######## res_station_bank ########
[src/rtl/rs_pkg.sv]
// Shared types for the reservation-station bank: entry lifecycle states and
// the default-width entry record.
package rs_pkg;

    typedef enum logic [1:0] {
        RS_FREE  = 2'd0,
        RS_WAIT  = 2'd1,
        RS_READY = 2'd2,
        RS_EXEC  = 2'd3
    } rs_state_e;

    // A producer tag of zero means the operand value is already present.
    localparam int TAG_NONE = 0;

    localparam int RS_DATA_W = 16;
    localparam int RS_TAG_W  = 3;
    localparam int RS_OP_W   = 3;
    localparam int RS_REG_W  = 3;

    typedef struct packed {
        rs_state_e             state;
        logic [RS_OP_W-1:0]    op;
        logic [RS_REG_W-1:0]   rd;
        logic [RS_DATA_W-1:0]  vj;
        logic [RS_DATA_W-1:0]  vk;
        logic [RS_TAG_W-1:0]   qj;
        logic [RS_TAG_W-1:0]   qk;
    } rs_entry_t;

endpackage

[src/rtl/rs_entry.sv]
// One reservation-station entry: lifecycle state, instruction capture with
// issue-time CDB bypass, and CDB snooping for outstanding operands.
module rs_entry
    import rs_pkg::*;
#(
    parameter int DATA_W = RS_DATA_W,
    parameter int TAG_W  = RS_TAG_W,
    parameter int OP_W   = RS_OP_W,
    parameter int REG_W  = RS_REG_W
) (
    input  logic              Clock,
    input  logic              Reset,
    input  logic              alloc,
    input  logic              dispatch,
    input  logic              complete,
    input  logic [OP_W-1:0]   issue_op,
    input  logic [REG_W-1:0]  issue_rd,
    input  logic [DATA_W-1:0] issue_vj,
    input  logic [DATA_W-1:0] issue_vk,
    input  logic [TAG_W-1:0]  issue_qj,
    input  logic [TAG_W-1:0]  issue_qk,
    input  logic              cdb_valid,
    input  logic [TAG_W-1:0]  cdb_tag,
    input  logic [DATA_W-1:0] cdb_value,
    output logic              is_free,
    output logic              is_ready,
    output logic              is_exec,
    output logic [OP_W-1:0]   op,
    output logic [REG_W-1:0]  rd,
    output logic [DATA_W-1:0] vj,
    output logic [DATA_W-1:0] vk
);

    localparam logic [TAG_W-1:0] NO_TAG = TAG_W'(TAG_NONE);

    rs_state_e         state, state_nxt;
    logic [TAG_W-1:0]  qj, qk, src_qj, src_qk, qj_nxt, qk_nxt;
    logic [DATA_W-1:0] src_vj, src_vk, vj_nxt, vk_nxt;
    logic              loading, capture, hit_j, hit_k, operands_ok;

    // The same snoop path serves the freshly issued operands and the held ones.
    always_comb begin
        loading     = alloc && (state == RS_FREE);
        capture     = loading || (state == RS_WAIT) || (state == RS_READY);
        src_qj      = loading ? issue_qj : qj;
        src_qk      = loading ? issue_qk : qk;
        src_vj      = loading ? issue_vj : vj;
        src_vk      = loading ? issue_vk : vk;
        hit_j       = cdb_valid && (src_qj != NO_TAG) && (src_qj == cdb_tag);
        hit_k       = cdb_valid && (src_qk != NO_TAG) && (src_qk == cdb_tag);
        qj_nxt      = hit_j ? NO_TAG : src_qj;
        qk_nxt      = hit_k ? NO_TAG : src_qk;
        vj_nxt      = hit_j ? cdb_value : src_vj;
        vk_nxt      = hit_k ? cdb_value : src_vk;
        operands_ok = (qj_nxt == NO_TAG) && (qk_nxt == NO_TAG);
    end

    always_comb begin
        state_nxt = state;
        unique case (state)
            RS_FREE:  if (loading)     state_nxt = operands_ok ? RS_READY : RS_WAIT;
            RS_WAIT:  if (operands_ok) state_nxt = RS_READY;
            RS_READY: if (dispatch)    state_nxt = RS_EXEC;
            RS_EXEC:  if (complete)    state_nxt = RS_FREE;
            default:                   state_nxt = RS_FREE;
        endcase
    end

    always_ff @(posedge Clock) begin
        if (Reset) begin
            state <= RS_FREE;
            qj    <= NO_TAG;
            qk    <= NO_TAG;
        end else begin
            state <= state_nxt;
            if (capture) begin
                qj <= qj_nxt;
                qk <= qk_nxt;
            end
        end
    end

    always_ff @(posedge Clock) begin
        if (loading) begin
            op <= issue_op;
            rd <= issue_rd;
        end
        if (capture) begin
            vj <= vj_nxt;
            vk <= vk_nxt;
        end
    end

    assign is_free  = (state == RS_FREE);
    assign is_ready = (state == RS_READY);
    assign is_exec  = (state == RS_EXEC);

endmodule

[src/rtl/res_station_bank.sv]
// Multi-entry reservation-station bank sharing one functional unit: lowest-index
// allocation and dispatch, Done matching and the register-file write enable.
module res_station_bank
    import rs_pkg::*;
#(
    parameter int DATA_W   = 16,
    parameter int TAG_W    = 3,
    parameter int OP_W     = 3,
    parameter int REG_W    = 3,
    parameter int DEPTH    = 2,
    parameter int TAG_BASE = 1
) (
    input  logic              Clock,
    input  logic              Reset,
    input  logic              Issue_valid,
    output logic              Issue_ready,
    input  logic [OP_W-1:0]   Issue_op,
    input  logic [REG_W-1:0]  Issue_rd,
    input  logic [DATA_W-1:0] Vj,
    input  logic [DATA_W-1:0] Vk,
    input  logic [TAG_W-1:0]  Qj,
    input  logic [TAG_W-1:0]  Qk,
    output logic [TAG_W-1:0]  Issue_tag,
    input  logic              Cdb_valid,
    input  logic [TAG_W-1:0]  Cdb_tag,
    input  logic [DATA_W-1:0] Cdb_value,
    output logic              Exec_valid,
    input  logic              Exec_ready,
    output logic [OP_W-1:0]   Exec_op,
    output logic [DATA_W-1:0] Exec_vj,
    output logic [DATA_W-1:0] Exec_vk,
    output logic [TAG_W-1:0]  Exec_tag,
    input  logic              Done,
    input  logic [TAG_W-1:0]  Done_tag,
    output logic              R_enable,
    output logic [REG_W-1:0]  R_target,
    output logic [DEPTH-1:0]  Busy
);

    logic [DEPTH-1:0]  free_m, ready_m, exec_m, alloc_v, disp_v, comp_v;
    logic [OP_W-1:0]   e_op [DEPTH];
    logic [REG_W-1:0]  e_rd [DEPTH];
    logic [DATA_W-1:0] e_vj [DEPTH];
    logic [DATA_W-1:0] e_vk [DEPTH];
    logic [TAG_W-1:0]  tag_of [DEPTH];
    logic [REG_W-1:0]  done_rd;
    logic              alloc_found, disp_found;

    for (genvar g = 0; g < DEPTH; g++) begin : g_entry
        assign tag_of[g] = TAG_W'(TAG_BASE + g);

        rs_entry #(
            .DATA_W (DATA_W),
            .TAG_W  (TAG_W),
            .OP_W   (OP_W),
            .REG_W  (REG_W)
        ) u_entry (
            .Clock     (Clock),
            .Reset     (Reset),
            .alloc     (alloc_v[g]),
            .dispatch  (disp_v[g]),
            .complete  (comp_v[g]),
            .issue_op  (Issue_op),
            .issue_rd  (Issue_rd),
            .issue_vj  (Vj),
            .issue_vk  (Vk),
            .issue_qj  (Qj),
            .issue_qk  (Qk),
            .cdb_valid (Cdb_valid),
            .cdb_tag   (Cdb_tag),
            .cdb_value (Cdb_value),
            .is_free   (free_m[g]),
            .is_ready  (ready_m[g]),
            .is_exec   (exec_m[g]),
            .op        (e_op[g]),
            .rd        (e_rd[g]),
            .vj        (e_vj[g]),
            .vk        (e_vk[g])
        );
    end

    // Allocation and dispatch both favour the lowest index; Done matches at most one EXEC entry.
    always_comb begin
        alloc_v     = '0;
        disp_v      = '0;
        comp_v      = '0;
        alloc_found = 1'b0;
        disp_found  = 1'b0;
        Issue_tag   = '0;
        Exec_op     = '0;
        Exec_vj     = '0;
        Exec_vk     = '0;
        Exec_tag    = '0;
        done_rd     = '0;
        for (int i = 0; i < DEPTH; i++) begin
            if (free_m[i] && !alloc_found) begin
                alloc_found = 1'b1;
                Issue_tag   = tag_of[i];
                alloc_v[i]  = Issue_valid;
            end
            if (ready_m[i] && !disp_found) begin
                disp_found = 1'b1;
                Exec_op    = e_op[i];
                Exec_vj    = e_vj[i];
                Exec_vk    = e_vk[i];
                Exec_tag   = tag_of[i];
                disp_v[i]  = Exec_ready;
            end
            if (exec_m[i] && Done && (Done_tag == tag_of[i])) begin
                comp_v[i] = 1'b1;
                done_rd   = e_rd[i];
            end
        end
    end

    assign Issue_ready = |free_m;
    assign Exec_valid  = |ready_m;
    assign Busy        = ~free_m;

    always_ff @(posedge Clock) begin
        if (Reset) begin
            R_enable <= 1'b0;
            R_target <= '0;
        end else begin
            R_enable <= |comp_v;
            if (|comp_v) R_target <= done_rd;
        end
    end

endmodule

[config.mk]
export PLATFORM = sky130hd
export DESIGN_NAME = res_station_bank
export DESIGN_NICKNAME = d
export VERILOG_FILES = /design/src/rtl/rs_pkg.sv /design/src/rtl/rs_entry.sv /design/src/rtl/res_station_bank.sv
export SDC_FILE = /design/constraint.sdc
export NUM_CORES = 1
export LEC_CHECK = 0
export ABC_CLOCK_PERIOD_IN_PS = 5100
export CORE_MARGIN = 2
export CORE_UTILIZATION = 25
export CTS_CLUSTER_DIAMETER = 30
export DETAILED_ROUTE_END_ITERATION = 10
export HOLD_SLACK_MARGIN = 0.06
export PLACE_DENSITY_LB_ADDON = 0.08
export SLEW_MARGIN = 20
export SYNTH_ARGS = -nofsm -noshare
export SYNTH_HDL_FRONTEND = slang
export SYNTH_SLANG_ARGS = --single-unit
[constraint.sdc]
create_clock -name Clock -period 5.1 [get_ports Clock]
set_input_delay 1.53 -clock Clock [delete_from_list [all_inputs] [get_ports Clock]]
set_output_delay 1.53 -clock Clock [all_outputs]
set_load 0.03 [all_outputs]
######## down_counter_n_bit ########
`src/rtl/counter_pkg.sv`:
```
// Constants shared by the team's binary up and down counters.
package counter_pkg;

  localparam int DEFAULT_WIDTH     = 3;
  localparam int DEFAULT_RESET_VAL = 0;

  // Terminal behaviour when a down count reaches zero.
  localparam bit MODE_WRAP = 1'b0;
  localparam bit MODE_STOP = 1'b1;

endpackage

```
`src/rtl/d_ff_ar.sv`:
```
// Single-bit D flip-flop with asynchronous active-low reset.
// The reset value comes in as a port, so one cell covers set and clear flops.
module d_ff_ar (
  input  logic clk,
  input  logic rst_n,
  input  logic rst_val,
  input  logic d,
  output logic q
);

  always_ff @(posedge clk or negedge rst_n) begin
    if (!rst_n) q <= rst_val;
    else        q <= d;
  end

endmodule

```
`src/rtl/down_counter_n_bit.sv`:
```
// N-bit binary down counter: gate-level borrow chain, load mux and flag gates
// around d_ff_ar cells. The borrow output is meant to drive en of the next stage.
module down_counter_n_bit
  import counter_pkg::*;
#(
  parameter int               WIDTH        = DEFAULT_WIDTH,
  parameter bit               STOP_AT_ZERO = MODE_WRAP,
  parameter logic [WIDTH-1:0] RESET_VAL    = WIDTH'(DEFAULT_RESET_VAL)
) (
  input  logic             clk,
  input  logic             rst_n,
  input  logic             en,
  input  logic             load,
  input  logic [WIDTH-1:0] d,
  output logic [WIDTH-1:0] Q_b,
  output logic             zero,
  output logic             borrow,
  output logic             done
);

  logic [WIDTH-1:0] count_q;
  logic [WIDTH-1:0] count_d;
  logic [WIDTH-1:0] toggle;
  logic             cnt_en;
  logic             borrow_q;
  logic             borrow_d;
  logic             done_q;
  logic             done_d;

  assign zero = (count_q == '0);

  // In stop mode the chain is starved at zero, so the count simply holds.
  assign cnt_en    = en && !load && !(STOP_AT_ZERO && zero);
  assign toggle[0] = cnt_en;

  for (genvar i = 1; i < WIDTH; i++) begin : g_chain
    assign toggle[i] = cnt_en & ~|count_q[i-1:0];
  end

  always_comb begin
    count_d  = load ? d : (count_q ^ toggle);
    borrow_d = en && !load && zero && !STOP_AT_ZERO;
    done_d   = done_q;
    if (load) begin
      done_d = 1'b0;
    end else if (en) begin
      done_d = STOP_AT_ZERO && (zero || (count_q == WIDTH'(1)));
    end
  end

  for (genvar i = 0; i < WIDTH; i++) begin : g_count_ff
    d_ff_ar u_ff (
      .clk     (clk),
      .rst_n   (rst_n),
      .rst_val (RESET_VAL[i]),
      .d       (count_d[i]),
      .q       (count_q[i])
    );
  end

  d_ff_ar u_borrow_ff (
    .clk     (clk),
    .rst_n   (rst_n),
    .rst_val (1'b0),
    .d       (borrow_d),
    .q       (borrow_q)
  );

  d_ff_ar u_done_ff (
    .clk     (clk),
    .rst_n   (rst_n),
    .rst_val (1'b0),
    .d       (done_d),
    .q       (done_q)
  );

  assign Q_b    = count_q;
  assign borrow = borrow_q;
  assign done   = done_q;

endmodule

```
`config.mk`:
```
export PLATFORM = sky130hd
export DESIGN_NAME = down_counter_n_bit
export DESIGN_NICKNAME = d
export VERILOG_FILES = /design/src/rtl/counter_pkg.sv /design/src/rtl/d_ff_ar.sv /design/src/rtl/down_counter_n_bit.sv
export SDC_FILE = /design/constraint.sdc
export NUM_CORES = 1
export LEC_CHECK = 0
export CORE_AREA = 2 2 39 41
export DETAILED_ROUTE_END_ITERATION = 6
export DIE_AREA = 0 0 41 43
export GPL_TIMING_DRIVEN = 0
export HOLD_SLACK_MARGIN = 0.03
export PLACE_DENSITY = 0.52
export SLEW_MARGIN = 10
export SYNTH_ARGS = -nofsm -noshare
export SYNTH_HDL_FRONTEND = slang
export SYNTH_SLANG_ARGS = --single-unit
```
`constraint.sdc`:
```
create_clock -name clk -period 1.05 [get_ports clk]
set_input_delay 0.1575 -clock clk [delete_from_list [all_inputs] [get_ports clk]]
set_output_delay 0.1575 -clock clk [all_outputs]
set_load 0.03 [all_outputs]
```

==> gallery <==
Placed standard cells.
image #1
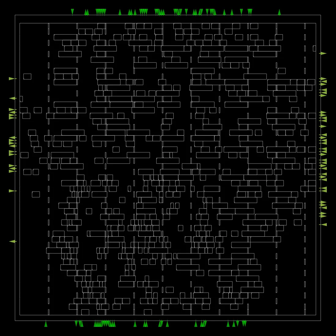
image #2
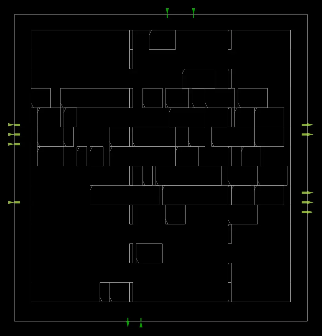
down_counter_n_bit -> image #2
res_station_bank -> image #1
The one with the most cells is image #1.

down_counter_n_bit, clock network drawn from the DEF:
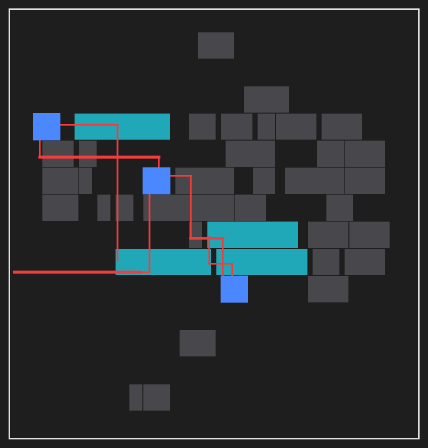
Key: blue = cells driving clock nets [count 3]; red = clock wires [length 84.2 um]; cyan = flip-flops [count 4]
There are 4 routed clock nets. Position of the flops: center.

down_counter_n_bit, signal metal coverage by tile:
The die is cut into 8 by 9 equal tiles; dark blue is low, red is high, scaled to the fullest tile. Values are wire area over tile area, all layers added.
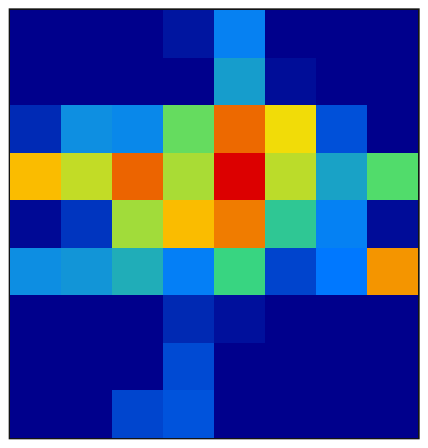
The mean over all tiles is 0.043. The fullest tile reaches 0.19. 46% of the tiles are nearly empty. The emptiest ninth of the die: south-east.

==> notes.md, down_counter_n_bit <==
The post-synthesis compound-gate area fraction is 10.4%. For the routed length on met2, the log shows 216 um. In the final report, the number of endpoints failing setup comes to 5. At the end of the flow, the number of nets in the layout was 50.

For reference, the most critical setup path is categorized as flop to output port. The run gives 3 for the biggest fanout along the worst timing path. Counting every sink on the clock net gives 4. The run gives 14 for the count of multi-input gates. The final reports fail on setup timing. The tools report the worst setup slack after layout as -120 ps. Note that the worst hold path type here is input pin to async pin. The capturing element type of the critical path was an output port. The flow ran to the end, but the final reports show violations. The number of logged tool warnings is 29.

With the net switching power figure at 0.000190 W, the area growth from synthesis to layout is 102%. The script logs the ratio of routed vias to standard cells as 3.63. Of the total power, registers draw 31.4%. The wire length on met1 was 177 um.

The layout has 3 clock buffers. met1 track demand over resource after global routing is 6.17%. The share of synthesized registers carrying an async set or reset was 100%.

The logs give 103 um2 for the area occupied by registers and 203 for the total via count in the routed design. At the worst endpoint, the arrival time is 1010 ps. Per STA, the worst path is made up of nor3_4, buf_6.
[down_counter_n_bit: flip-flops by register name, indices dropped and copies added (netlist names)]
| register | cells |
|---|---|
| u_borrow_ff.q | 1 |
| g_count_ff.u_ff.q | 3 |
[down_counter_n_bit: stage by stage]
stage | setup slack (ps) | TNS, ps | utilization [%]
2_1_floorplan | -67.7 | -67.7 | -
3_3_place_gp | -414 | -2260 | 26.3
3_5_place_dp | -421 | -2340 | 26.3
4_1_cts | -141 | -332 | 30.1
5_1_grt | -169 | -411 | 33.2
6_report | -120 | -233 | 33.2
res_station_bank, cell sizes after repair:
Scale bar: 50 um.
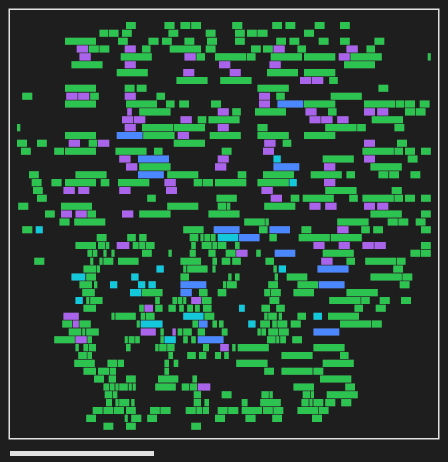
Key: green = drive 1 or less [cells 423, share 79%]; blue = drive 6 and up [cells 16, share 3.0%]; cyan = drive 3 to 4 [cells 19, share 3.6%]; purple = drive 2 [cells 76, share 14%]

==> notes.md, res_station_bank <==
met2 track demand over resource after global routing is 24.7%. The clock reaches the later pin of the worst-skew pair after 350 ps. The clock period could shrink to 4470 ps. For the setup slack at placement, the log shows 413 ps. The number of buffers and inverters on the critical path is 3. The number of logged tool warnings was 33; the I/O pin total was 121. In this run the VDD rail shows a maximum IR drop of 0.000177 V. The synthesis stats list as the most numerous cell sky130_fd_sc_hd__edfxtp_1. In the post-route analysis, the smallest setup slack over all paths is 634 ps. The layout report lists the clock-cell share of area as 4.62%.

For this design the static power due to leakage is 2.45 nW. Wire segments on met3 add up to 645 um in the final route. The flow ran to the end, and the final reports show no timing, DRC or antenna violations. The placed wire-length estimate after detailed placement came out at 11000 um.

Entering global routing, the biggest net connects 42 pins. Area of the core: 0.0203 mm2. Initial standard-cell utilization of the core: 25.6%. Global routing consumed, on the met1 layer, 19.2% of the routing resources. Looking at the worst setup and hold paths, the clock pins of their registers show a slew of 70 ps. The worst hold path begins at R_target[2]$_SDFFE_PP0P_. The logs give 1760 ps for the minimum setup slack among reg-to-reg paths and 0.00268 mm2 for the area occupied by registers. The critical path maximum fanout is 25. TritonRoute output was used to compute an average wire per cell of 19.7 um. Counting only logic cells after layout, the most numerous master is sky130_fd_sc_hd__clkdlybuf4s50_1. Nets still carrying antenna violations after routing amount to 0.

Looking at the clock tree report, the H-tree level count equals 3.
## res_station_bank: power breakdown
part / total (W) / leakage (nW) / switching [W] / internal [W]
registers: 0.00116 / 0.875 / 0.0000722 / 0.00109
logic: 0.00133 / 1.42 / 0.000788 / 0.000546
clock network: 0.000754 / 0.158 / 0.000319 / 0.000435
## res_station_bank: cells by family after synthesis
kind of cell               count (synthesis)  synth area share (%)
buffers and inverters                     45                  4.14
AOI/OAI and AO/OA                        101                  15.7
xor gates and xnor gates                   4                 0.674
adders and majority gates                  9                  2.17
other                                      1                0.0722
DFF                                       96                  51.6
muxes                                     78                  16.6
and+or+nand+nor                           79                  8.98

######## bit_serializer ########
--- config.mk ---
export PLATFORM = sky130hd
export DESIGN_NAME = bit_serializer
export DESIGN_NICKNAME = d
export VERILOG_FILES = /design/src/rtl/bit_serializer.sv
export SDC_FILE = /design/constraint.sdc
export NUM_CORES = 1
export LEC_CHECK = 0
export CAP_MARGIN = 20
export CORE_MARGIN = 10
export CORE_UTILIZATION = 49
export DETAILED_ROUTE_END_ITERATION = 8
export PLACE_DENSITY = 0.8
export SKIP_CTS_REPAIR_TIMING = 1
export SYNTH_ARGS = -nofsm -noshare
export SYNTH_HDL_FRONTEND = slang
export SYNTH_SLANG_ARGS = --single-unit
--- constraint.sdc ---
create_clock -name clk -period 1.8 [get_ports clk]
set_input_delay 0.18 -clock clk [delete_from_list [all_inputs] [get_ports clk]]
set_output_delay 0.18 -clock clk [all_outputs]
set_load 0.05 [all_outputs]
--- src/rtl/bit_serializer.sv ---
// ============================================================================
// Module   : bit_serializer
// Brief    : WIDTH-bit parallel word to MSB-first serial stream, DIV clocks
//            per bit, early ready for gapless back-to-back words.
//            Optional even-parity bit: define SER_PARITY_EN.
// Revision : 1.0 - initial release
// ============================================================================
`default_nettype none

module bit_serializer #(
  parameter int WIDTH = 8,
  parameter int DIV   = 1
) (
  input  logic             clk,
  input  logic             rstn,
  input  logic [WIDTH-1:0] din,
  input  logic             din_valid,
  output logic             din_ready,
  output logic             bit_out,
  output logic             bit_valid,
  output logic             busy,
  output logic             last
);

  localparam int c_IW = $clog2(WIDTH + 1);
  localparam int c_DW = (DIV > 1) ? $clog2(DIV) : 1;
  localparam logic [c_IW-1:0] c_BIT_MAX = c_IW'(WIDTH - 1);
  localparam logic [c_DW-1:0] c_DIV_MAX = c_DW'(DIV - 1);

  localparam logic [1:0] c_ST_IDLE  = 2'd0;
  localparam logic [1:0] c_ST_SHIFT = 2'd1;
`ifdef SER_PARITY_EN
  localparam logic [1:0] c_ST_PAR   = 2'd2;
`endif

  logic [1:0]       r_state, w_state_nxt;
  logic [WIDTH-1:0] r_shreg, w_shreg_nxt;
  logic [c_IW-1:0]  r_bidx,  w_bidx_nxt;
  logic [c_DW-1:0]  r_div,   w_div_nxt;
`ifdef SER_PARITY_EN
  logic             r_par,   w_par_nxt;
`endif

  logic r_bit_out, r_bit_valid, r_busy, r_last;
  logic w_bit_out_nxt, w_last_nxt, w_busy_nxt;
  logic w_div_end, w_bit_end, w_word_end, w_accept, w_load;

  assign w_div_end = (r_div == c_DIV_MAX);
  assign w_bit_end = (r_bidx == c_BIT_MAX);

  // Word ends on the final divider cycle of the last bit (parity or LSB)
`ifdef SER_PARITY_EN
  assign w_word_end = (r_state == c_ST_PAR) && w_div_end;
`else
  assign w_word_end = (r_state == c_ST_SHIFT) && w_bit_end && w_div_end;
`endif

  assign din_ready = (r_state == c_ST_IDLE) || w_word_end;
  assign w_accept  = din_valid && din_ready;

  always_comb begin
    w_state_nxt = r_state;
    w_shreg_nxt = r_shreg;
    w_bidx_nxt  = r_bidx;
    w_div_nxt   = r_div;
`ifdef SER_PARITY_EN
    w_par_nxt   = r_par;
`endif
    w_load      = 1'b0;
    case (r_state)
      c_ST_IDLE: begin
        w_load = w_accept;
      end
      c_ST_SHIFT: begin
        if (w_div_end) begin
          w_div_nxt = '0;
          if (w_bit_end) begin
            w_bidx_nxt = '0;
`ifdef SER_PARITY_EN
            w_state_nxt = c_ST_PAR;
`else
            w_state_nxt = c_ST_IDLE;
            w_load      = w_accept;
`endif
          end else begin
            w_shreg_nxt = {r_shreg[WIDTH-2:0], 1'b0};
            w_bidx_nxt  = r_bidx + c_IW'(1);
          end
        end else begin
          w_div_nxt = r_div + c_DW'(1);
        end
      end
`ifdef SER_PARITY_EN
      c_ST_PAR: begin
        if (w_div_end) begin
          w_div_nxt   = '0;
          w_state_nxt = c_ST_IDLE;
          w_load      = w_accept;
        end else begin
          w_div_nxt = r_div + c_DW'(1);
        end
      end
`endif
      default: begin
        w_state_nxt = c_ST_IDLE;
      end
    endcase
    // A reload overrides the return to IDLE so back-to-back words have no gap
    if (w_load) begin
      w_state_nxt = c_ST_SHIFT;
      w_shreg_nxt = din;
      w_bidx_nxt  = '0;
      w_div_nxt   = '0;
`ifdef SER_PARITY_EN
      w_par_nxt   = ^din;
`endif
    end
  end

  always_comb begin
    w_busy_nxt    = (w_state_nxt != c_ST_IDLE);
    w_bit_out_nxt = 1'b1;
    if (w_state_nxt == c_ST_SHIFT) begin
      w_bit_out_nxt = w_shreg_nxt[WIDTH-1];
    end
`ifdef SER_PARITY_EN
    if (w_state_nxt == c_ST_PAR) begin
      w_bit_out_nxt = w_par_nxt;
    end
    w_last_nxt = (w_state_nxt == c_ST_PAR);
`else
    w_last_nxt = (w_state_nxt == c_ST_SHIFT) && (w_bidx_nxt == c_BIT_MAX);
`endif
  end

  always_ff @(posedge clk or negedge rstn) begin
    if (!rstn) begin
      r_state     <= c_ST_IDLE;
      r_shreg     <= '0;
      r_bidx      <= '0;
      r_div       <= '0;
`ifdef SER_PARITY_EN
      r_par       <= 1'b0;
`endif
      r_bit_out   <= 1'b1;
      r_bit_valid <= 1'b0;
      r_busy      <= 1'b0;
      r_last      <= 1'b0;
    end else begin
      r_state     <= w_state_nxt;
      r_shreg     <= w_shreg_nxt;
      r_bidx      <= w_bidx_nxt;
      r_div       <= w_div_nxt;
`ifdef SER_PARITY_EN
      r_par       <= w_par_nxt;
`endif
      r_bit_out   <= w_bit_out_nxt;
      r_bit_valid <= w_busy_nxt && (w_div_nxt == '0);
      r_busy      <= w_busy_nxt;
      r_last      <= w_last_nxt;
    end
  end

  assign bit_out   = r_bit_out;
  assign bit_valid = r_bit_valid;
  assign busy      = r_busy;
  assign last      = r_last;

endmodule

`default_nettype wire
######## alu_cdb_driver_flat ########
File: src/rtl/alu_cdb_driver_if.sv
// Opcode set shared by the ALU CDB driver and its users, and the issue/CDB bus
// interface between the reservation station side and the ALU result queue.
package alu_cdb_pkg;
  localparam logic [5:0] OP_NOP   = 6'd0;
  localparam logic [5:0] OP_ADD   = 6'd1;
  localparam logic [5:0] OP_SUB   = 6'd2;
  localparam logic [5:0] OP_SLL   = 6'd3;
  localparam logic [5:0] OP_SLT   = 6'd4;
  localparam logic [5:0] OP_SLTU  = 6'd5;
  localparam logic [5:0] OP_XOR   = 6'd6;
  localparam logic [5:0] OP_SRL   = 6'd7;
  localparam logic [5:0] OP_SRA   = 6'd8;
  localparam logic [5:0] OP_OR    = 6'd9;
  localparam logic [5:0] OP_AND   = 6'd10;
  localparam logic [5:0] OP_ADDI  = 6'd11;
  localparam logic [5:0] OP_SLTI  = 6'd12;
  localparam logic [5:0] OP_SLTIU = 6'd13;
  localparam logic [5:0] OP_XORI  = 6'd14;
  localparam logic [5:0] OP_ORI   = 6'd15;
  localparam logic [5:0] OP_ANDI  = 6'd16;
  localparam logic [5:0] OP_SLLI  = 6'd17;
  localparam logic [5:0] OP_SRLI  = 6'd18;
  localparam logic [5:0] OP_SRAI  = 6'd19;
  localparam logic [5:0] OP_LUI   = 6'd20;
  localparam logic [5:0] OP_AUIPC = 6'd21;
  localparam logic [5:0] OP_JAL   = 6'd22;
  localparam logic [5:0] OP_JALR  = 6'd23;
  localparam logic [5:0] OP_BEQ   = 6'd24;
  localparam logic [5:0] OP_BNE   = 6'd25;
  localparam logic [5:0] OP_BLT   = 6'd26;
  localparam logic [5:0] OP_BGE   = 6'd27;
  localparam logic [5:0] OP_BLTU  = 6'd28;
  localparam logic [5:0] OP_BGEU  = 6'd29;
endpackage

interface alu_cdb_if #(
  parameter int ROB_W = 4,
  parameter int OP_W  = 6
);
  logic [OP_W-1:0]  in_op;
  logic [31:0]      in_Vj;
  logic [31:0]      in_Vk;
  logic [ROB_W-1:0] in_rob_tag;
  logic [31:0]      in_pc;
  logic [31:0]      in_imm;
  logic             cdb_grant;
  logic             cdb_valid;
  logic [ROB_W-1:0] cdb_rob_tag;
  logic [31:0]      cdb_data;
  logic             cdb_taken;
  logic [31:0]      cdb_target;
  logic             has_capacity;

  modport master (
    output in_op, in_Vj, in_Vk, in_rob_tag, in_pc, in_imm, cdb_grant,
    input  cdb_valid, cdb_rob_tag, cdb_data, cdb_taken, cdb_target, has_capacity
  );

  modport slave (
    input  in_op, in_Vj, in_Vk, in_rob_tag, in_pc, in_imm, cdb_grant,
    output cdb_valid, cdb_rob_tag, cdb_data, cdb_taken, cdb_target, has_capacity
  );
endinterface

File: src/rtl/alu_cdb_driver.sv
// RV32I ALU/branch evaluator feeding a result queue that drives the ALU CDB.
// Optional sticky overflow flag alu_ovf_err under `define ALU_OVF_CHECK_EN.
module alu_cdb_driver
  import alu_cdb_pkg::*;
#(
  parameter int ROB_W = 4,
  parameter int OP_W  = 6,
  parameter int DEPTH = 4
) (
  input  logic        clk,
  input  logic        rst,
  input  logic        ena,
  input  logic        clear,
`ifdef ALU_OVF_CHECK_EN
  output logic        alu_ovf_err,
`endif
  alu_cdb_if.slave    bus
);

  localparam int PTR_W = $clog2(DEPTH);
  localparam int CNT_W = PTR_W + 1;

  typedef struct packed {
    logic [ROB_W-1:0] tag;
    logic [31:0]      data;
    logic             taken;
    logic [31:0]      target;
  } entry_t;

  logic [OP_W-1:0] op;
  logic [31:0]     vj, vk, pc, imm, opb;
  logic [4:0]      shamt;
  entry_t          result;

  assign op    = bus.in_op;
  assign vj    = bus.in_Vj;
  assign vk    = bus.in_Vk;
  assign pc    = bus.in_pc;
  assign imm   = bus.in_imm;
  assign shamt = opb[4:0];

  // Second ALU operand: immediate for I-type ops, Vk otherwise.
  always_comb begin
    opb = vk;
    case (op)
      OP_ADDI, OP_SLTI, OP_SLTIU, OP_XORI, OP_ORI, OP_ANDI,
      OP_SLLI, OP_SRLI, OP_SRAI: opb = imm;
      default:                   opb = vk;
    endcase
  end

  always_comb begin
    // NOTE: every field gets a default first, so no path through the case leaves
    // a signal unassigned and no latch is inferred.
    result     = '0;
    result.tag = bus.in_rob_tag;
    case (op)
      OP_ADD,  OP_ADDI:  result.data = vj + opb;
      OP_SUB:            result.data = vj - opb;
      OP_SLL,  OP_SLLI:  result.data = vj << shamt;
      OP_SLT,  OP_SLTI:  result.data = {31'b0, $signed(vj) < $signed(opb)};
      OP_SLTU, OP_SLTIU: result.data = {31'b0, vj < opb};
      OP_XOR,  OP_XORI:  result.data = vj ^ opb;
      OP_SRL,  OP_SRLI:  result.data = vj >> shamt;
      OP_SRA,  OP_SRAI:  result.data = $signed(vj) >>> shamt;
      OP_OR,   OP_ORI:   result.data = vj | opb;
      OP_AND,  OP_ANDI:  result.data = vj & opb;
      OP_LUI:            result.data = imm;
      OP_AUIPC:          result.data = pc + imm;
      OP_JAL: begin
        result.data   = pc + 32'd4;
        result.target = pc + imm;
        result.taken  = 1'b1;
      end
      OP_JALR: begin
        result.data   = pc + 32'd4;
        result.target = (vj + imm) & ~32'd1;
        result.taken  = 1'b1;
      end
      OP_BEQ:  begin result.target = pc + imm; result.taken = (vj == vk); end
      OP_BNE:  begin result.target = pc + imm; result.taken = (vj != vk); end
      OP_BLT:  begin result.target = pc + imm; result.taken = ($signed(vj) <  $signed(vk)); end
      OP_BGE:  begin result.target = pc + imm; result.taken = ($signed(vj) >= $signed(vk)); end
      OP_BLTU: begin result.target = pc + imm; result.taken = (vj <  vk); end
      OP_BGEU: begin result.target = pc + imm; result.taken = (vj >= vk); end
      default: result.data = '0;
    endcase
  end

  entry_t           mem_q [DEPTH];
  entry_t           mem_d [DEPTH];
  logic [PTR_W-1:0] wr_ptr_q, wr_ptr_d, rd_ptr_q, rd_ptr_d;
  logic [CNT_W-1:0] count_q, count_d;
  logic             not_empty, full, push_req, pop, push;
  entry_t           head;

  assign not_empty = (count_q != '0);
  assign full      = (count_q == CNT_W'(DEPTH));
  assign push_req  = ena && !clear && (op != OP_NOP);
  assign pop       = ena && !clear && not_empty && bus.cdb_grant;
  // A full queue still accepts a push when the head leaves on the same edge.
  assign push      = push_req && (!full || pop);

  always_comb begin
    mem_d    = mem_q;
    wr_ptr_d = wr_ptr_q;
    rd_ptr_d = rd_ptr_q;
    count_d  = count_q;
    if (ena && clear) begin
      wr_ptr_d = '0;
      rd_ptr_d = '0;
      count_d  = '0;
    end else begin
      if (push) begin
        mem_d[wr_ptr_q] = result;
        wr_ptr_d        = wr_ptr_q + 1'b1;
      end
      if (pop) rd_ptr_d = rd_ptr_q + 1'b1;
      count_d = count_q + CNT_W'(push) - CNT_W'(pop);
    end
  end

  // NOTE: sequential state uses non-blocking assignments so every flop samples
  // its _d value from before the edge, independent of statement order.
  always_ff @(posedge clk or posedge rst) begin
    if (rst) begin
      wr_ptr_q <= '0;
      rd_ptr_q <= '0;
      count_q  <= '0;
    end else begin
      wr_ptr_q <= wr_ptr_d;
      rd_ptr_q <= rd_ptr_d;
      count_q  <= count_d;
    end
  end

  // NOTE: the storage array is deliberately not reset; an entry is only read
  // when count_q marks it valid, and the outputs are zero-gated otherwise.
  always_ff @(posedge clk) begin
    mem_q <= mem_d;
  end

  assign head             = mem_q[rd_ptr_q];
  assign bus.cdb_valid    = not_empty;
  assign bus.cdb_rob_tag  = not_empty ? head.tag    : '0;
  assign bus.cdb_data     = not_empty ? head.data   : '0;
  assign bus.cdb_taken    = not_empty ? head.taken  : 1'b0;
  assign bus.cdb_target   = not_empty ? head.target : '0;
  assign bus.has_capacity = (count_q <= CNT_W'(DEPTH - 2));

`ifdef ALU_OVF_CHECK_EN
  logic ovf_q, ovf_d;

  // Sticky until reset; a flush does not forgive a lost result.
  assign ovf_d       = ovf_q || (push_req && full && !pop);
  assign alu_ovf_err = ovf_q;

  always_ff @(posedge clk or posedge rst) begin
    if (rst) ovf_q <= 1'b0;
    else     ovf_q <= ovf_d;
  end
`else
  // Without the checker a push into a full, ungranted queue is dropped silently.
`endif

endmodule

File: src/flat_wrapper.sv
// flat-port wrapper written by rule: the top's interface ports become plain ports
module alu_cdb_driver_flat import alu_cdb_pkg::*;
#(
  parameter int ROB_W = 4,
  parameter int OP_W  = 6,
  parameter int DEPTH = 4
)
  (clk, rst, ena, clear, bus_in_op, bus_in_Vj, bus_in_Vk, bus_in_rob_tag, bus_in_pc, bus_in_imm, bus_cdb_grant, bus_cdb_valid, bus_cdb_rob_tag, bus_cdb_data, bus_cdb_taken, bus_cdb_target, bus_has_capacity);
  alu_cdb_if #(.ROB_W(ROB_W), .OP_W(OP_W)) bus_i ();
  input  logic clk;
  input  logic rst;
  input  logic ena;
  input  logic clear;
  input wire logic [$bits(bus_i.in_op)-1:0] bus_in_op;
  input wire logic [$bits(bus_i.in_Vj)-1:0] bus_in_Vj;
  input wire logic [$bits(bus_i.in_Vk)-1:0] bus_in_Vk;
  input wire logic [$bits(bus_i.in_rob_tag)-1:0] bus_in_rob_tag;
  input wire logic [$bits(bus_i.in_pc)-1:0] bus_in_pc;
  input wire logic [$bits(bus_i.in_imm)-1:0] bus_in_imm;
  input wire logic [$bits(bus_i.cdb_grant)-1:0] bus_cdb_grant;
  output wire logic [$bits(bus_i.cdb_valid)-1:0] bus_cdb_valid;
  output wire logic [$bits(bus_i.cdb_rob_tag)-1:0] bus_cdb_rob_tag;
  output wire logic [$bits(bus_i.cdb_data)-1:0] bus_cdb_data;
  output wire logic [$bits(bus_i.cdb_taken)-1:0] bus_cdb_taken;
  output wire logic [$bits(bus_i.cdb_target)-1:0] bus_cdb_target;
  output wire logic [$bits(bus_i.has_capacity)-1:0] bus_has_capacity;
  assign bus_i.in_op = bus_in_op;
  assign bus_i.in_Vj = bus_in_Vj;
  assign bus_i.in_Vk = bus_in_Vk;
  assign bus_i.in_rob_tag = bus_in_rob_tag;
  assign bus_i.in_pc = bus_in_pc;
  assign bus_i.in_imm = bus_in_imm;
  assign bus_i.cdb_grant = bus_cdb_grant;
  assign bus_cdb_valid = bus_i.cdb_valid;
  assign bus_cdb_rob_tag = bus_i.cdb_rob_tag;
  assign bus_cdb_data = bus_i.cdb_data;
  assign bus_cdb_taken = bus_i.cdb_taken;
  assign bus_cdb_target = bus_i.cdb_target;
  assign bus_has_capacity = bus_i.has_capacity;
  alu_cdb_driver #(.ROB_W(ROB_W), .OP_W(OP_W), .DEPTH(DEPTH)) u_core (.clk(clk), .rst(rst), .ena(ena), .clear(clear), .bus(bus_i));
endmodule
File: config.mk
export PLATFORM = sky130hd
export DESIGN_NAME = alu_cdb_driver_flat
export DESIGN_NICKNAME = d
export VERILOG_FILES = /design/src/rtl/alu_cdb_driver_if.sv /design/src/rtl/alu_cdb_driver.sv /design/src/flat_wrapper.sv
export SDC_FILE = /design/constraint.sdc
export NUM_CORES = 1
export LEC_CHECK = 0
export ABC_AREA = 1
export CAP_MARGIN = 30
export CORE_ASPECT_RATIO = 0.8
export CORE_MARGIN = 2
export CORE_UTILIZATION = 50
export CTS_BUF_LIST = sky130_fd_sc_hd__clkbuf_4 sky130_fd_sc_hd__clkbuf_8 sky130_fd_sc_hd__clkbuf_16
export CTS_CLUSTER_SIZE = 8
export DETAILED_ROUTE_END_ITERATION = 8
export MAX_ROUTING_LAYER = met4
export PLACE_DENSITY_LB_ADDON = 0.15
export RECOVER_POWER = 50
export SYNTH_ARGS = -nofsm -noshare
export SYNTH_HDL_FRONTEND = slang
export SYNTH_SLANG_ARGS = --single-unit
export TNS_END_PERCENT = 10
File: constraint.sdc
create_clock -name clk -period 6.22 [get_ports clk]
set_input_delay 1.244 -clock clk [delete_from_list [all_inputs] [get_ports clk]]
set_output_delay 1.244 -clock clk [all_outputs]
set_load 0.05 [all_outputs]
######## pc_mapper ########
<file path="src/rtl/pc_mapper_pkg.sv">
// Shared constants and types for the PC-side configuration mapper:
// field widths, register base addresses, program message layout and FSM states.
package pc_mapper_pkg;

  // Field widths
  localparam int NCONF       = 16;
  localparam int NREG        = 64;
  localparam int NCHAN       = 2;
  localparam int N_SF_FILTS  = 10;
  localparam int N_SF_STATE  = 27;
  localparam int N_SG_GENS   = 8;
  localparam int N_SG_PERIOD = 16;
  localparam int N_SG_TAG    = 11;
  localparam int N_TM_TIME   = 48;
  localparam int N_TM_UNIT   = 16;
  localparam int N_SG_EN     = 1 << N_SG_GENS;

  // Register base addresses
  localparam int SF_FILTS_REG       = 0;
  localparam int SF_INC_REG         = 1;
  localparam int SF_DECAY_REG       = 3;
  localparam int SG_GENS_USED_REG   = 5;
  localparam int SG_GENS_EN_REG     = 6;
  localparam int SG_GENS_EN_REGS    = N_SG_EN / NCONF;
  localparam int TM_UNIT_LEN_REG    = 22;
  localparam int TM_PC_TIME_REG     = 23;
  localparam int TM_RESET_TIME_REG  = 26;
  localparam int TM_HB_REG          = 27;
  localparam int TS_REPORT_TAGS_REG = 30;
  localparam int BD_STALL_REG       = 31;
  localparam int RESERVED_BASE_REG  = 32;

  // Channel assignment and program message length
  localparam int SG_PROG_CHAN  = 0;
  localparam int TM_STROBE_CHAN = 1;
  localparam int PROG_WORDS    = 4;

  // Program FSM: one collect state per message word, then a send state
  typedef enum logic [2:0] {
    COLLECT0,
    COLLECT1,
    COLLECT2,
    COLLECT3,
    SEND
  } prog_state_e;

  // One assembled spike-generator program write
  typedef struct packed {
    logic [N_SG_GENS-1:0]   gen_idx;
    logic [N_SG_PERIOD-1:0] period;
    logic [N_SG_PERIOD-1:0] ticks;
    logic [N_SG_TAG-1:0]    tag;
  } sg_prog_t;

endpackage

</file>
<file path="src/rtl/pc_mapper_sg_program_assembler.sv">
// Collects four channel words into one spike-generator program write and
// holds it on a valid/ack master port until the sink takes it.
module sg_program_assembler
  import pc_mapper_pkg::*;
(
  input  logic             clk,
  input  logic             reset,
  input  logic             ch_v,
  input  logic [NCONF-1:0] ch_d,
  output logic             ch_a,
  output logic             prog_v,
  input  logic             prog_a,
  output sg_prog_t         prog
);

  prog_state_e state, state_nxt;
  logic        collecting;

  // State register
  // NOTE: sequential state uses non-blocking assignments so every flop samples pre-edge values.
  always_ff @(posedge clk or negedge reset) begin
    if (!reset) state <= COLLECT0;
    else        state <= state_nxt;
  end

  // Next-state: advance one slot per accepted word, leave SEND when the sink acks
  // NOTE: state_nxt gets a default before the case so no path leaves it unassigned (no latch).
  always_comb begin
    state_nxt = state;
    unique case (state)
      COLLECT0: if (ch_v)   state_nxt = COLLECT1;
      COLLECT1: if (ch_v)   state_nxt = COLLECT2;
      COLLECT2: if (ch_v)   state_nxt = COLLECT3;
      COLLECT3: if (ch_v)   state_nxt = SEND;
      SEND:     if (prog_a) state_nxt = COLLECT0;
      default:              state_nxt = COLLECT0;
    endcase
  end

  // Outputs: accept words while collecting (never during reset), offer the write in SEND
  always_comb begin
    collecting = (state != SEND);
    ch_a       = collecting & reset;
    prog_v     = (state == SEND);
  end

  // Field registers: each accepted word lands in the slot named by the current state
  always_ff @(posedge clk or negedge reset) begin
    if (!reset) begin
      prog <= '0;
    end else if (ch_v && collecting) begin
      unique case (state)
        COLLECT0: prog.gen_idx <= ch_d[N_SG_GENS-1:0];
        COLLECT1: prog.period  <= ch_d;
        COLLECT2: prog.ticks   <= ch_d;
        COLLECT3: prog.tag     <= ch_d[N_SG_TAG-1:0];
        default:  ;
      endcase
    end
  end

endmodule

</file>
<file path="src/rtl/pc_mapper.sv">
// Slices the PC-side configuration register file into per-block fields and
// turns the parser's output channels into SG program writes and time strobes.
module pc_mapper
  import pc_mapper_pkg::*;
(
  input  logic                              clk,
  input  logic                              reset,
  input  logic [NREG-1:0][NCONF-1:0]        conf_reg_out,
  input  logic [NCHAN-1:0]                  conf_channel_v,
  input  logic [NCHAN-1:0][NCONF-1:0]       conf_channel_d,
  output logic [NCHAN-1:0]                  conf_channel_a,
  output logic [N_SF_FILTS-1:0]             sf_filts_used,
  output logic [N_SF_STATE-1:0]             sf_increment_constant,
  output logic [N_SF_STATE-1:0]             sf_decay_constant,
  output logic [N_SG_GENS-1:0]              sg_gens_used,
  output logic [N_SG_EN-1:0]                sg_gens_en,
  output logic [N_SG_GENS-1:0]              sg_prog_gen_idx,
  output logic [N_SG_PERIOD-1:0]            sg_prog_period,
  output logic [N_SG_PERIOD-1:0]            sg_prog_ticks,
  output logic [N_SG_TAG-1:0]               sg_prog_tag,
  output logic                              sg_prog_v,
  input  logic                              sg_prog_a,
  output logic [N_TM_UNIT-1:0]              tm_unit_len,
  output logic [N_TM_TIME-1:0]              tm_pc_time_elapsed,
  output logic [N_TM_TIME-1:0]              tm_send_hb_up_every,
  output logic                              tm_reset_time,
  output logic                              ts_report_tags,
  output logic                              bd_stall_up,
  output logic                              bd_stall_dn
);

  sg_prog_t prog;
  logic     prog_ch_a;
  logic     time_strobe;

  sg_program_assembler u_sg_program_assembler (
    .clk    (clk),
    .reset  (reset),
    .ch_v   (conf_channel_v[SG_PROG_CHAN]),
    .ch_d   (conf_channel_d[SG_PROG_CHAN]),
    .ch_a   (prog_ch_a),
    .prog_v (sg_prog_v),
    .prog_a (sg_prog_a),
    .prog   (prog)
  );

  assign sg_prog_gen_idx = prog.gen_idx;
  assign sg_prog_period  = prog.period;
  assign sg_prog_ticks   = prog.ticks;
  assign sg_prog_tag     = prog.tag;

  // The strobe channel always accepts outside reset
  assign conf_channel_a = {reset, prog_ch_a};

  // Register-file slices: zero latency, multi-register fields low word first
  always_comb begin
    sf_filts_used         = conf_reg_out[SF_FILTS_REG][N_SF_FILTS-1:0];
    sf_increment_constant = {conf_reg_out[SF_INC_REG+1][N_SF_STATE-NCONF-1:0], conf_reg_out[SF_INC_REG]};
    sf_decay_constant     = {conf_reg_out[SF_DECAY_REG+1][N_SF_STATE-NCONF-1:0], conf_reg_out[SF_DECAY_REG]};
    sg_gens_used          = conf_reg_out[SG_GENS_USED_REG][N_SG_GENS-1:0];
    sg_gens_en            = conf_reg_out[SG_GENS_EN_REG+SG_GENS_EN_REGS-1:SG_GENS_EN_REG];
    tm_unit_len           = conf_reg_out[TM_UNIT_LEN_REG];
    tm_pc_time_elapsed    = conf_reg_out[TM_PC_TIME_REG+2:TM_PC_TIME_REG];
    tm_send_hb_up_every   = conf_reg_out[TM_HB_REG+2:TM_HB_REG];
    tm_reset_time         = conf_reg_out[TM_RESET_TIME_REG][0] | time_strobe;
    ts_report_tags        = conf_reg_out[TS_REPORT_TAGS_REG][0];
    bd_stall_up           = conf_reg_out[BD_STALL_REG][0];
    bd_stall_dn           = conf_reg_out[BD_STALL_REG][1];
  end

  // One-cycle reset_time pulse for every accepted strobe word with bit 0 set
  always_ff @(posedge clk or negedge reset) begin
    if (!reset) time_strobe <= 1'b0;
    else        time_strobe <= conf_channel_v[TM_STROBE_CHAN] & conf_channel_d[TM_STROBE_CHAN][0];
  end

  // Reserved registers and unused upper bits are deliberately ignored
  logic unused_bits;
  assign unused_bits = ^{conf_reg_out[NREG-1:RESERVED_BASE_REG],
                         conf_reg_out[SF_FILTS_REG][NCONF-1:N_SF_FILTS],
                         conf_reg_out[SF_INC_REG+1][NCONF-1:N_SF_STATE-NCONF],
                         conf_reg_out[SF_DECAY_REG+1][NCONF-1:N_SF_STATE-NCONF],
                         conf_reg_out[SG_GENS_USED_REG][NCONF-1:N_SG_GENS],
                         conf_reg_out[TM_RESET_TIME_REG][NCONF-1:1],
                         conf_reg_out[TS_REPORT_TAGS_REG][NCONF-1:1],
                         conf_reg_out[BD_STALL_REG][NCONF-1:2],
                         conf_channel_d[TM_STROBE_CHAN][NCONF-1:1]};

endmodule

</file>
<file path="config.mk">
export PLATFORM = sky130hd
export DESIGN_NAME = pc_mapper
export DESIGN_NICKNAME = d
export VERILOG_FILES = /design/src/rtl/pc_mapper_pkg.sv /design/src/rtl/pc_mapper_sg_program_assembler.sv /design/src/rtl/pc_mapper.sv
export SDC_FILE = /design/constraint.sdc
export NUM_CORES = 1
export LEC_CHECK = 0
export CORE_AREA = 10 10 599 601
export CTS_CLUSTER_DIAMETER = 200
export DETAILED_ROUTE_END_ITERATION = 16
export DIE_AREA = 0 0 609 611
export MAX_ROUTING_LAYER = met4
export PLACE_DENSITY = 0.3
export SLEW_MARGIN = 10
export SYNTH_ARGS = -nofsm -noshare
export SYNTH_HDL_FRONTEND = slang
export SYNTH_HIERARCHICAL = 1
export SYNTH_SLANG_ARGS = --single-unit
</file>
<file path="constraint.sdc">
create_clock -name clk -period 1.9 [get_ports clk]
set_input_delay 0.19 -clock clk [delete_from_list [all_inputs] [get_ports clk]]
set_output_delay 0.19 -clock clk [all_outputs]
set_load 0.005 [all_outputs]
</file>
pc_mapper, sequential cells grouped by signal name:
Scale bar: 200 um.
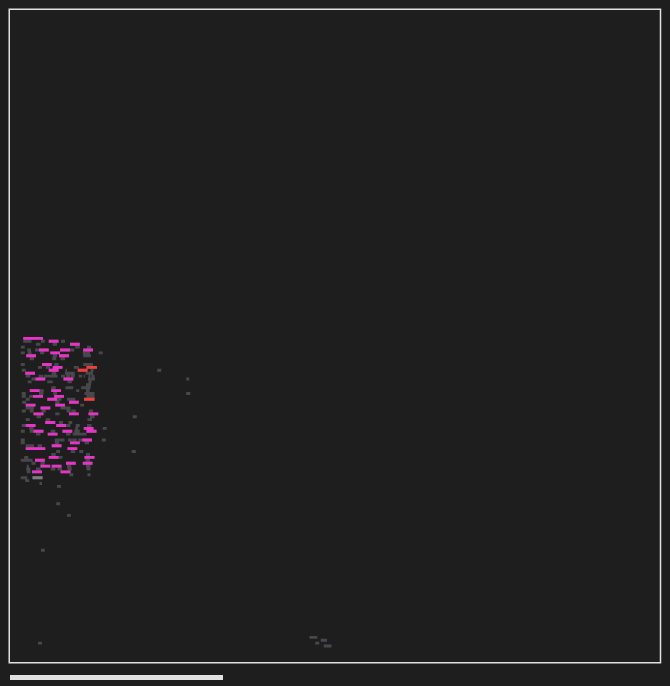
Key: red = u_sg_program_assembler/state [flops 3]; magenta = u_sg_program_assembler/prog [flops 51]
Another 1 sequential cells are not colored.

==> notes.md, pc_mapper <==
The sort of element at the start of the critical path is a flop. The number of logged tool warnings works out to 621. The largest registers in the layout are u_sg_program_assembler/prog: 51 flops, u_sg_program_assembler/state: 3 flops, time_strobe: 1 flops. Logic depth of the worst path, buffers included: 5. Per the synthesis report, the number of distinct cell types is 20. The tools report the final non-filler cell area as 0.00893 mm2. Hold is met by 285 ps.

The routed length on met2 is 61900 um. The initial utilization of the core area, before any placement, comes to 1.58%. The post-detailed-placement cell area came out at 0.00874 mm2. The critical path is of the flop to output port type. With the stage delay of the slowest cell on the critical path at 430 ps, the global routing met3 resource utilization is 14.2%. The clock network accounts for 17.7% of the total power.

The tools report the number of failing hold endpoints at the final stage as 0. The part of the total power dissipated in sequential elements came out at 38.6%. The area of the core was 0.346 mm2. The largest total area in the synthesized netlist belongs to sky130_fd_sc_hd__buf_4. The final report lists the setup-violating endpoint count as 0.

The run finished with clean final reports. The first global-routing pass estimated 145000 um of wire. In the synthesis report, Yosys lists the chip area as 0.00547 mm2.

sky130_fd_sc_hd__buf_4 is the most common cell in the netlist. The path class of the tightest hold or removal check is input pin to async pin. The final timing report lists a max-slew violation count of 0. The worst setup path is captured at an output port. The tools report the clock sink total as 55. The critical path endpoint was conf_channel_a[0].

The initialized floorplan defines 216 standard-cell rows. Entering global routing, the biggest net connects 56 pins. Combinational logic power: 0.00249 W.
==> pc_mapper: cell type report <==
class | count | share of cell area, %
repair buffers | 89 | 10.3
well taps | 4578 | 64.2
clock buffers | 8 | 1.75
diodes | 2 | 0.0561
flip-flops and latches | 55 | 15.4
multi-input cells | 65 | 8.27
inverters | 1 | 0.0420
==> pc_mapper: cells by family after synthesis <==
group                     count (synthesis)  synth area share, %
and+or+nand+nor                          10                 1.65
muxes                                    51                 10.5
AOI/OAI and AO/OA                         3                0.434
buffers and inverters                   452                 62.1
DFF                                      55                 25.2
xor gates and xnor gates                  1                0.160
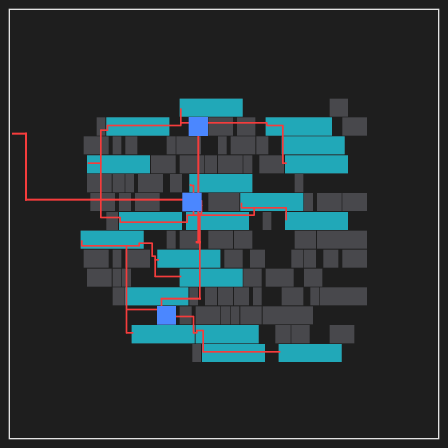
bit_serializer: clock network drawn from the DEF
Key: blue = cells driving clock nets [count 3]; red = clock wires [length 225 um]; cyan = flip-flops [count 19]
There are 4 routed clock nets.

bit_serializer, signal metal coverage by tile:
The die is cut into 12 by 12 equal tiles; dark blue is low, red is high, scaled to the fullest tile. Values are wire area over tile area, all layers added.
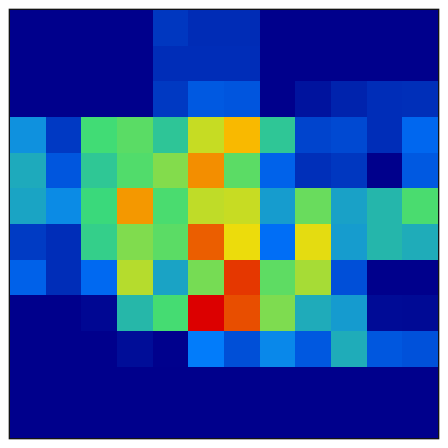
The emptiest ninth of the die: south-west. 40% of the tiles are nearly empty. The densest ninth of the die: center.

==> notes.md, bit_serializer <==
The flow ran to the end, and the final reports show no timing, DRC or antenna violations. The area growth from synthesis to layout is 26.0%. For this design, Yosys synthesis ends with a cell count of 78. The mux contribution to synthesized area is 10.6%, and the leakage power summed over all cells is 0.497 nW. The run gives 0.000207 W for the combinational logic power.

The floorplan step defined a core boundary enclosing 0.00158 mm2. The sequential cell count is 19, and the remaining antenna violation count after routing is 0. The net switching power figure was 0.000277 W; the number of design-rule violations left by the first detailed-router iteration was 6. The number of cells on the worst reg-to-reg path is 6.

Entering global routing, the biggest net connects 22 pins. The synthesis report lists the Yosys warning total as 0. For this run, the total global-route usage over all layers was measured as 8.55%. The count of multi-input gates is 56, and the total inserted antenna cells is 0. For this run, design rule violations remaining after detail routing come to 0.

Global routing used 2.67% of the available met3 tracks. The report lists the number of standard-cell rows as 14. After filler insertion, the fill cell instance count of the layout stands at 124. The library cells used most frequently in the layout, excluding fill and tap cells, are sky130_fd_sc_hd__dfrtp_1 (18), sky130_fd_sc_hd__clkdlybuf4s50_1 (13), sky130_fd_sc_hd__nand2_1 (10).

The clock sink total was 19. The tools report the combinational share of power as 21.7%. Pin placement for this block handled 16 I/O pins.

In the detailed route, the total length drawn on met2 is 665 um. The final timing report lists a hold violation count of 0. The tools report the worst setup slack after layout as 117 ps. For this configuration, the core starts out at a cell density of 54.0%.

The cell-mix breakdown from Yosys lists the adder-cell area share as 1.47%. With the number of search-and-repair iterations in the first detailed-routing pass at 4, the number of buffers other than clock buffers in the final layout is 17.
-- bit_serializer: Yosys cell counts, drive strengths merged --
| master | count |
|---|---|
| dfstp | 1 |
| nand2b | 2 |
| xnor2 | 1 |
| nand4 | 1 |
| conb | 1 |
| mux2i | 9 |
| a21oi | 4 |
| o21ai | 8 |
| o211ai | 1 |
| nor2 | 8 |
| nor3b | 2 |
| nand3b | 2 |
| buf | 3 |
| nor2b | 1 |
| dfrtp | 18 |
| and4 | 1 |
| nand2 | 11 |
| ha | 1 |
| xor2 | 1 |
| nand4bb | 1 |
| o21a | 1 |
alu_cdb_driver_flat, sequential cells grouped by signal name:
Scale bar: 100 um.
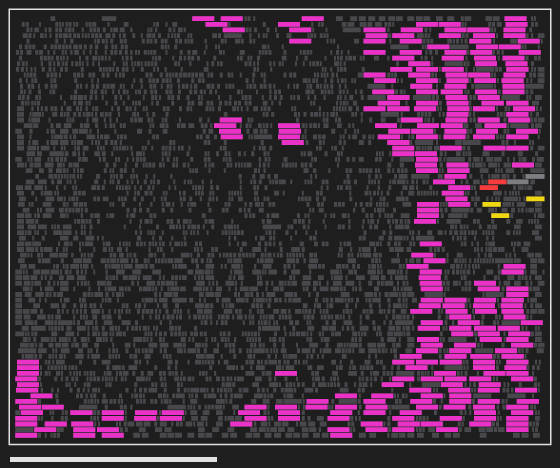
Key: magenta = u_core.mem_q [flops 276, where spread over the die]; yellow = u_core.count_q [flops 3]; red = u_core.wr_ptr_q [flops 2]
Another 2 sequential cells are not colored.

==> notes.md, alu_cdb_driver_flat <==
After filler insertion, the fill cell instance count of the layout stands at 5081. The run gives 3 for the total inserted antenna cells. For met1 alone, demand over resource in global routing was 60.8%. Clock sink total: 283.

The number of clock buffers added by TritonCTS is 41. Among the non-sequential cells, simple AND/OR/NAND/NOR gates take the most area. The run gives 13.2 nW for the leakage power summed over all cells. With the non-filler instance count after layout at 4723, the stage delay of the slowest cell on the critical path is 520 ps. The tools report the I/O pin total as 214.

The launch point of the worst register-to-register path is recorded as u_core.count_q[1]$_DFF_PP0_. With the number of pins with negative max-slew slack in the final report at 283, the number of buffers other than clock buffers in the final layout is 298. The highest metal layer carrying signal wires in the routed design is met4.

Per the CTS log, the buffer count on the longest clock path is 3. According to the cell report, the number of logic gates is 3004. In this run, the synthesized area fraction spent on and/or/nand/nor cells is recorded as 30.8%. In the synthesized netlist, mux cells make up 0% of the area.

Entering global routing, the biggest net connects 140 pins. The final reports fail on capacitance limit, slew limit. The count of library flops with an enable pin is 276. For this block, the via count after detailed routing is 29300. Per the detail_route report, vias per standard cell equal 6.21. Slowest stage cell on the critical path: sky130_fd_sc_hd__ha_1. The fraction of cell area in multi-input combinational cells is reported as 51.8%. The logs give 25800 for the number of global-route vias before repair and 0 for the buffer count from post-CTS setup fixing. Max capacitance violation total: 7. The tools report the met2 usage as 57.6%. The first global-routing pass estimated 168000 um of wire. The final setup violation count was 0; the post-detailed-route wirelength per cell was 24.8 um. Per the final report, the share of cell area in non-clock buffers is 9.09%. The flow ran to the end, but the final reports show violations. The vertical die dimension reported for this design is 210 um.

The logs give 580 ps for the clock latency of the later-clocked register in the worst-skew pair and 0.00903 W for the total power.
-- alu_cdb_driver_flat: flip-flops by register name, indices dropped and copies added, names as in the netlist --
register         flops
u_core.rd_ptr_q      2
u_core.mem_q       276
u_core.wr_ptr_q      2
u_core.count_q       3
-- alu_cdb_driver_flat: where the power goes --
| part | internal (W) | total [W] | switching [W] |
|---|---|---|---|
| clock | 0.00125 | 0.00205 | 0.000808 |
| sequential | 0.00231 | 0.00236 | 0.0000489 |
| combinational | 0.00129 | 0.00461 | 0.00332 |
| total | 0.00485 | 0.00903 | 0.00418 |

######## sll_seq ########
sll_seq, placed standard cells:
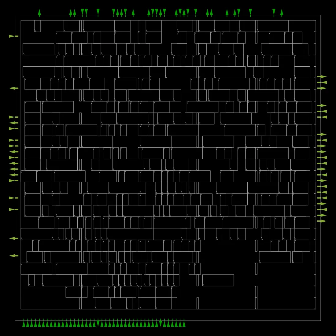

==> config.mk <==
export PLATFORM = sky130hd
export DESIGN_NAME = sll_seq
export DESIGN_NICKNAME = d
export VERILOG_FILES = /design/src/rtl/shift_pkg.sv /design/src/rtl/sll_step.sv /design/src/rtl/sll_seq.sv
export SDC_FILE = /design/constraint.sdc
export NUM_CORES = 1
export LEC_CHECK = 0
export ABC_AREA = 1
export CAP_MARGIN = 5
export CORE_UTILIZATION = 44
export CTS_BUF_LIST = sky130_fd_sc_hd__clkbuf_2 sky130_fd_sc_hd__clkbuf_4 sky130_fd_sc_hd__clkbuf_8
export DETAILED_ROUTE_END_ITERATION = 16
export HOLD_SLACK_MARGIN = 0.06
export PLACE_DENSITY_LB_ADDON = 0.2
export SETUP_SLACK_MARGIN = 0.02
export SYNTH_ARGS = -nofsm -noshare
export SYNTH_HDL_FRONTEND = slang
export SYNTH_SLANG_ARGS = --single-unit
==> constraint.sdc <==
create_clock -name clk -period 3.5 [get_ports clk]
set_input_delay 0.35 -clock clk [delete_from_list [all_inputs] [get_ports clk]]
set_output_delay 0.35 -clock clk [all_outputs]
set_load 0.02 [all_outputs]
==> src/rtl/shift_pkg.sv <==
// Shared definitions for the sequential shift units: FSM encoding and default sizes.
package shift_pkg;

   localparam int DEF_WIDTH = 32;
   localparam int DEF_STEP  = 1;

   typedef enum logic [1:0] {
      ST_IDLE  = 2'd0,
      ST_SHIFT = 2'd1,
      ST_DONE  = 2'd2
   } state_e;

   // Largest per-cycle shift that can ever be requested; the amount never reaches WIDTH.
   function automatic int step_clamp(input int step, input int width);
      return (step >= width) ? width - 1 : step;
   endfunction

endpackage

==> src/rtl/sll_step.sv <==
// One combinational iteration of the left shift: moves min(STEP, rem) bits per call.
// The shifted-out OR output exists only when SLL_SEQ_OVF_EN is defined.
module sll_step
   import shift_pkg::*;
#(
   parameter  int WIDTH = DEF_WIDTH,
   parameter  int STEP  = DEF_STEP,
   localparam int SHW   = $clog2(WIDTH)
) (
   input  logic [WIDTH-1:0] data_i,
   input  logic [SHW-1:0]   rem_i,
   output logic [WIDTH-1:0] data_o,
   output logic [SHW-1:0]   rem_o
`ifdef SLL_SEQ_OVF_EN
   ,
   output logic             out_or_o
`endif
);

   localparam int             KMAX   = step_clamp(STEP, WIDTH);
   localparam logic [SHW-1:0] KMAX_W = SHW'(KMAX);

   logic [SHW-1:0] k;

   always_comb begin
      k      = (rem_i < KMAX_W) ? rem_i : KMAX_W;
      data_o = data_i << k;
      rem_o  = rem_i - k;
   end

`ifdef SLL_SEQ_OVF_EN
   // Only the top k bits leave the word this cycle.
   always_comb begin
      out_or_o = 1'b0;
      for (int i = 0; i < KMAX; i++) begin
         if (SHW'(i) < k) begin
            out_or_o = out_or_o | data_i[WIDTH-1-i];
         end
      end
   end
`endif

endmodule

==> src/rtl/sll_seq.sv <==
// Multi-cycle logical shift-left unit: STEP bits per cycle, result held until consumed.
// Define SLL_SEQ_OVF_EN to accumulate the shifted-out flag on ovf; otherwise ovf is 0.
module sll_seq
   import shift_pkg::*;
#(
   parameter  int WIDTH = DEF_WIDTH,
   parameter  int STEP  = DEF_STEP,
   localparam int SHW   = $clog2(WIDTH)
) (
   input  logic             clk,
   input  logic             rst_n,
   input  logic             in_valid,
   output logic             in_ready,
   input  logic [WIDTH-1:0] a,
   input  logic [WIDTH-1:0] b,
   input  logic [SHW-1:0]   shamt,
   input  logic             use_imm,
   output logic             out_valid,
   input  logic             out_ready,
   output logic [WIDTH-1:0] out,
   output logic             ovf,
   output logic             busy
);

   // Handshake: a request transfers on a rising edge where in_valid && in_ready; a result
   // transfers where out_valid && out_ready. in_ready is high only in IDLE, out_valid only
   // in DONE, so the two never overlap and the DONE->IDLE edge cannot also accept.

   state_e           state_q, state_d;
   logic [WIDTH-1:0] data_q, data_d;
   logic [SHW-1:0]   rem_q, rem_d;
   logic             in_ready_q, in_ready_d;
   logic             out_valid_q, out_valid_d;
   logic             busy_q, busy_d;
   logic [SHW-1:0]   amount;
   logic [WIDTH-1:0] step_data;
   logic [SHW-1:0]   step_rem;
`ifdef SLL_SEQ_OVF_EN
   logic             ovf_q, ovf_d;
   logic             step_or;
`endif

   logic unused_b_hi;
   assign unused_b_hi = ^b[WIDTH-1:SHW];

   sll_step #(
      .WIDTH (WIDTH),
      .STEP  (STEP)
   ) u_step (
      .data_i   (data_q),
      .rem_i    (rem_q),
      .data_o   (step_data),
      .rem_o    (step_rem)
`ifdef SLL_SEQ_OVF_EN
      ,
      .out_or_o (step_or)
`endif
   );

   always_comb begin
      amount  = use_imm ? shamt : b[SHW-1:0];
      state_d = state_q;
      data_d  = data_q;
      rem_d   = rem_q;
`ifdef SLL_SEQ_OVF_EN
      ovf_d   = ovf_q;
`endif
      case (state_q)
         ST_IDLE: begin
            if (in_valid && in_ready_q) begin
               data_d  = a;
               rem_d   = amount;
`ifdef SLL_SEQ_OVF_EN
               ovf_d   = 1'b0;
`endif
               state_d = (amount == '0) ? ST_DONE : ST_SHIFT;
            end
         end
         ST_SHIFT: begin
            data_d = step_data;
            rem_d  = step_rem;
`ifdef SLL_SEQ_OVF_EN
            ovf_d  = ovf_q | step_or;
`endif
            if (step_rem == '0) begin
               state_d = ST_DONE;
            end
         end
         ST_DONE: begin
            if (out_ready) begin
               state_d = ST_IDLE;
            end
         end
         default: state_d = ST_IDLE;
      endcase
      // Status outputs are registered from the next state so they line up with state_q.
      in_ready_d  = (state_d == ST_IDLE);
      out_valid_d = (state_d == ST_DONE);
      busy_d      = (state_d != ST_IDLE);
   end

   always_ff @(posedge clk) begin
      if (!rst_n) begin
         state_q     <= ST_IDLE;
         data_q      <= '0;
         rem_q       <= '0;
         in_ready_q  <= 1'b1;
         out_valid_q <= 1'b0;
         busy_q      <= 1'b0;
`ifdef SLL_SEQ_OVF_EN
         ovf_q       <= 1'b0;
`endif
      end else begin
         state_q     <= state_d;
         data_q      <= data_d;
         rem_q       <= rem_d;
         in_ready_q  <= in_ready_d;
         out_valid_q <= out_valid_d;
         busy_q      <= busy_d;
`ifdef SLL_SEQ_OVF_EN
         ovf_q       <= ovf_d;
`endif
      end
   end

   assign in_ready  = in_ready_q;
   assign out_valid = out_valid_q;
   assign busy      = busy_q;
   assign out       = data_q;
`ifdef SLL_SEQ_OVF_EN
   assign ovf       = ovf_q;
`else
   assign ovf       = 1'b0;
`endif

endmodule
######## bilinear_interp_packer_flat ########
### src/rtl/bilinear_interp_packer_if.sv
// Pixel/fraction input bus and packed-word output bus of the bilinear interpolator/packer.
// The master drives pixels and flush; the slave (the packer) drives packed words.
interface bilinear_interp_packer_if #(
    parameter int FRAC_BITS = 2
);
    logic [64:0]            pix_in;
    logic [2*FRAC_BITS-1:0] frac_in;
    logic                   pix_in_valid;
    logic                   flush;
    logic [63:0]            out_word;
    logic [3:0]             out_lane_mask;
    logic                   out_gray;
    logic                   out_valid;

    modport master (
        output pix_in, frac_in, pix_in_valid, flush,
        input  out_word, out_lane_mask, out_gray, out_valid
    );

    modport slave (
        input  pix_in, frac_in, pix_in_valid, flush,
        output out_word, out_lane_mask, out_gray, out_valid
    );
endinterface

### src/rtl/bilinear_interp_packer.sv
// Bilinear interpolation of a 2x2 neighbourhood (gray16 or RGB565), then packing of
// consecutive same-format pixels into 4-lane 64-bit words with flush support.
module bilinear_interp_packer #(
    parameter int FRAC_BITS = 2
) (
    input  logic                     buf_read_clk,
    input  logic                     reset,
    bilinear_interp_packer_if.slave  bus
);
    localparam int S  = 2**FRAC_BITS;
    localparam int WW = 2*FRAC_BITS + 1;
    localparam int SW = 16 + 2*FRAC_BITS + 2;
    localparam int SH = 2*FRAC_BITS;

    logic [FRAC_BITS-1:0]  w_fx, w_fy;
    logic [WW-1:0]         w_sx, w_sy;
    logic [3:0][WW-1:0]    w_wt;

    logic [3:0][WW-1:0]    r_s1_wt;
    logic [3:0][15:0]      r_s1_pix;
    logic                  r_s1_gray;
    logic                  r_s1_valid;

    logic [2:0][3:0][15:0] w_ch;
    logic [2:0][3:0][SW-1:0] r_s2_prod;
    logic                  r_s2_gray;
    logic                  r_s2_valid;

    logic [2:0][SW-1:0]    w_sum;
    logic [15:0]           w_s3_pix;

    logic [1:0]            r_count;
    logic [3:0][15:0]      r_lane;
    logic                  r_gray;
    logic                  r_pend;
    logic [63:0]           r_out_word;
    logic [3:0]            r_out_mask;
    logic                  r_out_gray;
    logic                  r_out_valid;

    logic                  w_flush_eff;
    logic [2:0]            w_cnt_inc;
    logic [3:0][15:0]      w_app;
    logic [1:0]            w_count_n;
    logic [3:0][15:0]      w_lane_n;
    logic                  w_gray_n;
    logic                  w_pend_n;
    logic                  w_emit;
    logic [63:0]           w_emit_word;
    logic [3:0]            w_emit_mask;
    logic                  w_emit_gray;

    function automatic logic [3:0] mask_of(input logic [2:0] c);
        mask_of = 4'((5'd1 << c) - 5'd1);
    endfunction

    assign w_fx    = bus.frac_in[FRAC_BITS-1:0];
    assign w_fy    = bus.frac_in[2*FRAC_BITS-1:FRAC_BITS];
    assign w_sx    = WW'(S) - WW'(w_fx);
    assign w_sy    = WW'(S) - WW'(w_fy);
    assign w_wt[0] = w_sx * w_sy;
    assign w_wt[1] = WW'(w_fx) * w_sy;
    assign w_wt[2] = w_sx * WW'(w_fy);
    assign w_wt[3] = WW'(w_fx) * WW'(w_fy);

    // Gray uses channel 0 as the full 16-bit sample; RGB565 splits into R/G/B channels.
    always_comb begin
        for (int unsigned i = 0; i < 4; i++) begin
            if (r_s1_gray) begin
                w_ch[0][i] = r_s1_pix[i];
                w_ch[1][i] = '0;
                w_ch[2][i] = '0;
            end else begin
                w_ch[0][i] = {11'd0, r_s1_pix[i][15:11]};
                w_ch[1][i] = {10'd0, r_s1_pix[i][10:5]};
                w_ch[2][i] = {11'd0, r_s1_pix[i][4:0]};
            end
        end
    end

    always_ff @(posedge buf_read_clk) begin
        r_s1_wt   <= w_wt;
        r_s1_pix  <= bus.pix_in[63:0];
        r_s1_gray <= bus.pix_in[64];
        r_s2_gray <= r_s1_gray;
        for (int unsigned c = 0; c < 3; c++) begin
            for (int unsigned i = 0; i < 4; i++) begin
                r_s2_prod[c][i] <= SW'(w_ch[c][i]) * SW'(r_s1_wt[i]);
            end
        end
    end

    always_ff @(posedge buf_read_clk) begin
        if (reset) begin
            r_s1_valid <= 1'b0;
            r_s2_valid <= 1'b0;
        end else begin
            r_s1_valid <= bus.pix_in_valid;
            r_s2_valid <= r_s1_valid;
        end
    end

    // Sum/round/shift is the third stage; its register is the packer's output register.
    always_comb begin
        for (int unsigned c = 0; c < 3; c++) begin
            w_sum[c] = SW'(S*S/2);
            for (int unsigned i = 0; i < 4; i++) begin
                w_sum[c] = w_sum[c] + r_s2_prod[c][i];
            end
        end
        if (r_s2_gray) begin
            w_s3_pix = 16'(w_sum[0] >> SH);
        end else begin
            w_s3_pix = {5'(w_sum[0] >> SH), 6'(w_sum[1] >> SH), 5'(w_sum[2] >> SH)};
        end
    end

    // A pending flush behaves exactly like a flush request on the following cycle.
    always_comb begin
        w_flush_eff        = bus.flush | r_pend;
        w_cnt_inc          = {1'b0, r_count} + 3'd1;
        w_app              = r_lane;
        w_app[r_count]     = w_s3_pix;
        w_count_n          = r_count;
        w_lane_n           = r_lane;
        w_gray_n           = r_gray;
        w_pend_n           = 1'b0;
        w_emit             = 1'b0;
        w_emit_word        = '0;
        w_emit_mask        = '0;
        w_emit_gray        = 1'b0;
        if (r_s2_valid) begin
            if (r_count == 2'd0 || r_s2_gray == r_gray) begin
                if (w_cnt_inc == 3'd4 || w_flush_eff) begin
                    w_emit      = 1'b1;
                    w_emit_word = w_app;
                    w_emit_mask = mask_of(w_cnt_inc);
                    w_emit_gray = r_s2_gray;
                    w_count_n   = 2'd0;
                    w_lane_n    = '0;
                end else begin
                    w_lane_n    = w_app;
                    w_count_n   = w_cnt_inc[1:0];
                    w_gray_n    = r_s2_gray;
                end
            end else begin
                w_emit      = 1'b1;
                w_emit_word = r_lane;
                w_emit_mask = mask_of({1'b0, r_count});
                w_emit_gray = r_gray;
                w_lane_n    = '0;
                w_lane_n[0] = w_s3_pix;
                w_count_n   = 2'd1;
                w_gray_n    = r_s2_gray;
                w_pend_n    = w_flush_eff;
            end
        end else if (w_flush_eff && r_count != 2'd0) begin
            w_emit      = 1'b1;
            w_emit_word = r_lane;
            w_emit_mask = mask_of({1'b0, r_count});
            w_emit_gray = r_gray;
            w_count_n   = 2'd0;
            w_lane_n    = '0;
        end
    end

    always_ff @(posedge buf_read_clk) begin
        if (reset) begin
            r_count     <= 2'd0;
            r_lane      <= '0;
            r_gray      <= 1'b0;
            r_pend      <= 1'b0;
            r_out_word  <= '0;
            r_out_mask  <= '0;
            r_out_gray  <= 1'b0;
            r_out_valid <= 1'b0;
        end else begin
            r_count     <= w_count_n;
            r_lane      <= w_lane_n;
            r_gray      <= w_gray_n;
            r_pend      <= w_pend_n;
            r_out_word  <= w_emit_word;
            r_out_mask  <= w_emit_mask;
            r_out_gray  <= w_emit_gray;
            r_out_valid <= w_emit;
        end
    end

    assign bus.out_word      = r_out_word;
    assign bus.out_lane_mask = r_out_mask;
    assign bus.out_gray      = r_out_gray;
    assign bus.out_valid     = r_out_valid;
endmodule

### src/flat_wrapper.sv
// flat-port wrapper written by rule: the top's interface ports become plain ports
module bilinear_interp_packer_flat 
#(
    parameter int FRAC_BITS = 2
)
  (buf_read_clk, reset, bus_pix_in, bus_frac_in, bus_pix_in_valid, bus_flush, bus_out_word, bus_out_lane_mask, bus_out_gray, bus_out_valid);
  bilinear_interp_packer_if #(.FRAC_BITS(FRAC_BITS)) bus_i ();
  input  logic buf_read_clk;
  input  logic reset;
  input wire logic [$bits(bus_i.pix_in)-1:0] bus_pix_in;
  input wire logic [$bits(bus_i.frac_in)-1:0] bus_frac_in;
  input wire logic [$bits(bus_i.pix_in_valid)-1:0] bus_pix_in_valid;
  input wire logic [$bits(bus_i.flush)-1:0] bus_flush;
  output wire logic [$bits(bus_i.out_word)-1:0] bus_out_word;
  output wire logic [$bits(bus_i.out_lane_mask)-1:0] bus_out_lane_mask;
  output wire logic [$bits(bus_i.out_gray)-1:0] bus_out_gray;
  output wire logic [$bits(bus_i.out_valid)-1:0] bus_out_valid;
  assign bus_i.pix_in = bus_pix_in;
  assign bus_i.frac_in = bus_frac_in;
  assign bus_i.pix_in_valid = bus_pix_in_valid;
  assign bus_i.flush = bus_flush;
  assign bus_out_word = bus_i.out_word;
  assign bus_out_lane_mask = bus_i.out_lane_mask;
  assign bus_out_gray = bus_i.out_gray;
  assign bus_out_valid = bus_i.out_valid;
  bilinear_interp_packer #(.FRAC_BITS(FRAC_BITS)) u_core (.buf_read_clk(buf_read_clk), .reset(reset), .bus(bus_i));
endmodule
### config.mk
export PLATFORM = sky130hd
export DESIGN_NAME = bilinear_interp_packer_flat
export DESIGN_NICKNAME = d
export VERILOG_FILES = /design/src/rtl/bilinear_interp_packer_if.sv /design/src/rtl/bilinear_interp_packer.sv /design/src/flat_wrapper.sv
export SDC_FILE = /design/constraint.sdc
export NUM_CORES = 2
export LEC_CHECK = 0
export CORE_AREA = 2 2 242 244
export CTS_BUF_LIST = sky130_fd_sc_hd__clkbuf_2
export CTS_CLUSTER_DIAMETER = 120
export DETAILED_ROUTE_END_ITERATION = 12
export DIE_AREA = 0 0 244 246
export MAX_ROUTING_LAYER = met4
export PLACE_DENSITY = 0.78
export SLEW_MARGIN = 10
export SYNTH_ARGS = -nofsm -noshare
export SYNTH_HDL_FRONTEND = slang
export SYNTH_SLANG_ARGS = --single-unit
### constraint.sdc
create_clock -name buf_read_clk -period 5.2 [get_ports buf_read_clk]
set_clock_uncertainty 0.15 [all_clocks]
set_input_delay 0.52 -clock buf_read_clk [delete_from_list [all_inputs] [get_ports buf_read_clk]]
set_output_delay 0.52 -clock buf_read_clk [all_outputs]
set_load 0.03 [all_outputs]
######## edge_delay_meter ########
**config.mk**
```make
export PLATFORM = sky130hd
export DESIGN_NAME = edge_delay_meter
export DESIGN_NICKNAME = d
export VERILOG_FILES = /design/src/rtl/edge_delay_meter_pkg.sv /design/src/rtl/edm_counter.sv /design/src/rtl/edge_delay_meter.sv
export SDC_FILE = /design/constraint.sdc
export NUM_CORES = 1
export LEC_CHECK = 0
export CAP_MARGIN = 20
export CORE_MARGIN = 2
export CORE_UTILIZATION = 50
export CTS_CLUSTER_DIAMETER = 80
export CTS_CLUSTER_SIZE = 28
export DETAILED_ROUTE_END_ITERATION = 7
export PLACE_DENSITY = 0.86
export REMOVE_ABC_BUFFERS = 1
export SYNTH_ARGS = -nofsm -noshare
export SYNTH_HDL_FRONTEND = slang
export SYNTH_HIERARCHICAL = 1
export SYNTH_SLANG_ARGS = --single-unit
```
**constraint.sdc**
```tcl
create_clock -name clk -period 2.6 [get_ports clk]
set_input_delay 0.78 -clock clk [delete_from_list [all_inputs] [get_ports clk]]
set_output_delay 0.78 -clock clk [all_outputs]
set_load 0.05 [all_outputs]
```
**src/rtl/edge_delay_meter_pkg.sv**
```systemverilog
// Shared state encoding and default sizing for the edge delay meter.
package edge_delay_meter_pkg;

    localparam int EDM_CNT_W   = 8;
    localparam int EDM_TIMEOUT = 200;

    typedef enum logic [1:0] {
        ST_IDLE   = 2'd0,
        ST_LAUNCH = 2'd1,
        ST_WAIT   = 2'd2,
        ST_DONE   = 2'd3
    } edm_state_t;

endpackage

```
**src/rtl/edm_counter.sv**
```systemverilog
// Compare-and-count datapath: counts WAIT edges and flags a response match
// or the last edge before the timeout limit.
module edm_counter
    import edge_delay_meter_pkg::*;
#(
    parameter int CNT_W   = EDM_CNT_W,
    parameter int TIMEOUT = EDM_TIMEOUT
) (
    input  logic             clk,
    input  logic             rst_n,
    input  logic             clear,
    input  logic             enable,
    input  logic [1:0]       resp,
    input  logic [1:0]       expect_val,
    output logic [CNT_W-1:0] count,
    output logic             match,
    output logic             terminal
);

    localparam logic [CNT_W-1:0] TIMEOUT_V = CNT_W'(TIMEOUT);

    logic [CNT_W-1:0] next_count;

    assign next_count = count + 1'b1;
    assign match      = (resp == expect_val);
    // Terminal fires on the edge that would bring the count up to TIMEOUT.
    assign terminal   = (next_count == TIMEOUT_V);

    always_ff @(posedge clk) begin
        if (!rst_n) begin
            count <= '0;
        end else if (clear) begin
            count <= '0;
        end else if (enable) begin
            count <= next_count;
        end
    end

endmodule

```
**src/rtl/edge_delay_meter.sv**
```systemverilog
// Launches a stimulus word into a gate network and measures, in clock edges,
// how long the network takes to return the expected response.
module edge_delay_meter
    import edge_delay_meter_pkg::*;
#(
    parameter int CNT_W   = EDM_CNT_W,
    parameter int TIMEOUT = EDM_TIMEOUT
) (
    input  logic             clk,
    input  logic             rst_n,
    input  logic             start,
    input  logic [2:0]       pattern_in,
    input  logic [1:0]       expect_in,
    output logic [2:0]       stim_out,
    input  logic [1:0]       resp_in,
    output logic             busy,
    output logic             done,
    output logic             timed_out,
    output logic [CNT_W-1:0] delay_cnt
);

    edm_state_t       state, state_nxt;
    logic [1:0]       exp_q;
    logic [CNT_W-1:0] cnt;
    logic             cnt_clear, cnt_en, match, terminal, accept, finish;

    edm_counter #(
        .CNT_W   (CNT_W),
        .TIMEOUT (TIMEOUT)
    ) u_counter (
        .clk        (clk),
        .rst_n      (rst_n),
        .clear      (cnt_clear),
        .enable     (cnt_en),
        .resp       (resp_in),
        .expect_val (exp_q),
        .count      (cnt),
        .match      (match),
        .terminal   (terminal)
    );

    always_ff @(posedge clk) begin
        if (!rst_n) begin
            state <= ST_IDLE;
        end else begin
            state <= state_nxt;
        end
    end

    always_comb begin
        state_nxt = state;
        busy      = 1'b0;
        done      = 1'b0;
        cnt_clear = 1'b1;
        cnt_en    = 1'b0;
        accept    = 1'b0;
        finish    = 1'b0;
        case (state)
            ST_IDLE: begin
                if (start) begin
                    accept    = 1'b1;
                    state_nxt = ST_LAUNCH;
                end
            end
            ST_LAUNCH: begin
                busy      = 1'b1;
                state_nxt = ST_WAIT;
            end
            ST_WAIT: begin
                busy      = 1'b1;
                cnt_clear = 1'b0;
                cnt_en    = 1'b1;
                if (match || terminal) begin
                    finish    = 1'b1;
                    state_nxt = ST_DONE;
                end
            end
            ST_DONE: begin
                done      = 1'b1;
                state_nxt = ST_IDLE;
            end
            default: state_nxt = ST_IDLE;
        endcase
    end

    // A match on the terminal edge still counts as a successful measurement.
    always_ff @(posedge clk) begin
        if (!rst_n) begin
            stim_out  <= '0;
            exp_q     <= '0;
            delay_cnt <= '0;
            timed_out <= 1'b0;
        end else begin
            if (accept) begin
                stim_out  <= pattern_in;
                exp_q     <= expect_in;
                delay_cnt <= '0;
                timed_out <= 1'b0;
            end
            if (finish) begin
                delay_cnt <= cnt + 1'b1;
                timed_out <= ~match;
            end
        end
    end

endmodule

```
######## rle_image_decompressor_flat ########
`config.mk`:
```
export PLATFORM = sky130hd
export DESIGN_NAME = rle_image_decompressor_flat
export DESIGN_NICKNAME = d
export VERILOG_FILES = /design/src/rtl/rle_image_decompressor_if.sv /design/src/rtl/rle_image_decompressor.sv /design/src/flat_wrapper.sv
export SDC_FILE = /design/constraint.sdc
export NUM_CORES = 1
export LEC_CHECK = 0
export ABC_AREA = 1
export CAP_MARGIN = 10
export CORE_ASPECT_RATIO = 1.25
export CORE_MARGIN = 4
export CORE_UTILIZATION = 45
export DETAILED_ROUTE_END_ITERATION = 6
export GPL_TIMING_DRIVEN = 0
export PLACE_DENSITY = 0.67
export SETUP_SLACK_MARGIN = 0.05
export SLEW_MARGIN = 20
export SYNTH_ARGS = -nofsm -noshare
export SYNTH_HDL_FRONTEND = slang
export SYNTH_SLANG_ARGS = --single-unit
```
`constraint.sdc`:
```
create_clock -name clk -period 2.9 [get_ports clk]
set_clock_uncertainty 0.05 [all_clocks]
set_input_delay 0.435 -clock clk [delete_from_list [all_inputs] [get_ports clk]]
set_output_delay 0.435 -clock clk [all_outputs]
set_load 0.01 [all_outputs]
```
`src/rtl/rle_image_decompressor_if.sv`:
```
// Bus bundle for the RLE image decompressor: job control, the compressed
// word stream with its ready/valid handshake, and the RAM write port.
interface rle_image_decompressor_if #(
  parameter int ADDR_W = 16
);
  logic              en;
  logic [ADDR_W-1:0] base_addr;
  logic [15:0]       word_in;
  logic              word_valid;
  logic              word_ready;
  logic              ram_we;
  logic [ADDR_W-1:0] ram_addr;
  logic [15:0]       ram_data;
  logic              done;
  logic              overflow;

  // Producer side: starts jobs and supplies compressed words.
  modport master (
    output en, base_addr, word_in, word_valid,
    input  word_ready, ram_we, ram_addr, ram_data, done, overflow
  );

  // Decompressor side.
  modport slave (
    input  en, base_addr, word_in, word_valid,
    output word_ready, ram_we, ram_addr, ram_data, done, overflow
  );
endinterface

```
`src/rtl/rle_image_decompressor.sv`:
```
// RLE image decompressor: expands {value, run} words into a binary image,
// packs 16 pixels per RAM word (first pixel in bit 15) and writes them to
// consecutive addresses starting at the latched base address.
module rle_image_decompressor #(
  parameter int IMG_PIXELS = 784,
  parameter int ADDR_W     = 16
) (
  input logic clk,
  input logic RST,
  rle_image_decompressor_if.slave bus
);
  localparam int PIX_W = $clog2(IMG_PIXELS + 1);
  localparam logic [PIX_W-1:0] LAST_PIX = PIX_W'(IMG_PIXELS - 1);

  typedef enum logic [2:0] {IDLE, WAIT_WORD, EXPAND, FLUSH, DONE} state_t;

  state_t            stateReg, stateNext;
  logic [ADDR_W-1:0] wordAddrReg, ramAddrReg;
  logic [15:0]       shiftReg, ramDataReg;
  logic [3:0]        bitCountReg;
  logic [PIX_W-1:0]  pixCountReg;
  logic [14:0]       runReg;
  logic              pixValReg, ramWeReg, overflowReg;

  logic        startJob, acceptWord, shiftPixel, setOverflow, flushWrite, leaveJob;
  logic        wordReady, doneFlag;
  logic [15:0] shiftNext;
  logic [4:0]  padShift;

  // Next pixel group contents and the left shift that moves a partial group
  // up against bit 15 with zeros in the unused LSBs.
  assign shiftNext = {shiftReg[14:0], pixValReg};
  assign padShift  = 5'd16 - {1'b0, bitCountReg};

  // State register.
  always_ff @(posedge clk or negedge RST) begin
    if (!RST) stateReg <= IDLE;
    else      stateReg <= stateNext;
  end

  // Next-state logic and control strobes; dropping en aborts any active job.
  always_comb begin
    stateNext   = stateReg;
    startJob    = 1'b0;
    acceptWord  = 1'b0;
    shiftPixel  = 1'b0;
    setOverflow = 1'b0;
    flushWrite  = 1'b0;
    leaveJob    = 1'b0;
    wordReady   = 1'b0;
    doneFlag    = 1'b0;
    case (stateReg)
      IDLE: begin
        if (bus.en) begin
          startJob  = 1'b1;
          stateNext = WAIT_WORD;
        end
      end
      WAIT_WORD: begin
        if (!bus.en) begin
          leaveJob  = 1'b1;
          stateNext = IDLE;
        end else begin
          wordReady = 1'b1;
          if (bus.word_valid) begin
            acceptWord = 1'b1;
            // A zero-length run carries no pixels, so keep waiting.
            if (bus.word_in[14:0] != 15'd0) stateNext = EXPAND;
          end
        end
      end
      EXPAND: begin
        if (!bus.en) begin
          leaveJob  = 1'b1;
          stateNext = IDLE;
        end else begin
          shiftPixel = 1'b1;
          if (pixCountReg == LAST_PIX) begin
            // Image full: any run left over is discarded and flagged.
            stateNext   = FLUSH;
            setOverflow = (runReg != 15'd1);
          end else if (runReg == 15'd1) begin
            stateNext = WAIT_WORD;
          end
        end
      end
      FLUSH: begin
        if (!bus.en) begin
          leaveJob  = 1'b1;
          stateNext = IDLE;
        end else begin
          flushWrite = (bitCountReg != 4'd0);
          stateNext  = DONE;
        end
      end
      DONE: begin
        doneFlag = 1'b1;
        if (!bus.en) begin
          leaveJob  = 1'b1;
          stateNext = IDLE;
        end
      end
      default: stateNext = IDLE;
    endcase
  end

  // Datapath: run/pixel counters, pixel packing and the registered RAM write port.
  always_ff @(posedge clk or negedge RST) begin
    if (!RST) begin
      wordAddrReg <= '0;
      ramAddrReg  <= '0;
      shiftReg    <= '0;
      ramDataReg  <= '0;
      bitCountReg <= '0;
      pixCountReg <= '0;
      runReg      <= '0;
      pixValReg   <= 1'b0;
      ramWeReg    <= 1'b0;
      overflowReg <= 1'b0;
    end else begin
      ramWeReg <= 1'b0;
      if (startJob) begin
        wordAddrReg <= bus.base_addr;
        pixCountReg <= '0;
        bitCountReg <= '0;
        shiftReg    <= '0;
        overflowReg <= 1'b0;
      end
      if (leaveJob) overflowReg <= 1'b0;
      if (acceptWord) begin
        pixValReg <= bus.word_in[15];
        runReg    <= bus.word_in[14:0];
      end
      if (shiftPixel) begin
        shiftReg    <= shiftNext;
        runReg      <= runReg - 15'd1;
        pixCountReg <= pixCountReg + PIX_W'(1);
        bitCountReg <= bitCountReg + 4'd1;
        // Sixteenth bit of the group: hand the full word to the RAM port.
        if (bitCountReg == 4'd15) begin
          ramWeReg    <= 1'b1;
          ramDataReg  <= shiftNext;
          ramAddrReg  <= wordAddrReg;
          wordAddrReg <= wordAddrReg + ADDR_W'(1);
        end
      end
      if (setOverflow) overflowReg <= 1'b1;
      if (flushWrite) begin
        ramWeReg    <= 1'b1;
        ramDataReg  <= shiftReg << padShift;
        ramAddrReg  <= wordAddrReg;
        wordAddrReg <= wordAddrReg + ADDR_W'(1);
      end
    end
  end

  assign bus.word_ready = wordReady;
  assign bus.done       = doneFlag;
  assign bus.overflow   = overflowReg;
  assign bus.ram_we     = ramWeReg;
  assign bus.ram_addr   = ramAddrReg;
  assign bus.ram_data   = ramDataReg;
endmodule
```
`src/flat_wrapper.sv`:
```
// flat-port wrapper written by rule: the top's interface ports become plain ports
module rle_image_decompressor_flat 
#(
  parameter int IMG_PIXELS = 784,
  parameter int ADDR_W     = 16
)
  (clk, RST, bus_en, bus_base_addr, bus_word_in, bus_word_valid, bus_word_ready, bus_ram_we, bus_ram_addr, bus_ram_data, bus_done, bus_overflow);
  rle_image_decompressor_if #(.ADDR_W(ADDR_W)) bus_i ();
  input logic clk;
  input logic RST;
  input wire logic [$bits(bus_i.en)-1:0] bus_en;
  input wire logic [$bits(bus_i.base_addr)-1:0] bus_base_addr;
  input wire logic [$bits(bus_i.word_in)-1:0] bus_word_in;
  input wire logic [$bits(bus_i.word_valid)-1:0] bus_word_valid;
  output wire logic [$bits(bus_i.word_ready)-1:0] bus_word_ready;
  output wire logic [$bits(bus_i.ram_we)-1:0] bus_ram_we;
  output wire logic [$bits(bus_i.ram_addr)-1:0] bus_ram_addr;
  output wire logic [$bits(bus_i.ram_data)-1:0] bus_ram_data;
  output wire logic [$bits(bus_i.done)-1:0] bus_done;
  output wire logic [$bits(bus_i.overflow)-1:0] bus_overflow;
  assign bus_i.en = bus_en;
  assign bus_i.base_addr = bus_base_addr;
  assign bus_i.word_in = bus_word_in;
  assign bus_i.word_valid = bus_word_valid;
  assign bus_word_ready = bus_i.word_ready;
  assign bus_ram_we = bus_i.ram_we;
  assign bus_ram_addr = bus_i.ram_addr;
  assign bus_ram_data = bus_i.ram_data;
  assign bus_done = bus_i.done;
  assign bus_overflow = bus_i.overflow;
  rle_image_decompressor #(.IMG_PIXELS(IMG_PIXELS), .ADDR_W(ADDR_W)) u_core (.clk(clk), .RST(RST), .bus(bus_i));
endmodule
```
bilinear_interp_packer_flat, cell sizes after repair:
Scale bar: 50 um.
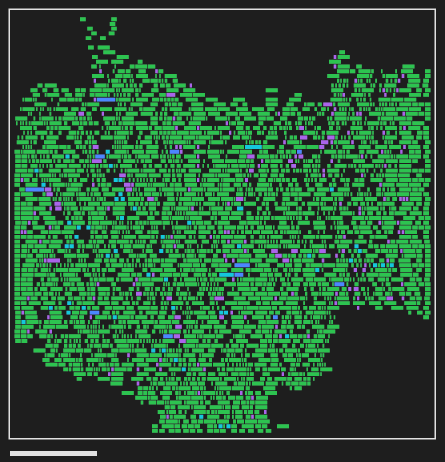
Key: purple = drive 2 [cells 183, share 5.6%]; blue = drive 6 and up [cells 11, share 0.34%]; cyan = drive 3 to 4 [cells 55, share 1.7%]; green = drive 1 or less [cells 3003, share 92%]

==> notes.md, bilinear_interp_packer_flat <==
The buffering stage count on the worst path with inverters included is 2, and the post-route setup TNS is 0 ps. The portion of synthesized area spent on multiplexers is 0.982%. The post-synth count of flops with an enable pin is 0. The die outline area is 0.0600 mm2. Among the stages of the critical path, the cell type that occurs most often is sky130_fd_sc_hd__fa_1.

After synthesis, the most frequently instantiated cells are sky130_fd_sc_hd__nand2_1 (384), sky130_fd_sc_hd__dfxtp_1 (378), sky130_fd_sc_hd__inv_1 (355). For hold timing, the worst endpoint is u_core.r_s1_pix[39]$_DFF_P_. For this configuration, the core starts out at a cell density of 48.4%. The run gives 0.0301 mm2 for the post-detailed-placement cell area. Per the cell usage report, the commonest logic cells after layout are sky130_fd_sc_hd__nand2_1 (384), sky130_fd_sc_hd__dfxtp_1 (376), sky130_fd_sc_hd__inv_1 (355). The logs give 0.0118 W for the total power and 235 ps for the worst setup slack after layout.

For this run, the chip area from Yosys synthesis comes to 0.0278 mm2. The leakage power summed over all cells was 15.9 nW. The tools report the wire length on met1 as 29700 um.

The pin closest to its max-slew limit shows a slew of 1200 ps. The register bit count reported by yosys is 378, and the final net count is 3863. In this run the top signal layer used is met4. The tools report the area of the core as 0.0574 mm2. Measured on the finished design, the core utilization comes to 55.5%.

Launching point of the worst reg2reg path: u_core.r_s1_gray$_DFF_P_. For the number of placed instances with taps included, the log shows 3774. At the worst endpoint, the arrival time is 5830 ps.

The run gives 29.3% as the part of the total power dissipated in sequential elements. The met2 usage is 39.8%. The endpoint of the lowest-slack register-to-register path was u_core.r_s2_prod[19]$_DFF_P_.

The flow reports power dissipated in sequential cells as 0.00346 W. In the hold timing report, the worst path depth is 2. The run gives 4530 um for the amount of wire on met3 after detailed routing. The register with the most flip-flops in the layout has 156 of them.

The worst setup path is launched from a flop. With the largest net degree at the start of global routing at 52, the net switching power figure is 0.00543 W. The worst setup path is captured at a flop. The flow ran to the end, and the final reports show no timing, DRC or antenna violations.

The logs give 1427 for the number of design-rule violations left by the first detailed-router iteration and 230 ps for the minimum setup slack among reg-to-reg paths.
==> bilinear_interp_packer_flat: layout make-up <==
class	count	area (um2)
fillers	4974	25500
multi-input cells	2081	18500
flip-flops and latches	378	7570
repair buffers	268	2570
inverters	356	1340
well taps	765	957
clock buffers	132	661
clock inverters	37	272
diodes	1	2.50
==> bilinear_interp_packer_flat: repair_timing <==
item,CTS,global route
setup buffers,0,2
setup endpoints to repair,0,18
hold buffers,72,0
endpoints found under the hold margin,75,0
gates resized,0,7
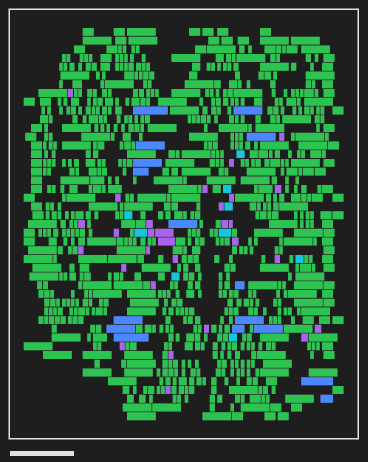
rle_image_decompressor_flat: cell sizes after repair
Scale bar: 20 um.
Key: cyan = drive 3 to 4 [cells 9, share 1.0%]; purple = drive 2 [cells 29, share 3.3%]; blue = drive 6 and up [cells 16, share 1.8%]; green = drive 1 or less [cells 825, share 94%]

==> notes.md, rle_image_decompressor_flat <==
The clock transition time at the flip-flop clock pins of the worst setup and hold paths was 60 ps; the global routing met3 resource utilization was 3.30%. The run gives 430 ps for the stage delay of the slowest cell on the critical path. The amount of wire on met3 after detailed routing is 750 um. The critical path is of the flop to flop type. The tools report the synthesized netlist cell count as 790.

The run gives 0 as the number of remaining DRC errors. The synthesis run identifies the leading combinational cell family as simple AND/OR/NAND/NOR gates. Post-route period utilization is reported as 89.6%. For reference, the mux area share after synthesis is 0%. Summed over all failing endpoints, the final setup total negative slack is 0 ps. The net count of the finished layout is 916.

The run gives 5219 for the number of global-route vias before repair. The register bit count reported by yosys came out at 99. After the first detailed-routing iteration, the DRC count stood at 343.

The internal portion of the total power is 0.00357 W. The run gives 39.5% for the multi-input logic portion of the cell area. The layout has 11 clock buffers. Grouping stages by cell kind, the critical path spends the most delay in buffers and inverters. The critical path endpoint was u_core.bus.ram_data[11]$_DFFE_PN0P_. In this run the number of H-tree levels came out at 3. With the I/O pin total at 72, the non-clock buffering overhead in the final layout is 13.1%.

Counting I/O delays and the setup requirement, the final critical path takes 2600 ps. The final weighted congestion recorded by global placement is 0.948. Sorting the synthesized cells by area gives the leading types as sky130_fd_sc_hd__dfrtp_1 (44%), sky130_fd_sc_hd__nand2_1 (17%), sky130_fd_sc_hd__nand3_1 (6.2%), sky130_fd_sc_hd__o21ai_0 (5.8%), sky130_fd_sc_hd__nor2_1 (5.0%).

Post-detailed-placement cell area: 0.00660 mm2. The area occupied by registers is 0.00248 mm2. The stage logs contain a warning count of 28.

The run finished with clean final reports. The placed wire-length estimate after detailed placement came out at 11600 um. The library cells used most frequently in the layout, excluding fill and tap cells, are sky130_fd_sc_hd__nand2_1 (262), sky130_fd_sc_hd__dfrtp_1 (99), sky130_fd_sc_hd__nor2_1 (75).

The synthesized netlist occupies a cell area of 0.00565 mm2. The run gives 2780 ps as the arrival time at the worst endpoint.
rle_image_decompressor_flat: stage by stage:
stage	setup WS (ps)	total power (W)	utilization, %	hold WS (ps)
floorplan	740	0.00368	-	89.4
global placement	-2430	0.00451	53.8	402
detailed placement	203	0.00457	54.0	295
CTS	177	0.00590	56.7	424
global route	78.1	0.00635	56.8	445
finish	302	0.00587	56.8	418
rle_image_decompressor_flat: what timing repair did:
action,4_1_cts,5_1_grt
hold buffers,1,0
endpoints found under the hold margin,33,0
endpoints found under the setup margin,0,16
resized,0,6
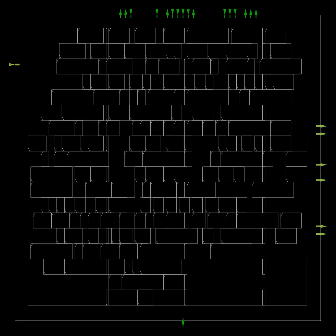
edge_delay_meter: placed standard cells
fill cell total of the finished layout: 193
Seq/total area: 31.2%
core region area: 0.00241 mm2

==> notes.md, edge_delay_meter <==
The largest family of logic cells by area was simple AND/OR/NAND/NOR gates. The run gives 2.35% for the clock distribution area overhead in the final layout. For the post-route setup TNS, the log shows 0 ps.

In the final report, the number of pins over their slew limit comes to 0. The congestion estimate from routability-driven global placement came to 0.841. For the tap cell count, the log shows 30.

The worst setup path is captured at an output port. Per the layout report, the design carries 7 non-clock inverters. The internal power of the cells totals 0.000665 W. The run gives 38.5% for the share of Yosys cell area claimed by the top area cell type. For this block, the routed nets add up to 2560 um of wire.

In the synthesized netlist the dominant register cell turns out to be sky130_fd_sc_hd__dfxtp_1. The horizontal die dimension is 54.0 um. The top achievable clock speed was 0.411 GHz; the number of buffers other than clock buffers in the final layout was 25. The run finished with clean final reports.

The number of search-and-repair iterations in the first detailed-routing pass was 4. The routed layout reports a DRC error count of 0. The tools report the cell row count as 18. The capture point of the worst register-to-register path is recorded as delay_cnt[5]$_SDFFE_PN0P_.

After Yosys synthesis, and, or, nand and nor cells account for 24.1% of the synthesized area. The tools report the buffer count from post-CTS setup fixing as 0. The post-layout minimum cycle time was 2440 ps; the stage delay of the slowest cell on the critical path was 790 ps. The count of hold-fix buffers inserted at cts was 0; the setup slack at placement was 197 ps.

The run gives 15 as the largest net degree at the start of global routing. In the routed layout, each cell is associated on average with a via count of 5.50. With the number of cells in the yosys synthesis report at 150, the non-filler instance count after layout is 203.

Per the layout area report, the register area comes to 480 um2. Looking at hold timing, the worst path starts from stim_out[2]$_SDFFE_PN0P_. The synthesis stat section lists a flop and latch total of 24.
[edge_delay_meter: metal layers]
metal / vias to the layer above / routed length, um / global-route usage (%)
li1: 568 / - / -
met5: - / 0 / 0
met3: 4 / 57 / 3.33
met4: 0 / 36 / 8.33
met1: 534 / 1180 / 24.9
met2: 10 / 1290 / 30.5
[edge_delay_meter: worst min-delay path, delay by kind of cell, from the launching register on]
kind,cells,cell delay [ps]
AOI/OAI and AO/OA,1,60
and+or+nand+nor,1,50
DFF,1,340
sll_seq, cell sizes after repair:
Scale bar: 20 um.
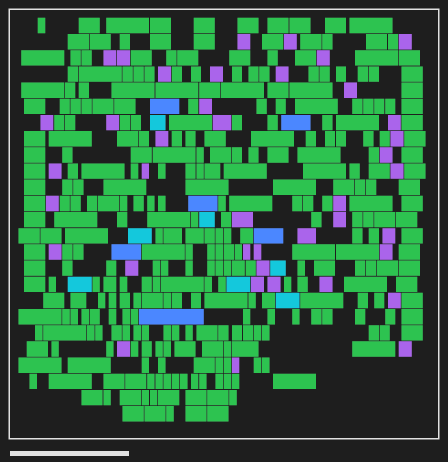
Key: green = drive 1 or less [cells 317, share 86%]; blue = drive 6 and up [cells 6, share 1.6%]; cyan = drive 3 to 4 [cells 7, share 1.9%]; purple = drive 2 [cells 40, share 11%]

Notes on 'placed standard cells' of sll_seq above:
core region area: 0.00472 mm2
filler-free cell count of the finished design: 437
Seq/total area: 27.6%

==> notes.md, sll_seq <==
The run gives 26.9% for the non-clock buffering overhead in the final layout. The run gives 290 ps for the clock latency of the later-clocked register in the worst-skew pair. The flow ran to the end, and the final reports show no timing, DRC or antenna violations. The mean cell area of the mapped netlist is 7.25 um2.

Top metal layer carrying routed signals: met4. The total standard cell area after synthesis came out at 0.00215 mm2. At the pin with the least slew margin, the transition time is 678 ps. The instance count along the most critical hold path came out at 2. The post-placement cell area is 0.00293 mm2. The logs give 2300 um for the wire length on met1 and 2320 ps for the arrival time at the worst endpoint.

The run gives 372 for the number of nets at floorplan. Hold timing on the final database bottoms out at a slack of 485 ps. The run gives 36 for the biggest fanout along the worst timing path.

The synthesized netlist was found by Yosys to have 297 cells. The max capacitance violation total came out at 0. TritonCTS built the clock tree. Leakage power summed over all cells: 1.31 nW.

The classification of the worst-slack hold path is flop to flop. Counting stages on the worst path, the most repeated cell is sky130_fd_sc_hd__inv_1. The remaining global-route overflow is 0. Setup slack closes at 1370 ps.

The number of search-and-repair iterations in the first detailed-routing pass was 4; the post-detailed-route wirelength per cell was 11.9 um. In the post-route report, total wirelength is listed as 5210 um.
## sll_seq: power breakdown
group | switching [W] | internal [W] | leakage (nW)
sequential | 0.000175 | 0.000717 | 0.348
clock | 0.000168 | 0.000221 | 0.0548
combinational | 0.000971 | 0.000701 | 0.904
## sll_seq: critical path, delay by kind of cell (launching register included)
family	cells	cell delay [ps]
and+or+nand+nor	2	1040
buffers and inverters	3	370
DFF	1	330
AOI/OAI and AO/OA	2	260
## sll_seq: flip-flops by register name, indices dropped and copies added, names as in the netlist
register,cells
out_valid,1
rem_q,5
out,32
busy,1
state_q,2
in_ready,1

==> gallery <==
Sequential cells grouped by signal name.
panel A
Scale bar: 20 um.
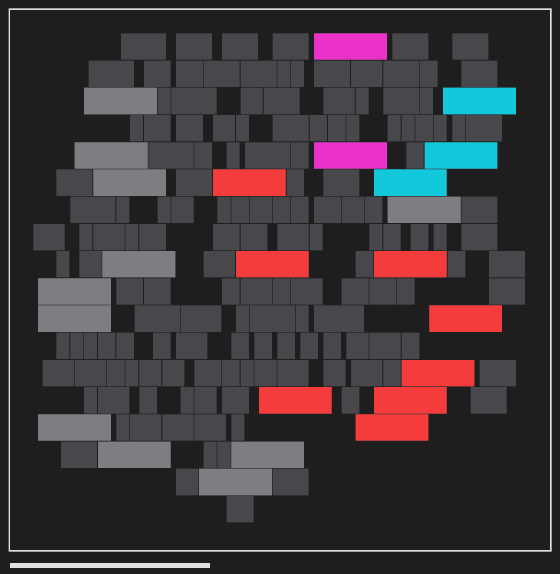
panel B
Scale bar: 20 um.
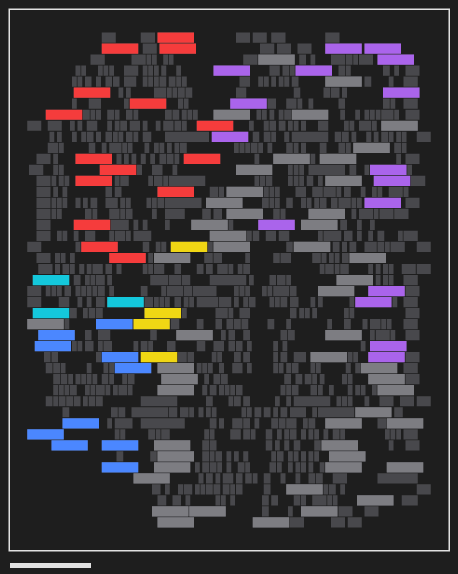
panel C
Scale bar: 50 um.
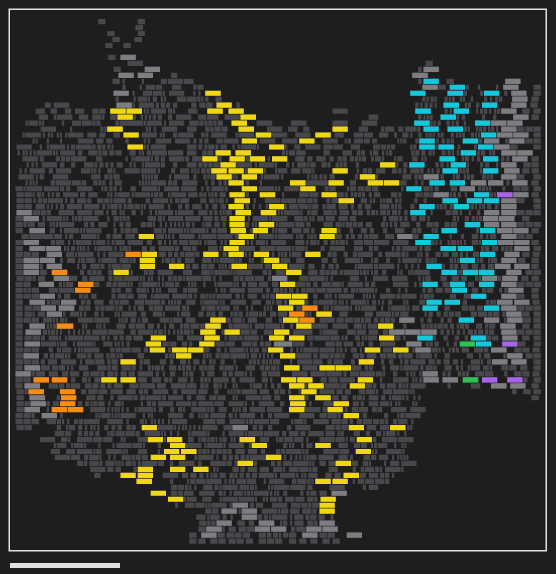
panel D
Scale bar: 20 um.
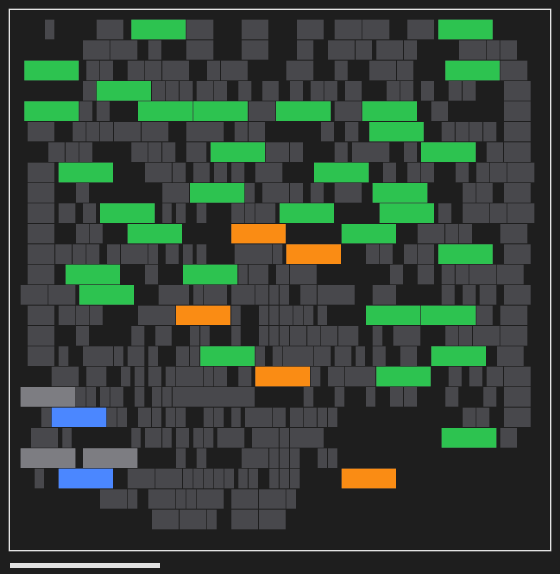
- edge_delay_meter = panel A
- rle_image_decompressor_flat = panel B
- sll_seq = panel D
- bilinear_interp_packer_flat = panel C


######## det_track_ctl ########
det_track_ctl, cell sizes after repair:
Scale bar: 10 um.
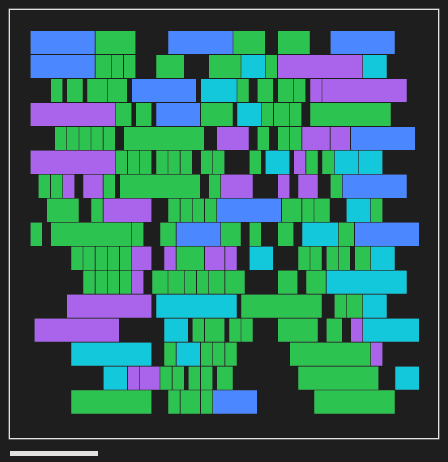
det_track_ctl, sequential cells grouped by signal name:
Scale bar: 10 um.
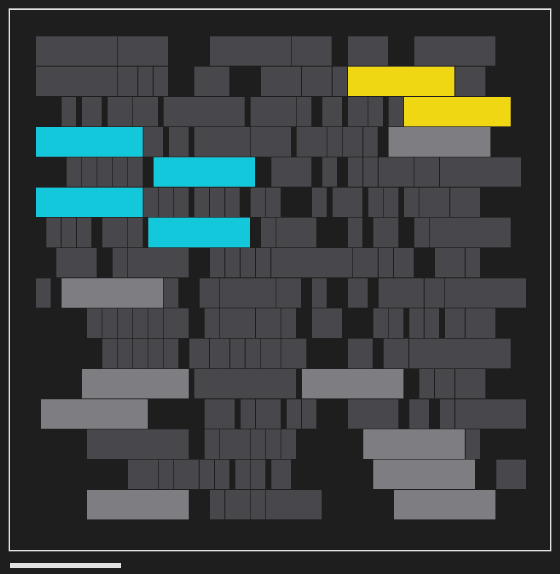
File: config.mk
export PLATFORM = sky130hd
export DESIGN_NAME = det_track_ctl
export DESIGN_NICKNAME = d
export VERILOG_FILES = /design/src/rtl/det_track_pkg.sv /design/src/rtl/det_track_ctl_sat_cnt.sv /design/src/rtl/det_track_ctl.sv
export SDC_FILE = /design/constraint.sdc
export NUM_CORES = 1
export LEC_CHECK = 0
export ABC_AREA = 1
export CAP_MARGIN = 20
export CORE_MARGIN = 2
export CORE_UTILIZATION = 50
export CTS_BUF_LIST = sky130_fd_sc_hd__clkbuf_8
export DETAILED_ROUTE_END_ITERATION = 8
export HOLD_SLACK_MARGIN = 0.1
export PLACE_DENSITY = 0.78
export SLEW_MARGIN = 20
export SYNTH_ARGS = -nofsm -noshare
export SYNTH_HDL_FRONTEND = slang
export SYNTH_HIERARCHICAL = 1
export SYNTH_SLANG_ARGS = --single-unit
File: constraint.sdc
create_clock -name clk -period 1.4 [get_ports clk]
set_input_delay 0.21 -clock clk [delete_from_list [all_inputs] [get_ports clk]]
set_output_delay 0.21 -clock clk [all_outputs]
set_load 0.05 [all_outputs]
File: src/rtl/det_track_pkg.sv
// Shared definitions for the detection hysteresis controller:
// the state encoding and a parameter legality check used at elaboration.
package det_track_pkg;

    localparam int ST_W = 2;

    typedef enum logic [ST_W-1:0] {
        ST_SEARCH  = 2'b00,
        ST_ACQUIRE = 2'b01,
        ST_TRACK   = 2'b10
    } state_e;

    // True when every threshold fits the counter width and ENG_THR >= DET_THR.
    function automatic bit params_ok(input int cnt_w,
                                     input int det_thr,
                                     input int eng_thr,
                                     input int undet_thr,
                                     input int skip_period);
        int max_v;
        max_v = (32'sd1 <<< cnt_w) - 32'sd1;
        return (det_thr >= 32'sd1) && (det_thr <= max_v) &&
               (eng_thr >= det_thr) && (eng_thr <= max_v) &&
               (undet_thr >= 32'sd1) && (undet_thr <= max_v) &&
               (skip_period >= 32'sd0) && (skip_period <= max_v);
    endfunction

endpackage

File: src/rtl/det_track_ctl_sat_cnt.sv
// sat_cnt: W-bit up counter with synchronous clear (priority) and an
// increment enable that stops at all-ones instead of wrapping.
module sat_cnt #(
    parameter int W = 4
) (
    input  logic         clk,
    input  logic         reset,
    input  logic         clr_i,
    input  logic         inc_i,
    output logic [W-1:0] cnt_o
);

    localparam logic [W-1:0] MAX_V = {W{1'b1}};
    localparam logic [W-1:0] ONE_V = {{(W-1){1'b0}}, 1'b1};

    logic [W-1:0] cnt_q;
    logic [W-1:0] cnt_d;

    // Next count: clear wins, otherwise increment until saturated.
    always_comb begin
        cnt_d = cnt_q;
        if (clr_i) begin
            cnt_d = {W{1'b0}};
        end else if (inc_i && (cnt_q != MAX_V)) begin
            cnt_d = cnt_q + ONE_V;
        end else begin
            cnt_d = cnt_q;
        end
    end

    // Count register.
    always_ff @(posedge clk or posedge reset) begin
        if (reset) begin
            cnt_q <= {W{1'b0}};
        end else begin
            cnt_q <= cnt_d;
        end
    end

    assign cnt_o = cnt_q;

endmodule

File: src/rtl/det_track_ctl.sv
// det_track_ctl: per-frame detection hysteresis controller (SEARCH / ACQUIRE /
// TRACK). Drives strobe enable, detector search-mode flag and engine enable.
// Optional macro DET_TRACK_EVT_EN adds registered o_acq_evt / o_lost_evt pulses.
module det_track_ctl
    import det_track_pkg::*;
#(
    parameter int CNT_W       = 4,
    parameter int DET_THR     = 4,
    parameter int ENG_THR     = 4,
    parameter int UNDET_THR   = 15,
    parameter int SKIP_PERIOD = 10
) (
    input  logic             clk,
    input  logic             reset,
    input  logic             i_obj_det,
    input  logic             i_obj_det_trig,
    input  logic             i_force_search,
    input  logic             i_hold,
    output logic             o_search_mode,
    output logic             o_en_strobe,
    output logic             o_en_engine,
    output logic [ST_W-1:0]  o_state,
    output logic [CNT_W-1:0] o_det_cnt
`ifdef DET_TRACK_EVT_EN
    ,
    output logic             o_acq_evt,
    output logic             o_lost_evt
`endif
);

    if (!params_ok(CNT_W, DET_THR, ENG_THR, UNDET_THR, SKIP_PERIOD)) begin : g_bad_params
        $fatal(1, "det_track_ctl: illegal threshold/width parameter set");
    end

    // Thresholds are compared against count+1 in CNT_W+1 bits so that the
    // post-update value is known without waiting for the counter register.
    localparam logic [CNT_W:0]   DET_W   = (CNT_W+1)'(DET_THR);
    localparam logic [CNT_W:0]   ENG_W   = (CNT_W+1)'(ENG_THR);
    localparam logic [CNT_W:0]   UNDET_W = (CNT_W+1)'(UNDET_THR);
    localparam logic [CNT_W:0]   PLUS1_W = {{CNT_W{1'b0}}, 1'b1};
    localparam logic [CNT_W-1:0] SKIP_V  = CNT_W'(SKIP_PERIOD);
    localparam logic [CNT_W-1:0] ONE_V   = {{(CNT_W-1){1'b0}}, 1'b1};
    localparam logic [CNT_W-1:0] ZERO_V  = {CNT_W{1'b0}};

    logic             upd_s;
    logic             hit_clr_s;
    logic             hit_inc_s;
    logic             miss_clr_s;
    logic             miss_inc_s;
    logic [CNT_W-1:0] hit_cnt_s;
    logic [CNT_W-1:0] miss_cnt_s;
    logic [CNT_W:0]   hit_plus_s;
    logic [CNT_W:0]   miss_plus_s;
    logic             hit_ge_det_s;
    logic             hit_ge_eng_s;
    logic             miss_ge_undet_s;

    state_e           state_q;
    state_e           state_d;
    logic [CNT_W-1:0] skip_q;
    logic [CNT_W-1:0] skip_d;
    logic             en_engine_q;

    // A frame result only counts when neither hold nor force-search is active.
    assign upd_s      = i_obj_det_trig & ~i_hold & ~i_force_search;
    assign hit_clr_s  = i_force_search | (upd_s & ~i_obj_det);
    assign hit_inc_s  = upd_s & i_obj_det;
    assign miss_clr_s = i_force_search | (upd_s & i_obj_det);
    assign miss_inc_s = upd_s & ~i_obj_det;

    sat_cnt #(.W(CNT_W)) u_hit_cnt (
        .clk   (clk),
        .reset (reset),
        .clr_i (hit_clr_s),
        .inc_i (hit_inc_s),
        .cnt_o (hit_cnt_s)
    );

    sat_cnt #(.W(CNT_W)) u_miss_cnt (
        .clk   (clk),
        .reset (reset),
        .clr_i (miss_clr_s),
        .inc_i (miss_inc_s),
        .cnt_o (miss_cnt_s)
    );

    // Saturation never matters here: every threshold is at most the max count.
    assign hit_plus_s      = {1'b0, hit_cnt_s} + PLUS1_W;
    assign miss_plus_s     = {1'b0, miss_cnt_s} + PLUS1_W;
    assign hit_ge_det_s    = hit_inc_s & (hit_plus_s >= DET_W);
    assign hit_ge_eng_s    = hit_inc_s & (hit_plus_s >= ENG_W);
    assign miss_ge_undet_s = miss_inc_s & (miss_plus_s >= UNDET_W);

    // Skip counter: only runs in SEARCH; reloads on an unstrobed miss at zero.
    always_comb begin
        skip_d = skip_q;
        if (i_force_search || (state_q != ST_SEARCH)) begin
            skip_d = ZERO_V;
        end else if (upd_s) begin
            if (i_obj_det) begin
                skip_d = ZERO_V;
            end else if (skip_q == ZERO_V) begin
                skip_d = SKIP_V;
            end else begin
                skip_d = skip_q - ONE_V;
            end
        end else begin
            skip_d = skip_q;
        end
    end

    // Next state from the post-update counts; misses never downgrade TRACK to ACQUIRE.
    always_comb begin
        state_d = state_q;
        if (i_force_search) begin
            state_d = ST_SEARCH;
        end else if (upd_s) begin
            case (state_q)
                ST_SEARCH: begin
                    if (hit_ge_eng_s) begin
                        state_d = ST_TRACK;
                    end else if (hit_ge_det_s) begin
                        state_d = ST_ACQUIRE;
                    end else begin
                        state_d = ST_SEARCH;
                    end
                end
                ST_ACQUIRE: begin
                    if (hit_ge_eng_s) begin
                        state_d = ST_TRACK;
                    end else if (miss_ge_undet_s) begin
                        state_d = ST_SEARCH;
                    end else begin
                        state_d = ST_ACQUIRE;
                    end
                end
                ST_TRACK: begin
                    if (miss_ge_undet_s) begin
                        state_d = ST_TRACK == ST_TRACK ? ST_SEARCH : ST_TRACK;
                    end else begin
                        state_d = ST_TRACK;
                    end
                end
                default: state_d = ST_SEARCH;
            endcase
        end else begin
            state_d = state_q;
        end
    end

    // State, skip count and delayed engine enable.
    always_ff @(posedge clk or posedge reset) begin
        if (reset) begin
            state_q     <= ST_SEARCH;
            skip_q      <= ZERO_V;
            en_engine_q <= 1'b0;
        end else begin
            state_q     <= state_d;
            skip_q      <= skip_d;
            en_engine_q <= (state_q == ST_TRACK);
        end
    end

    assign o_state       = state_q;
    assign o_search_mode = (state_q == ST_SEARCH);
    assign o_en_strobe   = (skip_q == ZERO_V) | (state_q != ST_SEARCH);
    assign o_en_engine   = en_engine_q;
    assign o_det_cnt     = hit_cnt_s;

`ifdef DET_TRACK_EVT_EN
    logic acq_evt_q;
    logic lost_evt_q;

    // One-cycle pulses aligned with the new state becoming visible.
    always_ff @(posedge clk or posedge reset) begin
        if (reset) begin
            acq_evt_q  <= 1'b0;
            lost_evt_q <= 1'b0;
        end else begin
            acq_evt_q  <= (state_q != ST_TRACK) && (state_d == ST_TRACK);
            lost_evt_q <= (state_q == ST_TRACK) && (state_d == ST_SEARCH);
        end
    end

    assign o_acq_evt  = acq_evt_q;
    assign o_lost_evt = lost_evt_q;
`endif

endmodule
==> notes.md <==
For this design, the slowest cell found on the critical path is sky130_fd_sc_hd__dfrtp_1. The run gives 0.00101 W as the total internal power. Per the synthesis report, the dominant area consumer among library cells is sky130_fd_sc_hd__dfrtp_1.

Derived from the worst setup path, the maximum achievable clock frequency is 0.735 GHz. Summed over all cells, the static leakage comes to 0.766 nW. The run finished with clean final reports. The switching portion of total power was 38.0%; the number of search-and-repair iterations in the first detailed-routing pass was 4. Setup repair after global routing could not meet its margin everywhere. The tools report the total number of H-tree levels as 1. The total standard cell area after synthesis came out at 993 um2. With the register bit count reported by yosys at 15, the final setup violation count is 0. Post-cts resize count: 6. The met1 routing resource usage after global routing came out at 24.7%.

In this run, flip-flops and latches consume 32.2% of the power. The number of remaining DRC errors came out at 0. The via-per-instance ratio came out at 5.03.

The timing report notes that buffer and inverter cells on the critical path total 2. The total overflow left after global routing is 0. The final core area utilization came out at 77.1%.

The origin of the worst setup path was skip_q[0]$_DFFE_PP0P_. After technology mapping, the gate count stands at 143. OpenROAD emitted warnings numbering 30. met2 track demand over resource after global routing is 37.3%. In this run the critical register-to-register path is captured at o_state[0]$_DFFE_PP0P_.

With the smallest hold slack at 224 ps, the buffer count from post-CTS setup fixing is 3. In the final routed layout, each cell accounts on average for 11.6 um. The tools report the number of placed instances with taps included as 189. In the post-synthesis netlist, the biggest area contributors are sky130_fd_sc_hd__dfrtp_1 (38%), sky130_fd_sc_hd__nand2_1 (17%), sky130_fd_sc_hd__inv_1 (9.4%), sky130_fd_sc_hd__ha_1 (7.6%), sky130_fd_sc_hd__nand3_1 (6.5%). The worst setup path is launched from a flop. Routing layer with the top usage in global route: met2.

The post-synthesis compound-gate area fraction was 4.79%. Measured along the x axis, the die boundary spans 48.6 um. The post-CTS hold buffer count recorded in the log is 0. The clock tree root driver cell was sky130_fd_sc_hd__clkbuf_8. The count of library flops with an enable pin was 0; the number of pins with negative max-slew slack in the final report was 0.

The tools report the final RePlAce weighted congestion as 0.865. The run gives 1730 um as the placed wire-length estimate after detailed placement. The layout report lists the multi-input gate area as 577 um2.

After synthesis, the chip area reported by Yosys is 993 um2. The run gives 0.00163 W as the total power.
Notes on 'cell sizes after repair' of det_track_ctl above:
Key: purple = drive 2 [cells 26, share 15%]; blue = drive 6 and up [cells 12, share 6.9%]; cyan = drive 3 to 4 [cells 20, share 11%]; green = drive 1 or less [cells 116, share 67%]

Notes on 'sequential cells grouped by signal name' of det_track_ctl above:
Key: yellow = o_state [flops 2]; cyan = u_hit_cnt/cnt_o [flops 4]

==> sequential cells by signal (all words and copies together), names as in the netlist <==
name / cells
u_hit_cnt/cnt_o: 4
o_state: 2
skip_q: 4
o_en_engine: 1
u_miss_cnt/cnt_o: 4
==> cell type report <==
type / instances / share of cell area, %
well taps: 27 / 2.28
repair buffers: 27 / 22.1
multi-input cells: 98 / 38.9
flip-flops and latches: 15 / 25.8
inverters: 30 / 7.85
clock inverters: 1 / 0.253
clock buffers: 3 / 2.78


==> screenshots <==
Signal metal coverage by tile.
(a)
The die is cut into 30 by 31 equal tiles; dark blue is low, red is high, scaled to the fullest tile. Values are wire area over tile area, all layers added.
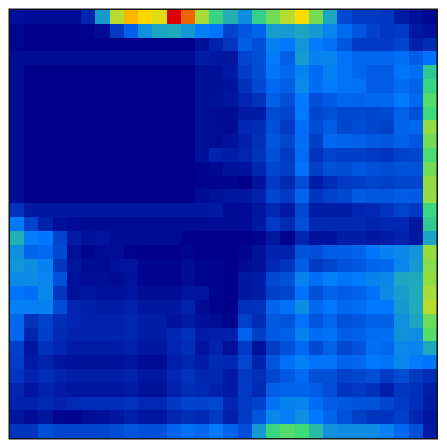
(b)
The die is cut into 10 by 10 equal tiles; dark blue is low, red is high, scaled to the fullest tile. Values are wire area over tile area, all layers added.
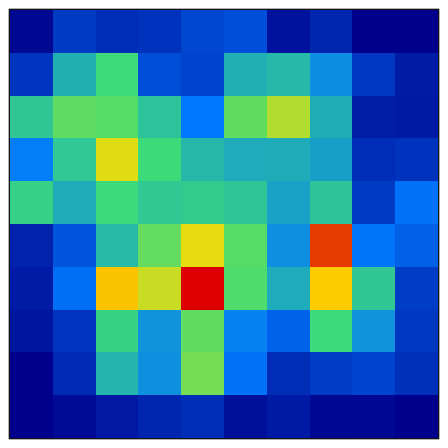
(c)
The die is cut into 22 by 27 equal tiles; dark blue is low, red is high, scaled to the fullest tile. Values are wire area over tile area, all layers added.
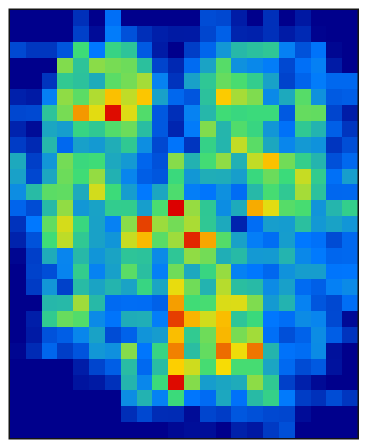
(d)
The die is cut into 14 by 14 equal tiles; dark blue is low, red is high, scaled to the fullest tile. Values are wire area over tile area, all layers added.
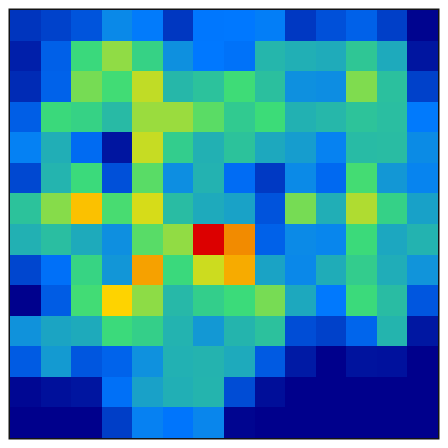
(e)
The die is cut into 26 by 21 equal tiles; dark blue is low, red is high, scaled to the fullest tile. Values are wire area over tile area, all layers added.
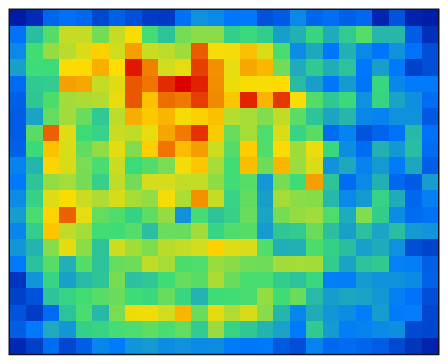
(f)
The die is cut into 24 by 25 equal tiles; dark blue is low, red is high, scaled to the fullest tile. Values are wire area over tile area, all layers added.
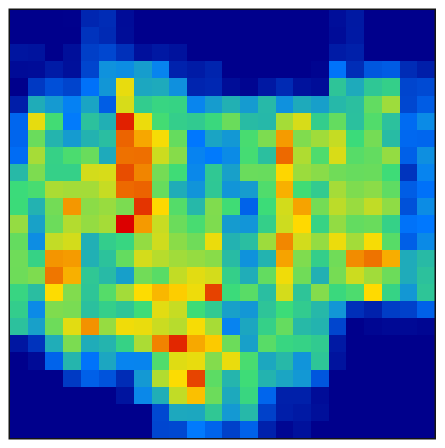
| picture | from |
|---|---|
| (e) | alu_cdb_driver_flat |
| (d) | sll_seq |
| (c) | rle_image_decompressor_flat |
| (f) | bilinear_interp_packer_flat |
| (b) | det_track_ctl |
| (a) | pc_mapper |

Key to (a):
The fullest tile reaches 0.63. The mean over all tiles is 0.079. 2.8% of the tiles are over half the peak.


==> screenshots <==
Clock network drawn from the DEF.
shot_01.png
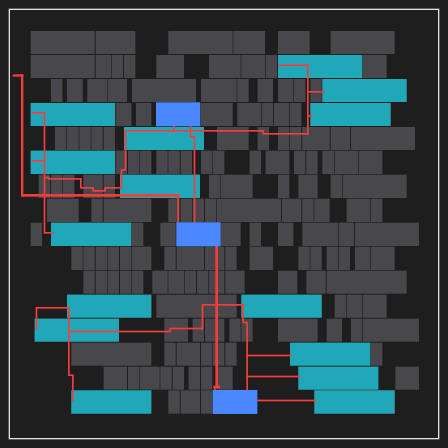
shot_02.png
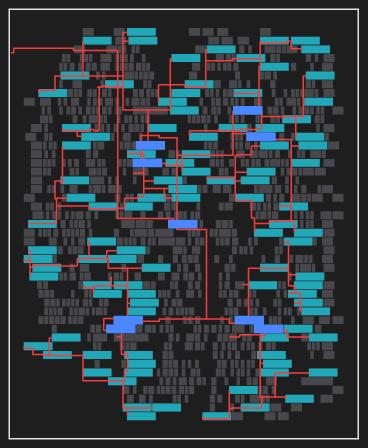
shot_03.png
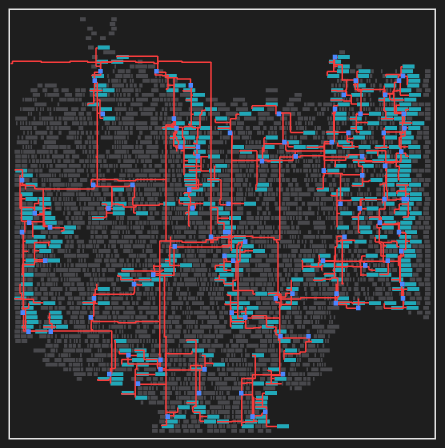
shot_04.png
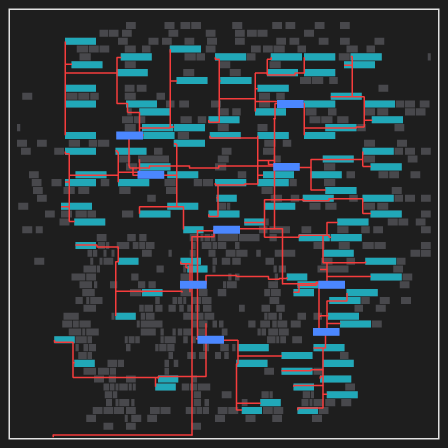
shot_05.png
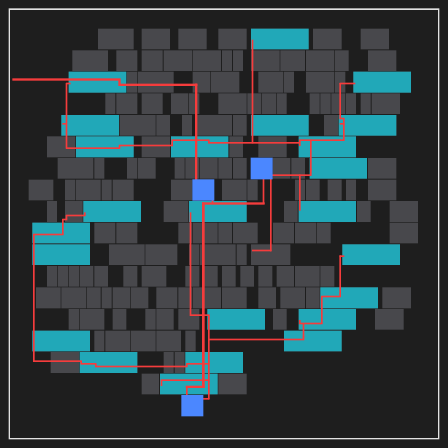
shot_06.png
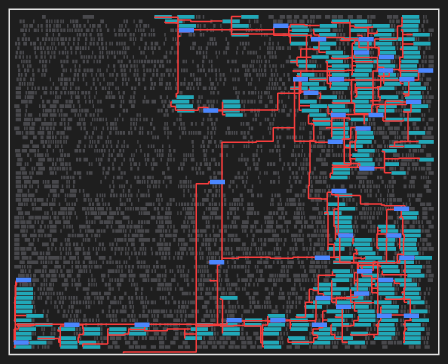
shot_06.png is alu_cdb_driver_flat.
shot_05.png is edge_delay_meter.
shot_03.png is bilinear_interp_packer_flat.
shot_04.png is res_station_bank.
shot_01.png is det_track_ctl.
shot_02.png is rle_image_decompressor_flat.
- most sequential cells: shot_03.png
- fewest sequential cells: shot_01.png

No activity file was given, so power comes from the tool's default toggle rates.
